# ---- design 1 ----
==> config.mk <==
export PLATFORM = sky130hd
export DESIGN_NAME = fifo_wr_arb
export DESIGN_NICKNAME = d
export VERILOG_FILES = /design/src/rtl/fifo_arb_pkg.sv /design/src/rtl/fifo_wr_arb_rr_pick.sv /design/src/rtl/fifo_wr_arb.sv
export SDC_FILE = /design/constraint.sdc
export NUM_CORES = 1
export LEC_CHECK = 0
export ABC_AREA = 1
export CAP_MARGIN = 20
export CELL_PAD_IN_SITES_DETAIL_PLACEMENT = 1
export CELL_PAD_IN_SITES_GLOBAL_PLACEMENT = 2
export CORE_MARGIN = 1.5
export CORE_UTILIZATION = 23
export DETAILED_ROUTE_END_ITERATION = 7
export PLACE_DENSITY = 0.89
export SYNTH_ARGS = -nofsm -noshare
export SYNTH_HDL_FRONTEND = slang
export SYNTH_SLANG_ARGS = --single-unit
==> constraint.sdc <==
create_clock -name wclk -period 2.7 [get_ports wclk]
set_input_delay 0.405 -clock wclk [delete_from_list [all_inputs] [get_ports wclk]]
set_output_delay 0.405 -clock wclk [all_outputs]
set_load 0.1 [all_outputs]
==> src/rtl/fifo_arb_pkg.sv <==
// fifo_arb_pkg
//   Shared types and widths for the FIFO write-side arbiter.
//   arb_state_t : arbiter FSM state (IDLE, BURST)
//   BEAT_W      : width of the in-burst word counter
//   CNT_W       : width of each optional per-requester word counter
package fifo_arb_pkg;

  typedef enum logic {
    IDLE  = 1'b0,
    BURST = 1'b1
  } arb_state_t;

  localparam int BEAT_W = 8;
  localparam int CNT_W  = 16;

endpackage

==> src/rtl/fifo_wr_arb_rr_pick.sv <==
// rr_pick
//   Combinational round-robin picker: returns the first set bit of req
//   searching upward from last+1 with wraparound.
// Ports:
//   req   : request vector, bit i = requester i
//   last  : index of the previously served requester
//   gnt   : one-hot pick (all zero when req is zero)
//   found : high when any request is set
module rr_pick #(
  parameter int NREQ  = 4,
  parameter int IDX_W = $clog2(NREQ)
) (
  input  logic [NREQ-1:0]  req,
  input  logic [IDX_W-1:0] last,
  output logic [NREQ-1:0]  gnt,
  output logic             found
);

  always_comb begin
    logic [IDX_W-1:0] idx;
    gnt   = '0;
    found = 1'b0;
    idx   = '0;
    // k = NREQ wraps back to last itself, so it has the lowest priority
    for (int k = 1; k <= NREQ; k++) begin
      idx = IDX_W'((int'(last) + k) % NREQ);
      if (!found && req[idx]) begin
        gnt[idx] = 1'b1;
        found    = 1'b1;
      end
    end
  end

endmodule

==> src/rtl/fifo_wr_arb.sv <==
// fifo_wr_arb
//   Round-robin arbiter sharing the write port of the async FIFO between
//   NREQ producers in the wclk domain. One requester is granted at a time
//   for at most MAX_BURST words; wfull stalls the burst without dropping data.
// Ports:
//   wclk, wrst_n : write clock, async active-low reset
//   req/req_data : per-requester word-valid and data (slice i*DATASIZE)
//   req_ack      : one-hot pulse, word of requester i accepted this cycle
//   wfull        : FIFO full flag (registered in wclk domain)
//   winc/wdata   : FIFO write strobe and data (wdata is 0 when winc is 0)
//   gnt          : one-hot current grant, zero when idle
//   busy         : high while a burst is in progress
//   word_cnt     : per-requester saturating accepted-word counts, only
//                  present when FIFO_WR_ARB_STATS_EN is defined
//
// state | meaning
// ------+-------------------------------------------------------------
// IDLE  | no grant; pick next requester round-robin from last+1
// BURST | gnt holds one requester; words flow while req[g] & ~wfull
module fifo_wr_arb
  import fifo_arb_pkg::*;
#(
  parameter int DATASIZE  = 8,
  parameter int NREQ      = 4,
  parameter int MAX_BURST = 8
) (
  input  logic                     wclk,
  input  logic                     wrst_n,
  input  logic [NREQ-1:0]          req,
  input  logic [NREQ*DATASIZE-1:0] req_data,
  output logic [NREQ-1:0]          req_ack,
  input  logic                     wfull,
  output logic                     winc,
  output logic [DATASIZE-1:0]      wdata,
  output logic [NREQ-1:0]          gnt,
`ifdef FIFO_WR_ARB_STATS_EN
  output logic [NREQ*CNT_W-1:0]    word_cnt,
`endif
  output logic                     busy
);

  localparam int                IDX_W     = $clog2(NREQ);
  localparam logic [BEAT_W-1:0] LAST_BEAT = BEAT_W'(MAX_BURST - 1);
  localparam logic [IDX_W-1:0]  LAST_RST  = IDX_W'(NREQ - 1);

  arb_state_t          state;
  logic [IDX_W-1:0]    last;
  logic [IDX_W-1:0]    gidx;
  logic [IDX_W-1:0]    pick_idx;
  logic [BEAT_W-1:0]   beat;
  logic [NREQ-1:0]     pick;
  logic                found;
  logic                req_g;
  logic                xfer;
  logic [DATASIZE-1:0] data_g;

  rr_pick #(
    .NREQ  (NREQ),
    .IDX_W (IDX_W)
  ) u_pick (
    .req   (req),
    .last  (last),
    .gnt   (pick),
    .found (found)
  );

  always_comb begin
    pick_idx = '0;
    for (int i = 0; i < NREQ; i++)
      if (pick[i]) pick_idx = IDX_W'(i);
  end

  always_comb begin
    data_g = '0;
    for (int i = 0; i < NREQ; i++)
      if (gnt[i]) data_g = req_data[i*DATASIZE +: DATASIZE];
  end

  // wfull gates the strobe in the same cycle, so no write is issued while full
  assign busy    = (state == BURST);
  assign req_g   = |(req & gnt);
  assign xfer    = busy & req_g & ~wfull;
  assign winc    = xfer;
  assign wdata   = xfer ? data_g : '0;
  assign req_ack = xfer ? gnt : '0;

  always_ff @(posedge wclk or negedge wrst_n) begin
    if (!wrst_n) begin
      state <= IDLE;
      gnt   <= '0;
      gidx  <= '0;
      last  <= LAST_RST;
      beat  <= '0;
    end else begin
      case (state)
        IDLE: begin
          if (found) begin
            state <= BURST;
            gnt   <= pick;
            gidx  <= pick_idx;
            beat  <= '0;
          end
        end
        BURST: begin
          // a stalled requester keeps the grant; only its own req drop or
          // the last beat ends the burst
          if (!req_g || (xfer && beat == LAST_BEAT)) begin
            state <= IDLE;
            gnt   <= '0;
            last  <= gidx;
          end else if (xfer) begin
            beat <= beat + 1'b1;
          end
        end
        default: state <= IDLE;
      endcase
    end
  end

`ifdef FIFO_WR_ARB_STATS_EN
  logic [CNT_W-1:0] cnt [NREQ];

  always_ff @(posedge wclk or negedge wrst_n) begin
    if (!wrst_n) begin
      for (int i = 0; i < NREQ; i++) cnt[i] <= '0;
    end else begin
      for (int i = 0; i < NREQ; i++)
        if (req_ack[i] && (cnt[i] != '1)) cnt[i] <= cnt[i] + 1'b1;
    end
  end

  always_comb begin
    word_cnt = '0;
    for (int i = 0; i < NREQ; i++) word_cnt[i*CNT_W +: CNT_W] = cnt[i];
  end
`endif

endmodule
# ---- design 2 ----
==> src/rtl/sprite_position_ctrl_if.sv <==
// Bundles the frame/button inputs and coordinate outputs of sprite_position_ctrl.
// master = stimulus/VGA side, slave = the position controller.
interface sprite_position_ctrl_if;
    logic        vsync;
    logic        btn_up;
    logic        btn_down;
    logic        btn_left;
    logic        btn_right;
    logic        btn_center;
    logic [15:0] xCoordinate;
    logic [15:0] yCoordinate;
    logic        moving;

    modport master (
        output vsync, btn_up, btn_down, btn_left, btn_right, btn_center,
        input  xCoordinate, yCoordinate, moving
    );

    modport slave (
        input  vsync, btn_up, btn_down, btn_left, btn_right, btn_center,
        output xCoordinate, yCoordinate, moving
    );
endinterface

==> src/rtl/sprite_position_ctrl.sv <==
// Frame-synchronous sprite position controller: latches button requests and commits
// one clamped step per vsync. Define POS_WRAP_EN to wrap at the edges instead of clamping.
module sprite_position_ctrl #(
    parameter int HD     = 640,
    parameter int VD     = 480,
    parameter int SPRITE = 12,
    parameter int STEP   = 4,
    parameter int X_INIT = 314,
    parameter int Y_INIT = 234
) (
    input  logic                 clk,
    input  logic                 reset,
    sprite_position_ctrl_if.slave bus
);

    localparam logic signed [11:0] C_XMAX  = 12'(HD - SPRITE);
    localparam logic signed [11:0] C_YMAX  = 12'(VD - SPRITE);
    localparam logic signed [11:0] C_STEP  = 12'(STEP);
    localparam logic        [9:0]  C_XINIT = 10'(X_INIT);
    localparam logic        [9:0]  C_YINIT = 10'(Y_INIT);

    typedef enum logic [1:0] {IDLE, CALC, COMMIT} state_t;

    state_t      r_state;
    state_t      w_state_next;
    logic        w_calc;
    logic        w_commit;
    logic [5:0]  w_async;
    logic [5:0]  r_meta;
    logic [5:0]  r_sync;
    logic        r_vsync_d;
    logic        r_tick;
    logic        w_tick;
    logic [4:0]  r_req;
    logic [9:0]  r_x;
    logic [9:0]  r_y;
    logic [9:0]  r_nx;
    logic [9:0]  r_ny;
    logic [9:0]  w_nx;
    logic [9:0]  w_ny;
    logic        r_moving;

    // Bit order {center, right, left, down, up, vsync}; r_req drops the vsync bit.
    assign w_async = {bus.btn_center, bus.btn_right, bus.btn_left,
                      bus.btn_down, bus.btn_up, bus.vsync};
    assign w_tick  = r_sync[0] & ~r_vsync_d;

    always_ff @(posedge clk or posedge reset) begin
        if (reset) begin
            r_meta    <= '0;
            r_sync    <= '0;
            r_vsync_d <= 1'b0;
            r_tick    <= 1'b0;
        end else begin
            r_meta    <= w_async;
            r_sync    <= r_meta;
            r_vsync_d <= r_sync[0];
            r_tick    <= w_tick;
        end
    end

    // A button still active during COMMIT survives the clear and carries to the next frame.
    always_ff @(posedge clk or posedge reset) begin
        if (reset) begin
            r_req <= '0;
        end else if (w_commit) begin
            r_req <= r_sync[5:1];
        end else begin
            r_req <= r_req | r_sync[5:1];
        end
    end

    always_ff @(posedge clk or posedge reset) begin
        if (reset) begin
            r_state <= IDLE;
        end else begin
            r_state <= w_state_next;
        end
    end

    always_comb begin
        w_state_next = r_state;
        w_calc       = 1'b0;
        w_commit     = 1'b0;
        case (r_state)
            IDLE:    if (r_tick) w_state_next = CALC;
            CALC: begin
                w_calc       = 1'b1;
                w_state_next = COMMIT;
            end
            COMMIT: begin
                w_commit     = 1'b1;
                w_state_next = IDLE;
            end
            default: w_state_next = IDLE;
        endcase
    end

    function automatic logic [9:0] f_axis(input logic [9:0] pos, input logic dec,
                                          input logic inc, input logic signed [11:0] maxv);
        logic signed [11:0] p;
        logic signed [11:0] d;
        logic signed [11:0] u;
        logic signed [11:0] res;
        p   = signed'({2'b00, pos});
        d   = p - C_STEP;
        u   = p + C_STEP;
        res = p;
`ifdef POS_WRAP_EN
        if (dec && !inc) res = (d < 0) ? maxv : d;
        if (inc && !dec) res = (u > maxv) ? 12'sd0 : u;
`else
        if (dec && !inc) res = (d < 0) ? 12'sd0 : d;
        if (inc && !dec) res = (u > maxv) ? maxv : u;
`endif
        f_axis = 10'(res);
    endfunction

    always_comb begin
        w_nx = C_XINIT;
        w_ny = C_YINIT;
        if (!r_req[4]) begin
            w_nx = f_axis(r_x, r_req[2], r_req[3], C_XMAX);
            w_ny = f_axis(r_y, r_req[0], r_req[1], C_YMAX);
        end
    end

    always_ff @(posedge clk or posedge reset) begin
        if (reset) begin
            r_nx     <= C_XINIT;
            r_ny     <= C_YINIT;
            r_x      <= C_XINIT;
            r_y      <= C_YINIT;
            r_moving <= 1'b0;
        end else begin
            if (w_calc) begin
                r_nx <= w_nx;
                r_ny <= w_ny;
            end
            r_moving <= 1'b0;
            if (w_commit) begin
                r_x      <= r_nx;
                r_y      <= r_ny;
                r_moving <= (r_nx != r_x) || (r_ny != r_y);
            end
        end
    end

    assign bus.xCoordinate = {6'b000000, r_x};
    assign bus.yCoordinate = {6'b000000, r_y};
    assign bus.moving      = r_moving;

endmodule

==> src/flat_wrapper.sv <==
// flat-port wrapper written by rule: the top's interface ports become plain ports
module sprite_position_ctrl_flat 
#(
    parameter int HD     = 640,
    parameter int VD     = 480,
    parameter int SPRITE = 12,
    parameter int STEP   = 4,
    parameter int X_INIT = 314,
    parameter int Y_INIT = 234
)
  (clk, reset, bus_vsync, bus_btn_up, bus_btn_down, bus_btn_left, bus_btn_right, bus_btn_center, bus_xCoordinate, bus_yCoordinate, bus_moving);
  sprite_position_ctrl_if bus_i ();
  input  logic clk;
  input  logic reset;
  input wire logic [$bits(bus_i.vsync)-1:0] bus_vsync;
  input wire logic [$bits(bus_i.btn_up)-1:0] bus_btn_up;
  input wire logic [$bits(bus_i.btn_down)-1:0] bus_btn_down;
  input wire logic [$bits(bus_i.btn_left)-1:0] bus_btn_left;
  input wire logic [$bits(bus_i.btn_right)-1:0] bus_btn_right;
  input wire logic [$bits(bus_i.btn_center)-1:0] bus_btn_center;
  output wire logic [$bits(bus_i.xCoordinate)-1:0] bus_xCoordinate;
  output wire logic [$bits(bus_i.yCoordinate)-1:0] bus_yCoordinate;
  output wire logic [$bits(bus_i.moving)-1:0] bus_moving;
  assign bus_i.vsync = bus_vsync;
  assign bus_i.btn_up = bus_btn_up;
  assign bus_i.btn_down = bus_btn_down;
  assign bus_i.btn_left = bus_btn_left;
  assign bus_i.btn_right = bus_btn_right;
  assign bus_i.btn_center = bus_btn_center;
  assign bus_xCoordinate = bus_i.xCoordinate;
  assign bus_yCoordinate = bus_i.yCoordinate;
  assign bus_moving = bus_i.moving;
  sprite_position_ctrl #(.HD(HD), .VD(VD), .SPRITE(SPRITE), .STEP(STEP), .X_INIT(X_INIT), .Y_INIT(Y_INIT)) u_core (.clk(clk), .reset(reset), .bus(bus_i));
endmodule
==> config.mk <==
export PLATFORM = sky130hd
export DESIGN_NAME = sprite_position_ctrl_flat
export DESIGN_NICKNAME = d
export VERILOG_FILES = /design/src/rtl/sprite_position_ctrl_if.sv /design/src/rtl/sprite_position_ctrl.sv /design/src/flat_wrapper.sv
export SDC_FILE = /design/constraint.sdc
export NUM_CORES = 1
export LEC_CHECK = 0
export ABC_AREA = 1
export CORE_AREA = 10 10 130 132
export DETAILED_ROUTE_END_ITERATION = 16
export DIE_AREA = 0 0 140 142
export SETUP_SLACK_MARGIN = 0.4
export SYNTH_ARGS = -nofsm -noshare
export SYNTH_HDL_FRONTEND = slang
export SYNTH_SLANG_ARGS = --single-unit
==> constraint.sdc <==
create_clock -name clk -period 3.3 [get_ports clk]
set_clock_uncertainty 0.15 [all_clocks]
set_input_delay 0.495 -clock clk [delete_from_list [all_inputs] [get_ports clk]]
set_output_delay 0.495 -clock clk [all_outputs]
set_load 0.1 [all_outputs]
# ---- design 3 ----
--- config.mk ---
export PLATFORM = sky130hd
export DESIGN_NAME = seg_mux_driver
export DESIGN_NICKNAME = d
export VERILOG_FILES = /design/src/rtl/seg_pkg.sv /design/src/rtl/seg_hex_decoder.sv /design/src/rtl/seg_mux_driver.sv
export SDC_FILE = /design/constraint.sdc
export NUM_CORES = 1
export LEC_CHECK = 0
export CAP_MARGIN = 20
export CORE_AREA = 2 2 131 82
export DETAILED_ROUTE_END_ITERATION = 7
export DIE_AREA = 0 0 133 84
export GPL_ROUTABILITY_DRIVEN = 0
export PLACE_DENSITY = 0.69
export REMOVE_ABC_BUFFERS = 1
export SETUP_SLACK_MARGIN = 0.3
export SLEW_MARGIN = 20
export SYNTH_ARGS = -nofsm -noshare
export SYNTH_HDL_FRONTEND = slang
export SYNTH_SLANG_ARGS = --single-unit
--- constraint.sdc ---
create_clock -name clk -period 8.3 [get_ports clk]
set_input_delay 1.66 -clock clk [delete_from_list [all_inputs] [get_ports clk]]
set_output_delay 1.66 -clock clk [all_outputs]
set_load 0.1 [all_outputs]
--- src/rtl/seg_pkg.sv ---
// Shared constants for the multiplexed seven-segment driver: hex glyph table
// and the dark pattern, both active-high in {g,f,e,d,c,b,a} order.
package seg_pkg;

  localparam logic [6:0] SEG_OFF = 7'h00;

  // Index 0 is the rightmost entry.
  localparam logic [15:0][6:0] SEG_HEX = {
    7'h71, 7'h79, 7'h5E, 7'h39, 7'h7C, 7'h77, 7'h6F, 7'h7F,
    7'h07, 7'h7D, 7'h6D, 7'h66, 7'h4F, 7'h5B, 7'h06, 7'h3F
  };

endpackage

--- src/rtl/seg_hex_decoder.sv ---
// Combinational hex nibble to active-high seven-segment glyph (0-9, A, b, C, d, E, F).
module seg_hex_decoder
  import seg_pkg::*;
(
  input  logic [3:0] nibble,
  output logic [6:0] segs
);

  assign segs = SEG_HEX[nibble];

endmodule

--- src/rtl/seg_mux_driver.sv ---
// Time-multiplexed seven-segment scanner with PWM brightness, blanking and tear-free
// frame updates. Optional decimal point path is enabled by defining SEG_MUX_DP_EN.
module seg_mux_driver
  import seg_pkg::*;
#(
  parameter int N_DIGITS    = 8,
  parameter int REFRESH_DIV = 100000,
  parameter int BLANK_CYC   = 1000,
  parameter int ACTIVE_LOW  = 1
) (
  input  logic                    clk,
  input  logic                    rst,
  input  logic [4*N_DIGITS-1:0]   digits_i,
  input  logic                    load,
  input  logic [N_DIGITS-1:0]     blank_mask,
  input  logic [3:0]              bright,
`ifdef SEG_MUX_DP_EN
  input  logic [N_DIGITS-1:0]     dp_i,
  output logic                    dp,
`endif
  output logic [6:0]              seg,
  output logic [N_DIGITS-1:0]     an,
  output logic                    frame_done
);

  localparam int   IW  = $clog2(N_DIGITS);
  localparam int   SW  = $clog2(REFRESH_DIV);
  localparam logic INV = (ACTIVE_LOW != 0);

  logic [SW-1:0]         slot_cnt;
  logic [3:0]            pwm_cnt;
  logic [IW-1:0]         index;
  logic [4*N_DIGITS-1:0] stage;
  logic [4*N_DIGITS-1:0] display;

  logic                  slot_wrap;
  logic                  frame_wrap;
  logic                  lit;
  logic [3:0]            cur_nibble;
  logic [6:0]            cur_seg;
  logic [N_DIGITS-1:0]   an_act;

  assign slot_wrap  = (slot_cnt == SW'(REFRESH_DIV - 1));
  assign frame_wrap = slot_wrap && (index == IW'(N_DIGITS - 1));
  assign cur_nibble = display[4*index +: 4];

  // Dead time at slot start keeps the previous digit's charge from ghosting.
  assign lit = (slot_cnt >= SW'(BLANK_CYC)) && (pwm_cnt < bright) && !blank_mask[index];

  assign an_act = lit ? (N_DIGITS'(1) << index) : '0;

  seg_hex_decoder u_dec (
    .nibble (cur_nibble),
    .segs   (cur_seg)
  );

  always_ff @(posedge clk or posedge rst) begin
    if (rst) begin
      slot_cnt <= '0;
      pwm_cnt  <= '0;
      index    <= '0;
    end else begin
      pwm_cnt  <= pwm_cnt + 4'd1;
      slot_cnt <= slot_wrap ? '0 : slot_cnt + SW'(1);
      if (slot_wrap) begin
        index <= (index == IW'(N_DIGITS - 1)) ? '0 : index + IW'(1);
      end
    end
  end

  // Display only changes between frames; a load on the boundary cycle bypasses stage.
  always_ff @(posedge clk or posedge rst) begin
    if (rst) begin
      stage   <= '0;
      display <= '0;
    end else begin
      if (load) begin
        stage <= digits_i;
      end
      if (frame_wrap) begin
        display <= load ? digits_i : stage;
      end
    end
  end

  always_ff @(posedge clk or posedge rst) begin
    if (rst) begin
      seg        <= SEG_OFF ^ {7{INV}};
      an         <= {N_DIGITS{INV}};
      frame_done <= 1'b0;
    end else begin
      seg        <= (lit ? cur_seg : SEG_OFF) ^ {7{INV}};
      an         <= an_act ^ {N_DIGITS{INV}};
      frame_done <= frame_wrap;
    end
  end

`ifdef SEG_MUX_DP_EN
  logic [N_DIGITS-1:0] dp_stage;
  logic [N_DIGITS-1:0] dp_display;

  always_ff @(posedge clk or posedge rst) begin
    if (rst) begin
      dp_stage   <= '0;
      dp_display <= '0;
      dp         <= INV;
    end else begin
      if (load) begin
        dp_stage <= dp_i;
      end
      if (frame_wrap) begin
        dp_display <= load ? dp_i : dp_stage;
      end
      dp <= (lit && dp_display[index]) ^ INV;
    end
  end
`endif

endmodule

# ---- design 4 ----
<file path="config.mk">
export PLATFORM = sky130hd
export DESIGN_NAME = contador_modulo_ud
export DESIGN_NICKNAME = d
export VERILOG_FILES = /design/src/rtl/contador_modulo_ud.sv
export SDC_FILE = /design/constraint.sdc
export NUM_CORES = 1
export LEC_CHECK = 0
export CAP_MARGIN = 10
export CORE_UTILIZATION = 35
export CTS_CLUSTER_DIAMETER = 60
export DETAILED_ROUTE_END_ITERATION = 10
export PLACE_DENSITY = 0.74
export SLEW_MARGIN = 20
export SYNTH_ARGS = -nofsm -noshare
export SYNTH_HDL_FRONTEND = slang
export SYNTH_SLANG_ARGS = --single-unit
</file>
<file path="constraint.sdc">
create_clock -name clk -period 2.4 [get_ports clk]
set_input_delay 0.48 -clock clk [delete_from_list [all_inputs] [get_ports clk]]
set_output_delay 0.48 -clock clk [all_outputs]
set_load 0.01 [all_outputs]
</file>
<file path="src/rtl/contador_modulo_ud.sv">
// Up/down modulo counter, falling-edge state, async active-low reset.
// Optional: define CONTADOR_SATURATE_EN to hold at the limit instead of wrapping.
module contador_modulo_ud #(
  parameter int     WIDTH  = 4,
  parameter longint MODULO = 10
) (
  input  logic             clk,
  input  logic             rst,
  input  logic             enable,
  input  logic             up,
  input  logic             clr,
  input  logic             load,
  input  logic [WIDTH-1:0] dato,
  output logic [WIDTH-1:0] cuenta,
  output logic             tc,
  output logic             desborde
);

  localparam logic [WIDTH-1:0] MAXV = WIDTH'(MODULO - 1);

`ifdef CONTADOR_SATURATE_EN
  localparam logic [WIDTH-1:0] AFTER_TOP = MAXV;
  localparam logic [WIDTH-1:0] AFTER_BOT = '0;
`else
  localparam logic [WIDTH-1:0] AFTER_TOP = '0;
  localparam logic [WIDTH-1:0] AFTER_BOT = MAXV;
`endif

  logic [WIDTH-1:0] r_cuenta;
  logic             r_desborde;
  logic [WIDTH-1:0] w_next;
  logic [WIDTH-1:0] w_load_val;
  logic             w_top;
  logic             w_bot;
  logic             w_tc;

  assign w_top = up && (r_cuenta == MAXV);
  assign w_bot = !up && (r_cuenta == '0);

  // rst gating keeps tc quiet while the count is forced to zero
  assign w_tc = rst && enable && !clr && !load && (w_top || w_bot);

  assign w_load_val = (dato > MAXV) ? MAXV : dato;

  always_comb begin
    w_next = r_cuenta;
    if (clr) begin
      w_next = '0;
    end else if (load) begin
      w_next = w_load_val;
    end else if (enable) begin
      if (up) begin
        w_next = w_top ? AFTER_TOP : r_cuenta + WIDTH'(1);
      end else begin
        w_next = w_bot ? AFTER_BOT : r_cuenta - WIDTH'(1);
      end
    end
  end

  always_ff @(negedge clk or negedge rst) begin
    if (!rst) begin
      r_cuenta   <= '0;
      r_desborde <= 1'b0;
    end else begin
      r_cuenta <= w_next;
      if (clr) begin
        r_desborde <= 1'b0;
      end else if (w_tc) begin
        r_desborde <= 1'b1;
      end
    end
  end

  assign cuenta   = r_cuenta;
  assign tc       = w_tc;
  assign desborde = r_desborde;

endmodule

</file>

==> gallery <==
Routed metal, one color a layer.
shot_01.png
Scale: 10 px per um. Only two layers are drawn.
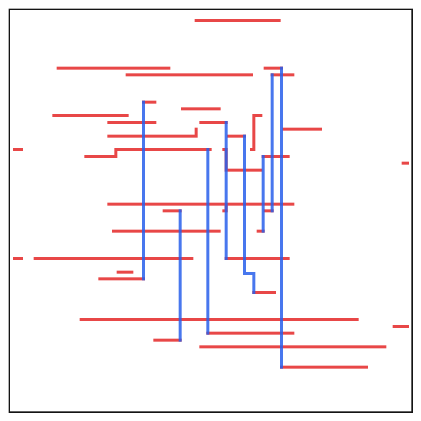
shot_02.png
Scale: 3 px per um. Only two layers are drawn.
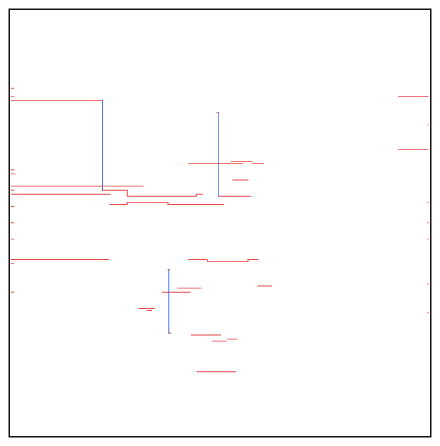
shot_03.png
Scale: 3 px per um. Only two layers are drawn.
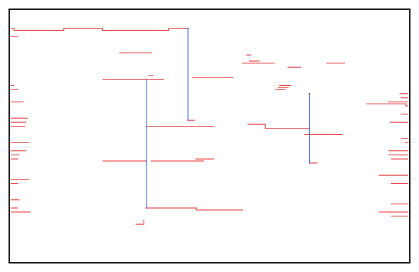
shot_04.png
Scale: 4 px per um. Only two layers are drawn.
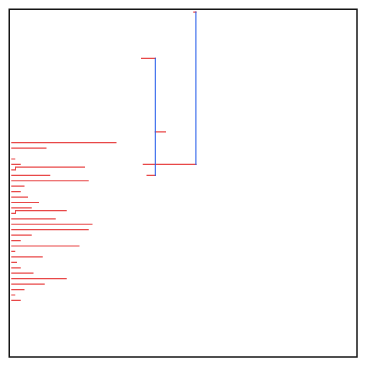
shot_02.png is design 2.
shot_01.png is design 4.
shot_03.png is design 3.
shot_04.png is design 1.
The one with the largest die is shot_02.png.

Key to shot_01.png:
- red: metal 3 (wire length 226 um)
- blue: metal 4 (wire length 130 um)

==> design_2/placement.png <==
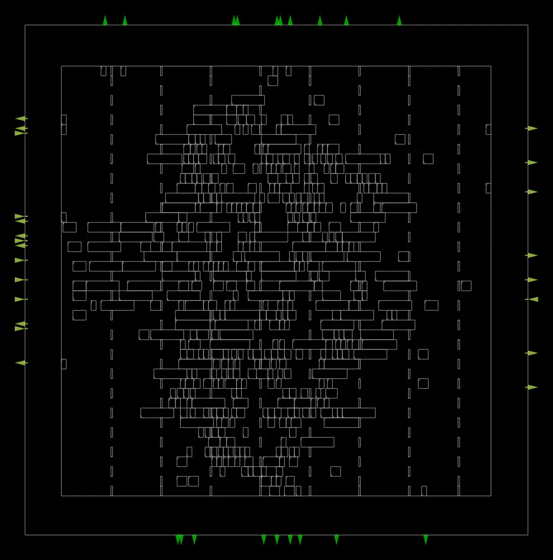
flop share of the area: 0.374
fin cells: 681
# rows: 44
placeable core area: 14300 um2

==> results.sh, design 2 <==
# flow metrics
export IMPL_hp_class="reg2reg"
export IMPL_fin_area_um2=4210
export IMPL_holdPathStages=0
export IMPL_place_gp_congestion=0.890
export IMPL_power_density_nw_per_um2=678
export IMPL_hpwl_um=6630
export IMPL_cp_max_fo=12
export IMPL_peakVddDrop_uv=277
export IMPL_io_buffer_count=28
export IMPL_power_clock_uw=979
export IMPL_setup_ws_ns=1.10
export IMPL_cts_hold_buf=0
export IMPL_fp_util=0.245
export IMPL_placed_cell_area_um2=3900
export IMPL_period_used=0.667
export IMPL_layout_top_cell="nand2_1"
export IMPL_routed_top_layer="met4"
export IMPL_cts_repair_resized=0
export IMPL_comb_cells=329
export IMPL_grt_overflow=0
export IMPL_flop_cell="dfrtp_1"
export IMPL_grt_pass1_vias=2994
export IMPL_totalWireLength_um=8880
export IMPL_simple_gate_share=0.277
export IMPL_antenna_found_initial=0
export IMPL_cp_common_cell="nand2_1"
export IMPL_drtPass1Iterations=4
export IMPL_tightest_slew_ns=0.541
export IMPL_grt_max_degree=24
export IMPL_arrival_ns=2.25
export IMPL_seq_cells=62
export IMPL_reg2reg_from="u_core.r_x[2]$_DFFE_PP0P_"
export IMPL_outcome="finished clean"
export IMPL_nFillCells=1542
export IMPL_fin_util=0.294
export IMPL_min_from="u_core.r_meta[4]$_DFF_PP0_"
export IMPL_yosysTopAreaCell="dfrtp_1"
export IMPL_ys_seq_frac=0.450
export IMPL_most_common_cell="nand2_1"
export IMPL_grt_pass1_wl_um=14900
export IMPL_yosys_area_share_xor_xnor=0.0350
==> design_3/metal_density.png <==
Scale: 3 px per um. The die is cut into 27 by 17 equal tiles; dark blue is low, red is high, scaled to the fullest tile. Values are wire area over tile area, all layers added.
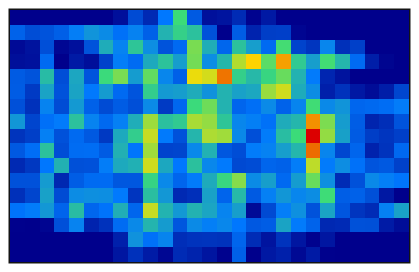
- nearly empty tiles: 16%
- mean over tiles: 0.12
- fullest tile: 0.53
- tiles over half the peak: 7.8%
Total GRT Usage: 0.173
DRT Wirelength: 8750 um
routed via count: 2808
DR WL/cell: 16.1 um

==> results.sh, design 3 <==
# flow metrics
export IMPL_fmax_ghz=0.271
export IMPL_hold_path_end="pwm_cnt[0]$_DFF_PP0_"
export IMPL_layout_top_cell="dfrtp_1"
export IMPL_clkLatencyLatePin_ns=0.35
export IMPL_yosysTopAreaCellShare=0.460
export IMPL_outcome="finished clean"
export IMPL_viasPerCell=5.16
export IMPL_cts_setup_buffers=0
export IMPL_synthArstFlopShare=1.00
export IMPL_switching_share=0.220
export IMPL_simple_gate_share=0.0736
export IMPL_io_buffer_count=62
export IMPL_ys_sh_mux=0.240
export IMPL_routed_top_layer="met4"
export IMPL_netlist_area_um2=4840
export IMPL_hold_viol_final=0
export IMPL_arrival_ns=2.03
export IMPL_antenna_cells=0
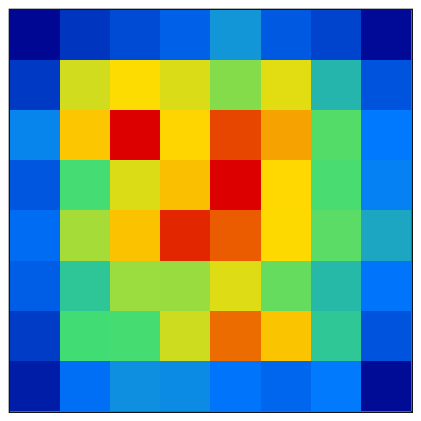
(design_4/metal_density.png)
Scale: 10 px per um. The die is cut into 8 by 8 equal tiles; dark blue is low, red is high, scaled to the fullest tile. Values are wire area over tile area, all layers added.
- fullest tile: 0.66
- mean over tiles: 0.31
- tiles over half the peak: 50%
- nearly empty tiles: 1.6%
DRT Wirelength: 3030 um
routed via count: 821

==> design_4/placement.png <==
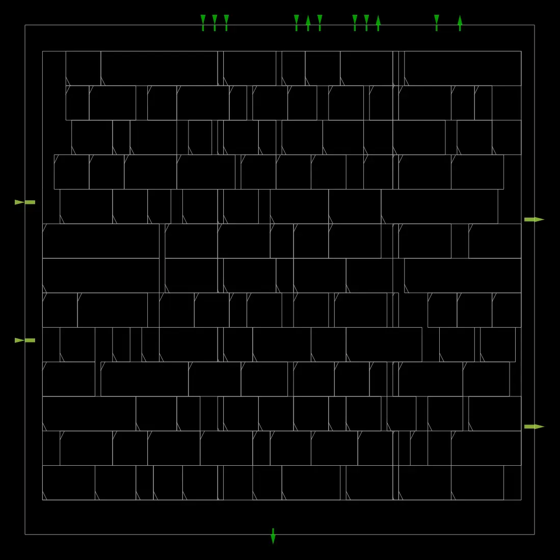
fillcell total: 66
tap cells: 15

==> results.sh, design 4 <==
# flow metrics
export IMPL_outcome="finished with violations"
export IMPL_violations="negative setup slack"
export IMPL_grt_max_degree=8
export IMPL_power_frac_seq=0.208
export IMPL_setup_ws_ns=-1.13
export IMPL_powerSeq_uw=100
export IMPL_setup_viol=8
export IMPL_final_antenna_net_count=0
export IMPL_critPathTopFamily="simple AND/OR/NAND/NOR gates"
export IMPL_layout_top_cell="buf_4"
export IMPL_hold_path_end="desborde$_DFFE_NN0P_"
export IMPL_syn_area_per_cell_um2=8.21
export IMPL_holdPathStages=2
export IMPL_ys_sh_mux=0.0197
export IMPL_fp_util=0.382
export IMPL_drtPass1Iterations=4
export IMPL_ys_seq_frac=0.246
==> design_1/metal_density.png <==
Scale: 4 px per um. The die is cut into 17 by 17 equal tiles; dark blue is low, red is high, scaled to the fullest tile. Values are wire area over tile area, all layers added.
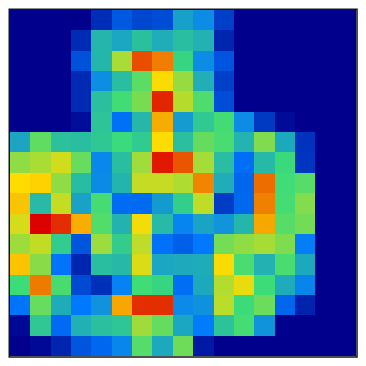
- nearly empty tiles: 29%
- mean over tiles: 0.11
- tiles over half the peak: 28%
Total GRT Usage: 0.153
DRT Wirelength: 5380 um

==> results.sh, design 1 <==
# flow metrics
export IMPL_netlist_area_um2=1610
export IMPL_setup_ws_ns=0.252
export IMPL_post_route_drc_count=0
export IMPL_htreeDepth=1
export IMPL_grtUsageMet3=0.0305
export IMPL_busiest_layer="met2"
export IMPL_flop_area_um2=442
export IMPL_drv_cap=0
export IMPL_hpwl_um=4410
export IMPL_intPower_mw=1.02
export IMPL_period_used=0.907
export IMPL_comb_area_share=0.463
export IMPL_powerSeq_uw=476
export IMPL_peakVddDrop_uv=364
export IMPL_holdPathStages=2
export IMPL_fin_worst_skew_ns=0.000407
export IMPL_endpoint="wdata[4]"
export IMPL_die_area_um2=7490
export IMPL_reg2reg_from="last[1]$_DFFE_PN1P_"
export IMPL_seq_share=0.175
export IMPL_coreArea_um2=6760
export IMPL_dp_worst_setup_slack_ns=0.201
export IMPL_antenna_found_initial=0
export IMPL_fin_setup_tns_ns=0
export IMPL_viasPerCell=4.77
export IMPL_drt_met1_wl_um=2290
export IMPL_tightest_slew_ns=0.789
export IMPL_outcome="finished clean"
export IMPL_r2r_slack_ns=0.39
export IMPL_ys_cells=239
export IMPL_hold_viol_final=0
export IMPL_ys_sh_mux=0
export IMPL_synthArstFlopShare=1.00
export IMPL_antenna_cells=0
export IMPL_most_common_cell="nand2_1"
export IMPL_cp_slowest_cell="dfrtp_4"
export IMPL_ys_chip_area_um2=1610
export IMPL_cts_inserted_buffers=3

# ---- design 5 ----
==> design_5/io_fan.png <==
Scale: 4 px per um.
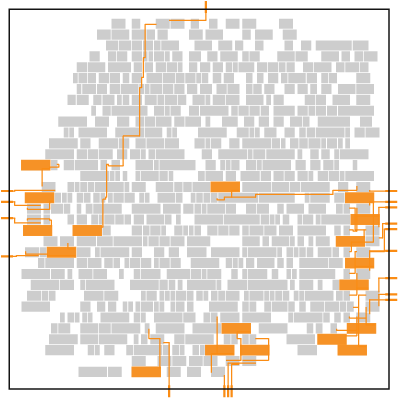

$ cat config.mk
export PLATFORM = sky130hd
export DESIGN_NAME = ml_min_search_flat
export DESIGN_NICKNAME = d
export VERILOG_FILES = /design/src/rtl/ml_min_search_pkg.sv /design/src/rtl/ml_min_search_if.sv /design/src/rtl/ml_min_search_sat_accumulate.sv /design/src/rtl/ml_min_search.sv /design/src/flat_wrapper.sv
export SDC_FILE = /design/constraint.sdc
export NUM_CORES = 1
export LEC_CHECK = 0
export CORE_MARGIN = 2
export CORE_UTILIZATION = 51
export DETAILED_ROUTE_END_ITERATION = 10
export GPL_ROUTABILITY_DRIVEN = 0
export PLACE_DENSITY = 0.76
export SLEW_MARGIN = 10
export SYNTH_ARGS = -nofsm -noshare
export SYNTH_HDL_FRONTEND = slang
export SYNTH_SLANG_ARGS = --single-unit
$ cat constraint.sdc
create_clock -name clk -period 5.3 [get_ports clk]
set_clock_uncertainty 0.15 [all_clocks]
set_input_delay 1.06 -clock clk [delete_from_list [all_inputs] [get_ports clk]]
set_output_delay 1.06 -clock clk [all_outputs]
set_load 0.01 [all_outputs]
$ cat src/rtl/ml_min_search_pkg.sv
// Shared detector constants and helpers for the ML minimum-distance search.
// Candidate generator, detector and search block all take their sizes from here.
package ml_min_search_pkg;

  localparam int FIXED_POINT_WIDTH = 16;
  localparam int FRACTION_BITS     = 8;
  localparam int ML_NUM_RX         = 2;
  localparam int ML_NUM_CAND       = 16;

  // One guard bit beyond the worst-case sum of NUM_RX clipped samples.
  function automatic int acc_width(input int width, input int num_rx);
    return width + $clog2(num_rx) + 1;
  endfunction

endpackage

$ cat src/rtl/ml_min_search_if.sv
// Sample-in / result-out handshake bundle of the minimum-distance search.
// master is the surrounding datapath, slave is the search block.
interface ml_min_search_if #(
  parameter int WIDTH = 16,
  parameter int IDX_W = 4,
  parameter int ACC_W = 18
) ();

  logic             in_valid;
  logic             in_ready;
  logic [WIDTH-1:0] in_metric;
  logic             out_valid;
  logic             out_ready;
  logic [IDX_W-1:0] out_index;
  logic [ACC_W-1:0] out_metric;
  logic             busy;

  modport master (
    output in_valid, in_metric, out_ready,
    input  in_ready, out_valid, out_index, out_metric, busy
  );

  modport slave (
    input  in_valid, in_metric, out_ready,
    output in_ready, out_valid, out_index, out_metric, busy
  );

endinterface

$ cat src/rtl/ml_min_search_sat_accumulate.sv
// Combinational saturating adder: acc + sanitised sample, clipped at all-ones.
// Negative samples flag an upstream overflow and are clamped to the largest positive value.
module sat_accumulate #(
  parameter int WIDTH = 16,
  parameter int ACC_W = 18
) (
  input  logic [ACC_W-1:0] acc,
  input  logic [WIDTH-1:0] sample,
  output logic [ACC_W-1:0] sum
);

  logic [WIDTH-1:0] clipped;
  logic [ACC_W-1:0] sample_ext;
  logic [ACC_W:0]   raw;

  always_comb begin
    clipped    = sample[WIDTH-1] ? {1'b0, {(WIDTH-1){1'b1}}} : sample;
    sample_ext = ACC_W'(clipped);
    raw        = {1'b0, acc} + {1'b0, sample_ext};
    sum        = raw[ACC_W] ? '1 : raw[ACC_W-1:0];
  end

endmodule

$ cat src/rtl/ml_min_search.sv
// Streaming minimum Euclidean distance search over NUM_CAND candidates of NUM_RX samples.
//   state   | meaning
//   COLLECT | accepting samples, accumulating distances, tracking the best candidate
//   DONE    | result presented, input stalled until the result handshake
module ml_min_search
  import ml_min_search_pkg::*;
#(
  parameter int WIDTH    = FIXED_POINT_WIDTH,
  parameter int NUM_RX   = ML_NUM_RX,
  parameter int NUM_CAND = ML_NUM_CAND,
  parameter int IDX_W    = $clog2(NUM_CAND),
  parameter int ACC_W    = acc_width(WIDTH, NUM_RX)
) (
  input logic            clk,
  input logic            rst,
  ml_min_search_if.slave bus
);

  localparam int RX_W = (NUM_RX > 1) ? $clog2(NUM_RX) : 1;

  localparam logic ST_COLLECT = 1'b0;
  localparam logic ST_DONE    = 1'b1;

  typedef enum logic {
    COLLECT = ST_COLLECT,
    DONE    = ST_DONE
  } state_t;

  state_t           state;
  logic [RX_W-1:0]  rx_cnt;
  logic [IDX_W-1:0] cand_cnt;
  logic [ACC_W-1:0] acc;
  logic [ACC_W-1:0] best;
  logic [IDX_W-1:0] best_idx;
  logic             in_ready_q;
  logic             out_valid_q;
  logic [IDX_W-1:0] out_index_q;
  logic [ACC_W-1:0] out_metric_q;
  logic             busy_q;

  logic [ACC_W-1:0] sum;
  logic             accept;
  logic             cand_done;
  logic             last_cand;
  logic             take;
  logic [ACC_W-1:0] next_best;
  logic [IDX_W-1:0] next_idx;

  sat_accumulate #(
    .WIDTH(WIDTH),
    .ACC_W(ACC_W)
  ) u_sat_accumulate (
    .acc   (acc),
    .sample(bus.in_metric),
    .sum   (sum)
  );

  // Candidate 0 always seeds the best; strict less-than keeps the lowest index on ties.
  always_comb begin
    accept    = bus.in_valid && in_ready_q;
    cand_done = (rx_cnt == RX_W'(NUM_RX - 1));
    last_cand = (cand_cnt == IDX_W'(NUM_CAND - 1));
    take      = (cand_cnt == '0) || (sum < best);
    next_best = take ? sum : best;
    next_idx  = take ? cand_cnt : best_idx;
  end

  always_ff @(posedge clk) begin
    if (rst) begin
      state        <= COLLECT;
      rx_cnt       <= '0;
      cand_cnt     <= '0;
      acc          <= '0;
      best         <= '1;
      best_idx     <= '0;
      in_ready_q   <= 1'b1;
      out_valid_q  <= 1'b0;
      out_index_q  <= '0;
      out_metric_q <= '0;
      busy_q       <= 1'b0;
    end else begin
      case (state)
        COLLECT: begin
          if (accept) begin
            busy_q <= 1'b1;
            if (!cand_done) begin
              acc    <= sum;
              rx_cnt <= rx_cnt + 1'b1;
            end else begin
              acc      <= '0;
              rx_cnt   <= '0;
              best     <= next_best;
              best_idx <= next_idx;
              if (last_cand) begin
                cand_cnt     <= '0;
                state        <= DONE;
                in_ready_q   <= 1'b0;
                out_valid_q  <= 1'b1;
                out_index_q  <= next_idx;
                out_metric_q <= next_best;
              end else begin
                cand_cnt <= cand_cnt + 1'b1;
              end
            end
          end
        end
        DONE: begin
          // in_ready only reopens after the handshake edge, so no sample lands in that cycle.
          if (bus.out_ready) begin
            state       <= COLLECT;
            in_ready_q  <= 1'b1;
            out_valid_q <= 1'b0;
            busy_q      <= 1'b0;
          end
        end
        default: state <= COLLECT;
      endcase
    end
  end

  assign bus.in_ready   = in_ready_q;
  assign bus.out_valid  = out_valid_q;
  assign bus.out_index  = out_index_q;
  assign bus.out_metric = out_metric_q;
  assign bus.busy       = busy_q;

endmodule

$ cat src/flat_wrapper.sv
// flat-port wrapper written by rule: the top's interface ports become plain ports
module ml_min_search_flat import ml_min_search_pkg::*;
#(
  parameter int WIDTH    = FIXED_POINT_WIDTH,
  parameter int NUM_RX   = ML_NUM_RX,
  parameter int NUM_CAND = ML_NUM_CAND,
  parameter int IDX_W    = $clog2(NUM_CAND),
  parameter int ACC_W    = acc_width(WIDTH, NUM_RX)
)
  (clk, rst, bus_in_valid, bus_in_metric, bus_out_ready, bus_in_ready, bus_out_valid, bus_out_index, bus_out_metric, bus_busy);
  ml_min_search_if #(.WIDTH(WIDTH), .IDX_W(IDX_W), .ACC_W(ACC_W)) bus_i ();
  input logic clk;
  input logic rst;
  input wire logic [$bits(bus_i.in_valid)-1:0] bus_in_valid;
  input wire logic [$bits(bus_i.in_metric)-1:0] bus_in_metric;
  input wire logic [$bits(bus_i.out_ready)-1:0] bus_out_ready;
  output wire logic [$bits(bus_i.in_ready)-1:0] bus_in_ready;
  output wire logic [$bits(bus_i.out_valid)-1:0] bus_out_valid;
  output wire logic [$bits(bus_i.out_index)-1:0] bus_out_index;
  output wire logic [$bits(bus_i.out_metric)-1:0] bus_out_metric;
  output wire logic [$bits(bus_i.busy)-1:0] bus_busy;
  assign bus_i.in_valid = bus_in_valid;
  assign bus_i.in_metric = bus_in_metric;
  assign bus_i.out_ready = bus_out_ready;
  assign bus_in_ready = bus_i.in_ready;
  assign bus_out_valid = bus_i.out_valid;
  assign bus_out_index = bus_i.out_index;
  assign bus_out_metric = bus_i.out_metric;
  assign bus_busy = bus_i.busy;
  ml_min_search #(.WIDTH(WIDTH), .NUM_RX(NUM_RX), .NUM_CAND(NUM_CAND), .IDX_W(IDX_W), .ACC_W(ACC_W)) u_core (.clk(clk), .rst(rst), .bus(bus_i));
endmodule
# ---- design 6 ----
===== config.mk =====
export PLATFORM = sky130hd
export DESIGN_NAME = not_gate_rr_scheduler
export DESIGN_NICKNAME = d
export VERILOG_FILES = /design/src/rtl/not_gate_rr_scheduler.sv
export SDC_FILE = /design/constraint.sdc
export NUM_CORES = 1
export LEC_CHECK = 0
export ABC_AREA = 1
export CAP_MARGIN = 20
export CORE_MARGIN = 3
export CORE_UTILIZATION = 25
export CTS_CLUSTER_SIZE = 24
export DETAILED_ROUTE_END_ITERATION = 12
export HOLD_SLACK_MARGIN = 0.15
export PLACE_DENSITY = 0.53
export SYNTH_ARGS = -nofsm -noshare
export SYNTH_HDL_FRONTEND = slang
export SYNTH_SLANG_ARGS = --single-unit

===== constraint.sdc =====
create_clock -name CLK -period 2 [get_ports CLK]
set_input_delay 0.3 -clock CLK [delete_from_list [all_inputs] [get_ports CLK]]
set_output_delay 0.3 -clock CLK [all_outputs]
set_load 0.02 [all_outputs]

===== src/rtl/not_gate_rr_scheduler.sv =====
// not_gate_rr_scheduler
//   Round-robin front end for one shared WIDTH-bit bitwise inverter. NUM_REQ
//   requesters offer operands over valid/ready; the winner's operand is inverted
//   into a single-entry result register tagged with the requester index, which
//   drains over a valid/ready response port.
//
// Ports
//   CLK        clock, rising edge
//   RST        asynchronous active-high reset
//   REQ_VALID  [NUM_REQ]        requester i has an operand
//   REQ_DATA   [NUM_REQ*WIDTH]  operand i in bits [i*WIDTH +: WIDTH]
//   REQ_READY  [NUM_REQ]        one-hot-or-zero accept strobe
//   RSP_VALID                   result register holds a result
//   RSP_READY                   downstream consumes the result this cycle
//   RSP_DATA   [WIDTH]          inverted operand
//   RSP_ID     [ID_W]           index of the producing requester
module not_gate_rr_scheduler #(
    parameter int WIDTH   = 8,
    parameter int NUM_REQ = 4,
    localparam int ID_W   = (NUM_REQ > 1) ? $clog2(NUM_REQ) : 1
) (
    input  logic                     CLK,
    input  logic                     RST,
    input  logic [NUM_REQ-1:0]       REQ_VALID,
    input  logic [NUM_REQ*WIDTH-1:0] REQ_DATA,
    output logic [NUM_REQ-1:0]       REQ_READY,
    output logic                     RSP_VALID,
    input  logic                     RSP_READY,
    output logic [WIDTH-1:0]         RSP_DATA,
    output logic [ID_W-1:0]          RSP_ID
);

    logic [NUM_REQ-1:0][WIDTH-1:0] req_data_a;
    logic [ID_W-1:0]               ptr;
    logic [ID_W-1:0]               grant_idx;
    logic [ID_W-1:0]               ptr_nxt;
    logic                          grant_vld;
    logic                          slot_free;
    logic                          accept;

    assign req_data_a = REQ_DATA;

    // The register can take a new result when empty or when it drains this cycle.
    assign slot_free = !RSP_VALID || RSP_READY;

    // Circular priority search starting at ptr. The grant depends only on
    // REQ_VALID and ptr, never on operand data.
    always_comb begin
        int              idx;
        logic [ID_W-1:0] cand;
        idx       = 0;
        cand      = '0;
        grant_vld = 1'b0;
        grant_idx = '0;
        for (int k = 0; k < NUM_REQ; k++) begin
            idx = int'(ptr) + k;
            if (idx >= NUM_REQ) idx = idx - NUM_REQ;
            cand = ID_W'(idx);
            if (!grant_vld && REQ_VALID[cand]) begin
                grant_vld = 1'b1;
                grant_idx = cand;
            end
        end
    end

    // Ready is suppressed while reset is held so nothing looks accepted.
    always_comb begin
        REQ_READY = '0;
        if (!RST && slot_free && grant_vld) REQ_READY[grant_idx] = 1'b1;
    end

    assign accept  = |REQ_READY;
    assign ptr_nxt = (grant_idx == ID_W'(NUM_REQ - 1)) ? '0 : grant_idx + ID_W'(1);

    // Accept has priority over drain so a simultaneous drain+accept leaves no bubble.
    always_ff @(posedge CLK or posedge RST) begin
        if (RST) begin
            RSP_VALID <= 1'b0;
            RSP_DATA  <= '0;
            RSP_ID    <= '0;
            ptr       <= '0;
        end else if (accept) begin
            RSP_VALID <= 1'b1;
            RSP_DATA  <= ~req_data_a[grant_idx];
            RSP_ID    <= grant_idx;
            ptr       <= ptr_nxt;
        end else if (RSP_READY) begin
            // Drain only; data and id keep their last values.
            RSP_VALID <= 1'b0;
        end
    end

endmodule

# ---- design 7 ----
<file path="src/rtl/i2c_tmp101_responder_if.sv">
`timescale 1ns/1ps
// I2C bus as seen by the TMP101 responder: SCL input, resolved SDA level, open-drain pull-down request.
// sda_drive_low=1 pulls SDA low; 0 leaves SDA to the pull-up (Z).
interface i2c_tmp101_responder_if;
    logic scl;
    logic sda;
    logic sda_drive_low;

    modport master (output scl, output sda, input sda_drive_low);
    modport slave  (input scl, input sda, output sda_drive_low);
endinterface

</file>
<file path="src/rtl/i2c_tmp101_responder.sv">
`timescale 1ns/1ps
// TMP101-style I2C responder: answers {4'b1001,DeviceAddress}, returns a 12-bit temperature as two bytes.
// Define TMP101_PTR_WRITE_EN to accept pointer/config writes; otherwise write addresses are NACKed.
module i2c_tmp101_responder #(
    parameter int SYNC_STAGES = 2,
    parameter int HOLD_CYCLES = 4
) (
    input  logic                   clock,
    input  logic                   Reset,
    input  logic [2:0]             DeviceAddress,
    input  logic [11:0]            Temperature,
    i2c_tmp101_responder_if.slave  bus,
    output logic                   Busy,
    output logic                   AddressMatch,
    output logic                   ReadDone,
    output logic [7:0]             ConfigOut
);
    typedef enum logic [3:0] {
        IDLE, ADDR, ADDR_ACK, TX_BYTE, TX_ACK,
        RX_PTR, RX_PTR_ACK, RX_DATA, RX_DATA_ACK, WAIT_STOP
    } state_t;

    localparam int HCW = (HOLD_CYCLES < 2) ? 1 : $clog2(HOLD_CYCLES + 1);
`ifdef TMP101_PTR_WRITE_EN
    localparam bit WRITE_EN = 1'b1;
`else
    localparam bit WRITE_EN = 1'b0;
`endif

    state_t                 state_q;
    logic [SYNC_STAGES-1:0] scl_sync_q, sda_sync_q;
    logic                   scl_prev_q, sda_prev_q;
    logic                   scl_s, sda_s;
    logic                   scl_rise, scl_fall, start_det, stop_det;
    logic [2:0]             bit_cnt_q;
    logic [6:0]             shift_q;
    logic                   rw_q, byte_sel_q;
    logic [15:0]            tx_word_q;
    logic [7:0]             tx_byte;
    logic                   drive_q, pend_q, drive_d;
    logic [HCW-1:0]         hold_cnt_q;
    logic                   busy_q, addr_match_q, read_done_q;
    logic [1:0]             ptr;
    logic [7:0]             cfg;

`ifdef TMP101_PTR_WRITE_EN
    logic [1:0] ptr_q;
    logic [7:0] cfg_q;
    logic [7:0] rx_byte_q;
    assign ptr = ptr_q;
    assign cfg = cfg_q;
`else
    assign ptr = 2'b00;
    assign cfg = 8'h00;
`endif

    assign scl_s     = scl_sync_q[SYNC_STAGES-1];
    assign sda_s     = sda_sync_q[SYNC_STAGES-1];
    assign scl_rise  = scl_s & ~scl_prev_q;
    assign scl_fall  = ~scl_s & scl_prev_q;
    assign start_det = scl_s & scl_prev_q & sda_prev_q & ~sda_s;
    assign stop_det  = scl_s & scl_prev_q & ~sda_prev_q & sda_s;

    // Drive level for the bit that starts at the current SCL fall.
    always_comb begin
        tx_byte = byte_sel_q ? tx_word_q[7:0] : tx_word_q[15:8];
        if (ptr == 2'b01) begin
            tx_byte = cfg;
        end
        drive_d = 1'b0;
        case (state_q)
            ADDR_ACK, RX_PTR_ACK, RX_DATA_ACK: drive_d = 1'b1;
            TX_BYTE:                           drive_d = ~tx_byte[3'd7 - bit_cnt_q];
            default:                           drive_d = 1'b0;
        endcase
    end

    always_ff @(posedge clock) begin
        if (!Reset) begin
            scl_sync_q   <= '1;
            sda_sync_q   <= '1;
            scl_prev_q   <= 1'b1;
            sda_prev_q   <= 1'b1;
            state_q      <= IDLE;
            bit_cnt_q    <= 3'd0;
            shift_q      <= 7'd0;
            rw_q         <= 1'b0;
            byte_sel_q   <= 1'b0;
            tx_word_q    <= 16'h0000;
            drive_q      <= 1'b0;
            pend_q       <= 1'b0;
            hold_cnt_q   <= '0;
            busy_q       <= 1'b0;
            addr_match_q <= 1'b0;
            read_done_q  <= 1'b0;
`ifdef TMP101_PTR_WRITE_EN
            ptr_q        <= 2'b00;
            cfg_q        <= 8'h00;
            rx_byte_q    <= 8'h00;
`endif
        end else begin
            scl_sync_q   <= {scl_sync_q[SYNC_STAGES-2:0], bus.scl};
            sda_sync_q   <= {sda_sync_q[SYNC_STAGES-2:0], bus.sda};
            scl_prev_q   <= scl_s;
            sda_prev_q   <= sda_s;
            addr_match_q <= 1'b0;
            read_done_q  <= 1'b0;

            if (hold_cnt_q != '0) begin
                hold_cnt_q <= hold_cnt_q - 1'b1;
                if (hold_cnt_q == HCW'(1)) begin
                    drive_q <= pend_q;
                end
            end

            if (start_det) begin
                state_q    <= ADDR;
                bit_cnt_q  <= 3'd0;
                busy_q     <= 1'b1;
                drive_q    <= 1'b0;
                hold_cnt_q <= '0;
            end else if (stop_det) begin
                state_q    <= IDLE;
                busy_q     <= 1'b0;
                drive_q    <= 1'b0;
                hold_cnt_q <= '0;
            end else if (scl_fall) begin
                if (HOLD_CYCLES == 0) begin
                    drive_q <= drive_d;
                end else begin
                    pend_q     <= drive_d;
                    hold_cnt_q <= HCW'(HOLD_CYCLES);
                end
            end else if (scl_rise) begin
                case (state_q)
                    ADDR, RX_PTR, RX_DATA: begin
                        shift_q   <= {shift_q[5:0], sda_s};
                        bit_cnt_q <= bit_cnt_q + 3'd1;
                        if (bit_cnt_q == 3'd7) begin
                            if (state_q == ADDR) begin
                                rw_q    <= sda_s;
                                state_q <= (shift_q == {4'b1001, DeviceAddress} && (sda_s || WRITE_EN))
                                           ? ADDR_ACK : WAIT_STOP;
                            end else begin
                                state_q <= (state_q == RX_PTR) ? RX_PTR_ACK : RX_DATA_ACK;
                            end
`ifdef TMP101_PTR_WRITE_EN
                            rx_byte_q <= {shift_q, sda_s};
`endif
                        end
                    end
                    ADDR_ACK: begin
                        // Snapshot both bytes together so a read never mixes two samples.
                        addr_match_q <= 1'b1;
                        tx_word_q    <= {Temperature, 4'b0000};
                        byte_sel_q   <= 1'b0;
                        state_q      <= rw_q ? TX_BYTE : RX_PTR;
                    end
                    TX_BYTE: begin
                        bit_cnt_q <= bit_cnt_q + 3'd1;
                        if (bit_cnt_q == 3'd7) begin
                            state_q <= TX_ACK;
                        end
                    end
                    TX_ACK: begin
                        if (!sda_s) begin
                            byte_sel_q <= ~byte_sel_q;
                            state_q    <= TX_BYTE;
                        end else begin
                            read_done_q <= 1'b1;
                            state_q     <= WAIT_STOP;
                        end
                    end
                    RX_PTR_ACK: begin
`ifdef TMP101_PTR_WRITE_EN
                        ptr_q <= rx_byte_q[1:0];
`endif
                        state_q <= RX_DATA;
                    end
                    RX_DATA_ACK: begin
`ifdef TMP101_PTR_WRITE_EN
                        if (ptr_q == 2'b01) begin
                            cfg_q <= rx_byte_q;
                        end
`endif
                        state_q <= RX_DATA;
                    end
                    default: ;
                endcase
            end
        end
    end

    assign bus.sda_drive_low = drive_q;
    assign Busy              = busy_q;
    assign AddressMatch      = addr_match_q;
    assign ReadDone          = read_done_q;
    assign ConfigOut         = cfg;
endmodule
</file>
<file path="src/flat_wrapper.sv">
// flat-port wrapper written by rule: the top's interface ports become plain ports
module i2c_tmp101_responder_flat 
#(
    parameter int SYNC_STAGES = 2,
    parameter int HOLD_CYCLES = 4
)
  (clock, Reset, DeviceAddress, Temperature, Busy, AddressMatch, ReadDone, ConfigOut, bus_scl, bus_sda, bus_sda_drive_low);
  i2c_tmp101_responder_if bus_i ();
  input  logic clock;
  input  logic Reset;
  input  logic [2:0] DeviceAddress;
  input  logic [11:0] Temperature;
  output logic Busy;
  output logic AddressMatch;
  output logic ReadDone;
  output logic [7:0] ConfigOut;
  input wire logic [$bits(bus_i.scl)-1:0] bus_scl;
  input wire logic [$bits(bus_i.sda)-1:0] bus_sda;
  output wire logic [$bits(bus_i.sda_drive_low)-1:0] bus_sda_drive_low;
  assign bus_i.scl = bus_scl;
  assign bus_i.sda = bus_sda;
  assign bus_sda_drive_low = bus_i.sda_drive_low;
  i2c_tmp101_responder #(.SYNC_STAGES(SYNC_STAGES), .HOLD_CYCLES(HOLD_CYCLES)) u_core (.clock(clock), .Reset(Reset), .DeviceAddress(DeviceAddress), .Temperature(Temperature), .bus(bus_i), .Busy(Busy), .AddressMatch(AddressMatch), .ReadDone(ReadDone), .ConfigOut(ConfigOut));
endmodule
</file>
<file path="config.mk">
export PLATFORM = sky130hd
export DESIGN_NAME = i2c_tmp101_responder_flat
export DESIGN_NICKNAME = d
export VERILOG_FILES = /design/src/rtl/i2c_tmp101_responder_if.sv /design/src/rtl/i2c_tmp101_responder.sv /design/src/flat_wrapper.sv
export SDC_FILE = /design/constraint.sdc
export NUM_CORES = 1
export LEC_CHECK = 0
export CAP_MARGIN = 10
export CELL_PAD_IN_SITES_DETAIL_PLACEMENT = 0
export CELL_PAD_IN_SITES_GLOBAL_PLACEMENT = 1
export CORE_MARGIN = 5
export CORE_UTILIZATION = 40
export DETAILED_ROUTE_END_ITERATION = 6
export HOLD_SLACK_MARGIN = 0.05
export PLACE_DENSITY = 0.77
export SYNTH_ARGS = -nofsm -noshare
export SYNTH_HDL_FRONTEND = slang
export SYNTH_SLANG_ARGS = --single-unit
</file>
<file path="constraint.sdc">
create_clock -name clock -period 1.8 [get_ports clock]
set_input_delay 0.54 -clock clock [delete_from_list [all_inputs] [get_ports clock]]
set_output_delay 0.54 -clock clock [all_outputs]
set_load 0.005 [all_outputs]
</file>
# ---- design 8 ----
--- src/rtl/fifo_rd_drain.sv ---
// Read-domain consumer for the asynchronous FIFO. It pops words, hides the FIFO's
// one-cycle read latency behind a 2-entry buffer, counts words and checks the sequence.
module fifo_rd_drain #(
    parameter int DATA_WIDTH = 32,
    parameter int CNT_W      = 32,
    parameter bit SEQ_CHECK  = 1'b1
) (
    input  logic                  r_clk,
    input  logic                  r_rst,
    input  logic                  fifo_empty,
    output logic                  r_en,
    input  logic [DATA_WIDTH-1:0] read_data,
    output logic [DATA_WIDTH-1:0] m_data,
    output logic                  m_valid,
    input  logic                  m_ready,
    input  logic                  seq_clr,
    output logic [CNT_W-1:0]      word_cnt,
    output logic                  seq_err,
    output logic [DATA_WIDTH-1:0] err_expect,
    output logic [DATA_WIDTH-1:0] err_data
);

    logic [1:0]            occ;
    logic                  inflight;
    logic [DATA_WIDTH-1:0] head;
    logic [DATA_WIDTH-1:0] tail;
    logic                  pop;
    logic [2:0]            fill;

    assign pop     = m_valid & m_ready;
    assign m_valid = (occ != 2'd0);
    assign m_data  = head;

    // Words already committed (buffered or in flight) after this cycle's pop; a new
    // pop is only safe while that leaves room for one more word in the buffer.
    assign fill = {1'b0, occ} + {2'b00, inflight} - {2'b00, pop};
    assign r_en = !r_rst && !fifo_empty && (fill <= 3'd1);

    always_ff @(posedge r_clk or posedge r_rst) begin
        if (r_rst) begin
            inflight <= 1'b0;
        end else begin
            inflight <= r_en;
        end
    end

    always_ff @(posedge r_clk or posedge r_rst) begin
        if (r_rst) begin
            occ  <= 2'd0;
            head <= '0;
            tail <= '0;
        end else begin
            case ({inflight, pop})
                2'b10: begin
                    if (occ == 2'd0) begin
                        head <= read_data;
                    end else begin
                        tail <= read_data;
                    end
                    occ <= occ + 2'd1;
                end
                2'b01: begin
                    head <= tail;
                    occ  <= occ - 2'd1;
                end
                2'b11: begin
                    // Simultaneous write and pop: occupancy unchanged, order kept.
                    if (occ == 2'd2) begin
                        head <= tail;
                        tail <= read_data;
                    end else begin
                        head <= read_data;
                    end
                end
                default: begin
                end
            endcase
        end
    end

    always_ff @(posedge r_clk or posedge r_rst) begin
        if (r_rst) begin
            word_cnt <= '0;
        end else if (pop) begin
            word_cnt <= word_cnt + {{(CNT_W-1){1'b0}}, 1'b1};
        end
    end

    generate
        if (SEQ_CHECK) begin : g_seq
            logic [DATA_WIDTH-1:0] expected;

            // A clear coinciding with a pop wins, so expected restarts at 0.
            always_ff @(posedge r_clk or posedge r_rst) begin
                if (r_rst) begin
                    expected   <= '0;
                    seq_err    <= 1'b0;
                    err_expect <= '0;
                    err_data   <= '0;
                end else if (seq_clr) begin
                    expected   <= '0;
                    seq_err    <= 1'b0;
                    err_expect <= '0;
                    err_data   <= '0;
                end else if (pop) begin
                    if ((m_data != expected) && !seq_err) begin
                        seq_err    <= 1'b1;
                        err_expect <= expected;
                        err_data   <= m_data;
                    end
                    expected <= m_data + {{(DATA_WIDTH-1){1'b0}}, 1'b1};
                end
            end
        end else begin : g_no_seq
            assign seq_err    = 1'b0;
            assign err_expect = '0;
            assign err_data   = '0;
        end
    endgenerate

endmodule

--- config.mk ---
export PLATFORM = sky130hd
export DESIGN_NAME = fifo_rd_drain
export DESIGN_NICKNAME = d
export VERILOG_FILES = /design/src/rtl/fifo_rd_drain.sv
export SDC_FILE = /design/constraint.sdc
export NUM_CORES = 1
export LEC_CHECK = 0
export CORE_UTILIZATION = 45
export DETAILED_ROUTE_END_ITERATION = 7
export HOLD_SLACK_MARGIN = 0.05
export PLACE_DENSITY = 0.73
export SLEW_MARGIN = 0
export SYNTH_ARGS = -nofsm -noshare
export SYNTH_HDL_FRONTEND = slang
export SYNTH_SLANG_ARGS = --single-unit
--- constraint.sdc ---
create_clock -name r_clk -period 15.9 [get_ports r_clk]
set_clock_uncertainty 0.05 [all_clocks]
set_input_delay 3.18 -clock r_clk [delete_from_list [all_inputs] [get_ports r_clk]]
set_output_delay 3.18 -clock r_clk [all_outputs]
set_load 0.005 [all_outputs]

==> notes/layouts.md <==
Pictures saved along the way, in no particular order.

Wiring heat map.
Plate I
Scale: 4 px per um. The die is cut into 15 by 15 equal tiles; dark blue is low, red is high, scaled to the fullest tile. Values are wire area over tile area, all layers added.
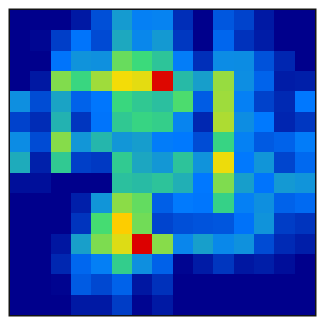
Plate II
Scale: 4 px per um. The die is cut into 19 by 19 equal tiles; dark blue is low, red is high, scaled to the fullest tile. Values are wire area over tile area, all layers added.
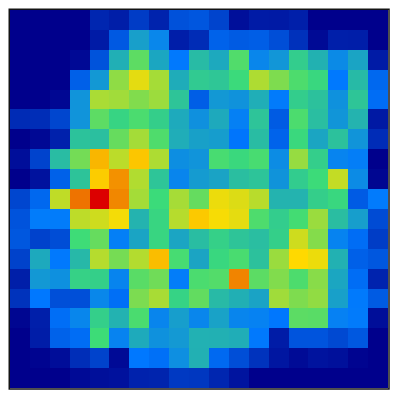
Plate III
Scale: 2 px per um. The die is cut into 30 by 30 equal tiles; dark blue is low, red is high, scaled to the fullest tile. Values are wire area over tile area, all layers added.
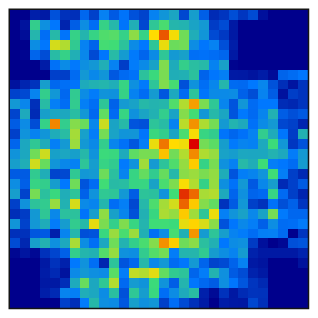
Plate IV
Scale: 4 px per um. The die is cut into 17 by 17 equal tiles; dark blue is low, red is high, scaled to the fullest tile. Values are wire area over tile area, all layers added.
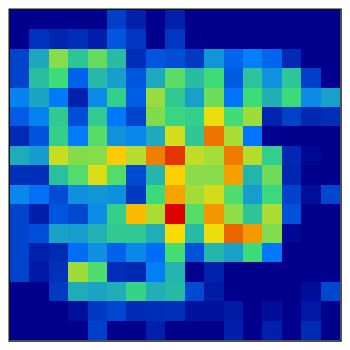
Plate I -> design 6
Plate II -> design 5
Plate III -> design 8
Plate IV -> design 7
- smallest die: Plate I

==> design_7/placement.png <==
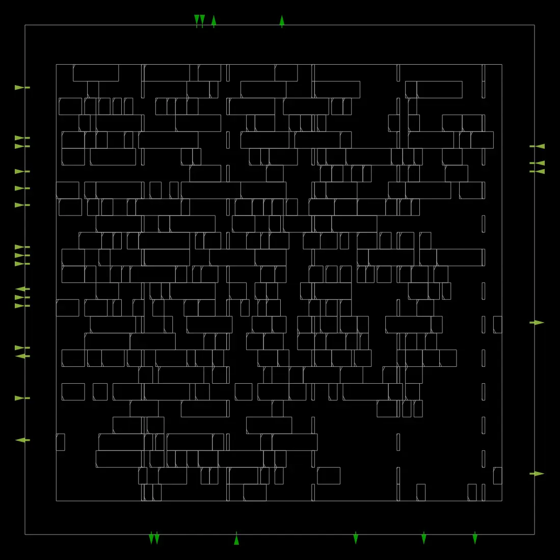
tap cells: 70
fin cells: 351
Layout Utilization: 0.494

==> design_7/io_fan.png <==
Scale: 6 px per um.
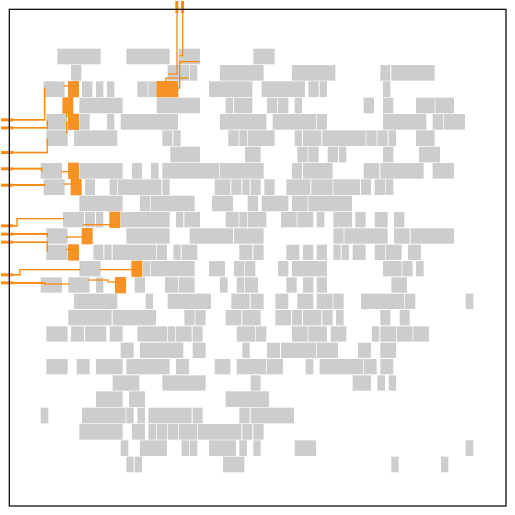
- orange: Temperature (bits 12; direction input; end cells 12; buffers 12; wire 156 um)
# IOs: 31
Buffers on Ports: 22

==> results.sh, design 7 <==
# flow metrics
export IMPL_fin_setup_tns_ns=0
export IMPL_hp_class="reg2reg"
export IMPL_cp_max_fo=3
export IMPL_fmax_ghz=0.584
export IMPL_seq_share=0.333
export IMPL_use_met1=0.194
export IMPL_switchingPower_uw=507
export IMPL_power_frac_seq=0.524
export IMPL_logic_family="simple AND/OR/NAND/NOR gates"
export IMPL_outcome="finished clean"
export IMPL_path_buffers=1
export IMPL_clockPowerShare=0.323
export IMPL_nets=306
export IMPL_cts_repair_resized=0
export IMPL_clkSlewWorstSetupHoldPaths_ns=0.08
export IMPL_min_from="u_core.sda_sync_q[0]$_SDFF_PN1_"
export IMPL_clkbuf_count=6
export IMPL_flop_cell="dfxtp_1"
export IMPL_simple_gate_share=0.231
export IMPL_grt_pass1_wl_um=7760
export IMPL_crit_path_cell_trace="clkdlybuf4s50_1"
export IMPL_busiest_layer="met2"
export IMPL_ys_ff=42
export IMPL_vias=1746
export IMPL_hold_viol_final=0
export IMPL_cts_setup_buffers=0
export IMPL_switching_share=0.270
export IMPL_totalWireLength_um=4610
export IMPL_viasPerCell=4.97
export IMPL_reg2reg_from="u_core.state_q[1]$_SDFFE_PP0P_"
export IMPL_wl_met2_um=2040
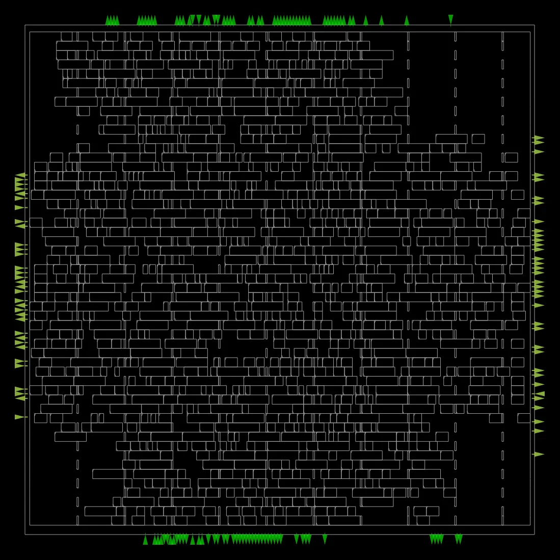
(design_8/placement.png)
tap cells: 275
placeable core area: 21100 um2
Seq cells: 196
fin cells: 1321

==> results.sh, design 8 <==
# flow metrics
export IMPL_outcome="finished clean"
export IMPL_powerSeq_uw=818
export IMPL_buffers=175
export IMPL_holdPathStages=1
export IMPL_holdWs_ns=0.430
export IMPL_yosys_area_share_xor_xnor=0.0839
export IMPL_use_met1=0.324
export IMPL_busiest_layer="met1"
export IMPL_ys_seq_frac=0.505
export IMPL_syn_inst=902
export IMPL_power_density_nw_per_um2=155
export IMPL_arrival_ns=6.81
export IMPL_area_share_nonclk_buffers=0.143
export IMPL_rows=53
export IMPL_wl_met2_um=10400
export IMPL_grtUsageMet3=0.0382
==> design_6/wires.png <==
Scale: 4 px per um. Only two layers are drawn.
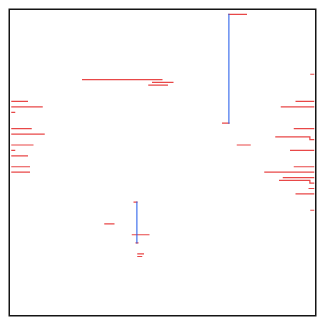
- red: metal 3 (wire length 166 um)
- blue: metal 4 (wire length 37.4 um)
DRT Wirelength: 4110 um
Total GRT Usage: 0.132
routed via count: 1525

==> results.sh, design 6 <==
# flow metrics
export IMPL_powerSeq_uw=503
export IMPL_wl_met3_um=165
export IMPL_end_kind="primary output"
export IMPL_peakVddDrop_uv=821
export IMPL_reg2reg_from="ptr[0]$_DFFE_PP0P_"
export IMPL_fin_util=0.494
export IMPL_inverters_excl_clock=23
export IMPL_largest_register="RSP_DATA"
export IMPL_most_common_cell="nand2_1"
export IMPL_compound_area_frac=0.0314
export IMPL_violations="negative setup slack"
export IMPL_period_minus_slack_ns=2.26
export IMPL_hp_class="in2async"
export IMPL_post_route_drc_count=0
export IMPL_power_clock_uw=233
export IMPL_seq_cells=13
export IMPL_clock_path_buffers=2
export IMPL_cts_repair_resized=57
export IMPL_rsz0062_at_grt="yes"
export IMPL_outcome="finished with violations"
export IMPL_setup_ws_ns=-0.256
export IMPL_combPwrFrac=0.853
export IMPL_dp_worst_setup_slack_ns=-0.695
export IMPL_crit_path_cell_trace="buf_12 -> buf_6 -> nand2_2 -> nand2_2 -> nand2_2 -> nand2_2 -> nor2_4 -> nand3_2 -> nand3_2 -> buf_6 -> ha_4 -> nand3_4 -> inv_2 -> buf_6"
export IMPL_synthArstFlopShare=1.00
export IMPL_hold_viol_final=0
export IMPL_setup_viol=17
export IMPL_cts_inserted_buffers=3
export IMPL_logic_area_um2=906
export IMPL_antenna_found_initial=0
export IMPL_crit_start="ptr[0]$_DFFE_PP0P_"
export IMPL_reg2regPathDepth=17
==> design_5/flops_by_reg.png <==
Scale: 6 px per um.
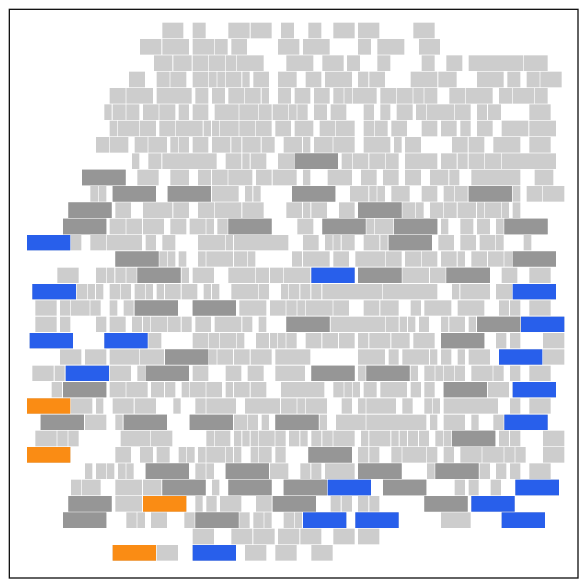
- orange: u_core.bus.out_index (flops 4; where lower left)
- blue: u_core.bus.out_metric (flops 18)
- not colored: 49
Layout Utilization: 0.699
sequential logic power: 597 uW
Register Area: 1420 um2

About design_5/io_fan.png:
- orange: bus_out_metric (bits 18; direction output; end cells 18; buffers 18; wire 462 um)
Buffers on Ports: 44
# IOs: 45

==> results.sh, design 5 <==
# flow metrics
export IMPL_cp_slowest_cell="clkdlybuf4s50_1"
export IMPL_drt_met1_wl_um=4880
export IMPL_synthTopCellsByCount="dfxtp_1 (71), nor2_1 (48), nand2_1 (43), nand3_1 (43), ha_1 (34)"
export IMPL_yosysTopAreaCellShare=0.340
export IMPL_wl_met2_um=5770
export IMPL_power_total_mw=1.90
export IMPL_clock_path_buffers=2
export IMPL_largest_cell_class="multi-input combinational cells"
export IMPL_comb_area_share=0.482
export IMPL_cts_setup_buffers=0
export IMPL_totalWireLength_um=11400
export IMPL_r2r_slack_ns=0.95
export IMPL_reg2reg_from="u_core.acc[0]$_SDFFE_PP0P_"
export IMPL_outcome="finished clean"
export IMPL_simple_gate_share=0.221
export IMPL_min_from="u_core.bus.out_metric[3]$_SDFFE_PP0P_"
export IMPL_crit_start="bus_in_metric[0]"
export IMPL_clkbuf_count=14
export IMPL_ys_ff=71
export IMPL_comb_cells=385
export IMPL_power_combinational_uw=934
export IMPL_cts_inserted_buffers=9
export IMPL_grt_max_degree=45
export IMPL_fp_util=0.517
export IMPL_ctsRootBufferMaster="clkbuf_8"
export IMPL_grtUsageMet3=0.0503
export IMPL_placed_cell_area_um2=5210
export IMPL_most_common_cell="dfxtp_1"
export IMPL_yosys_area_share_adder=0.107


## Gallery

Placement view.
image #1
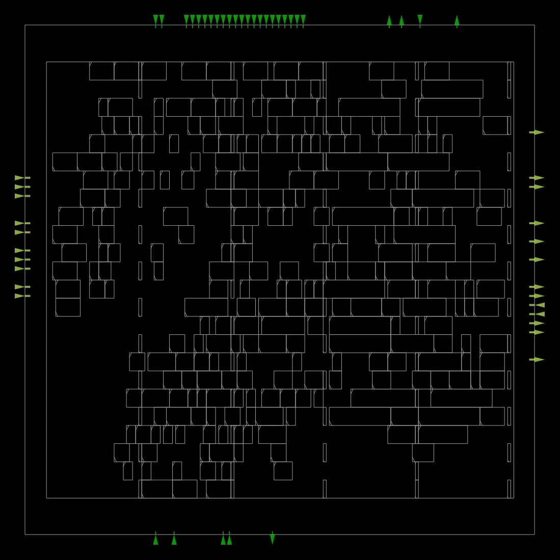
image #2
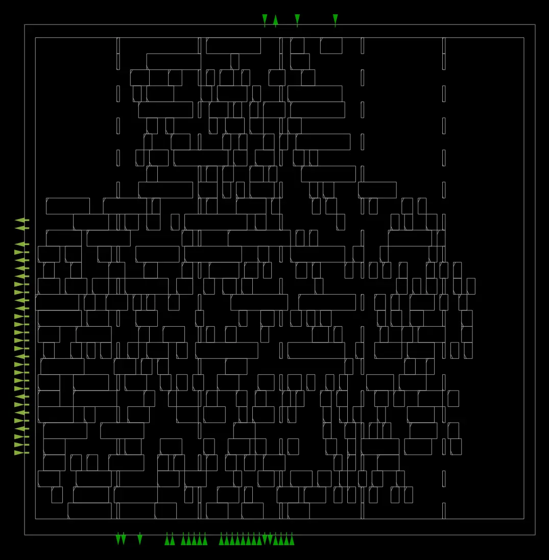
image #3
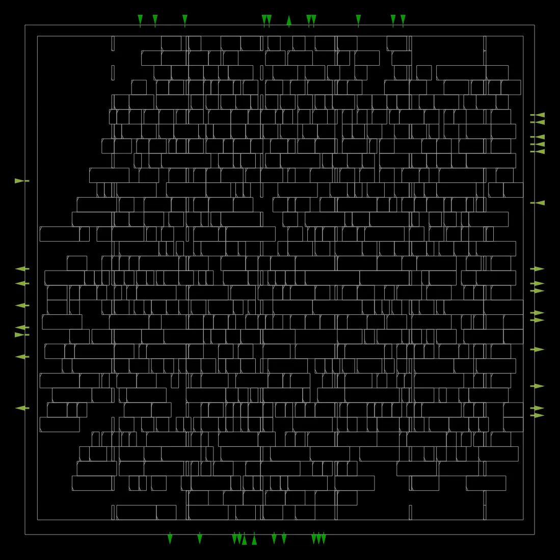
image #4
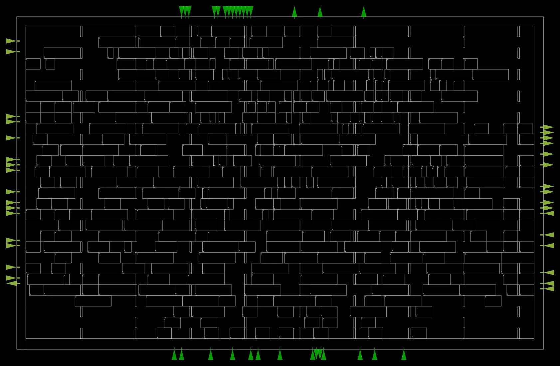
Design 5 is image #3.
Design 3 is image #4.
Design 6 is image #1.
Design 1 is image #2.
The one with the most sequential cells is image #4.
The one with the fewest sequential cells is image #1.


==> screenshots <==
Wires at chosen ports, followed through buffers.
picture 1
Scale: 3 px per um.
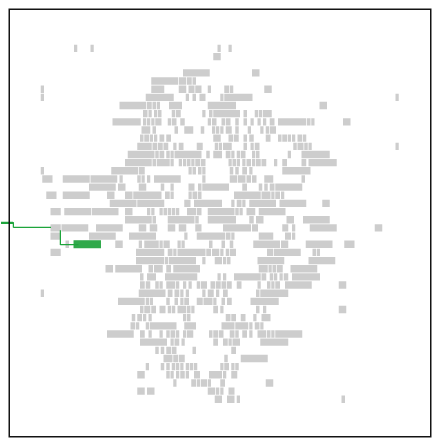
picture 2
Scale: 12 px per um.
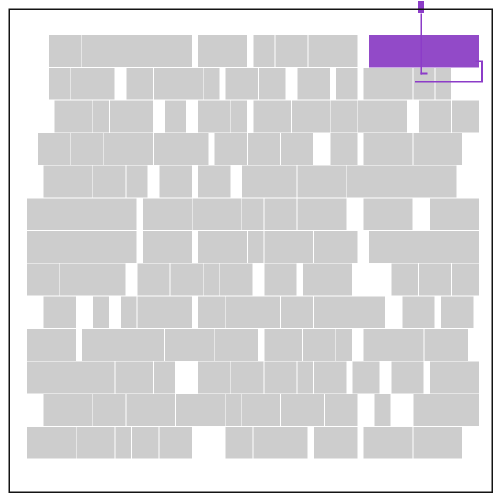
picture 3
Scale: 4 px per um.
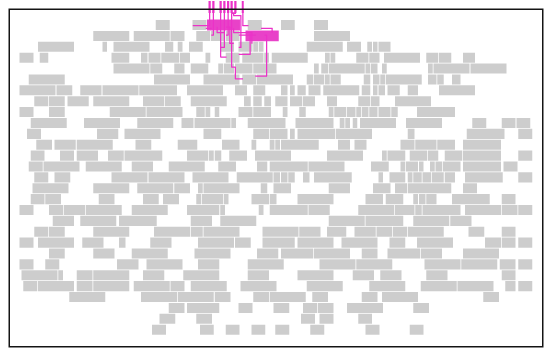
picture 4
Scale: 3 px per um.
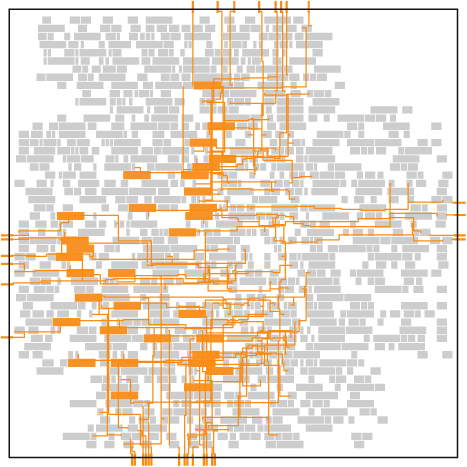
picture 5
Scale: 6 px per um.
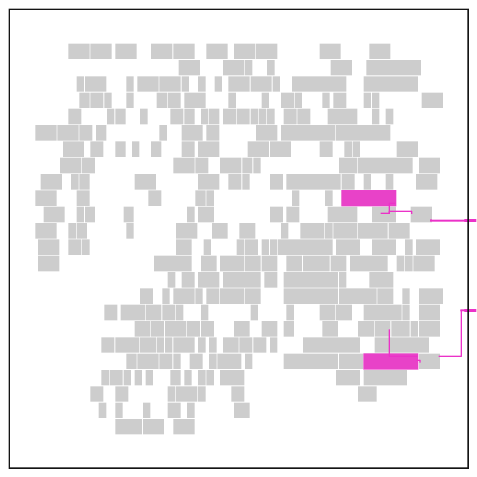
picture 6
Scale: 6 px per um.
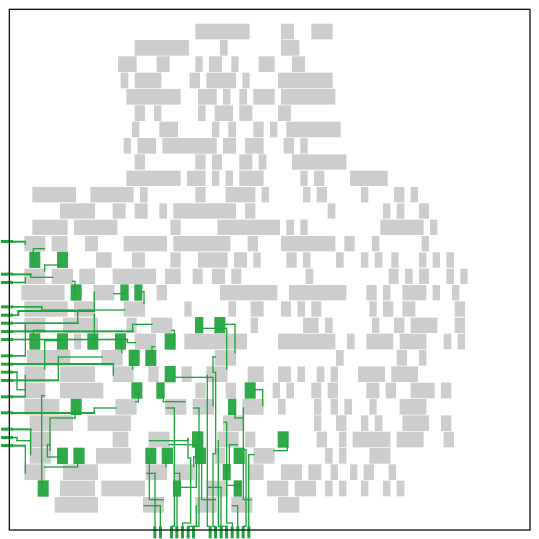
- smallest die: picture 2
- most cells: picture 4
- picture 4 = design 8
- picture 5 = design 6
- picture 6 = design 1
- picture 3 = design 3
- picture 2 = design 4
- picture 1 = design 2

Power and IR drop assume default switching activity.
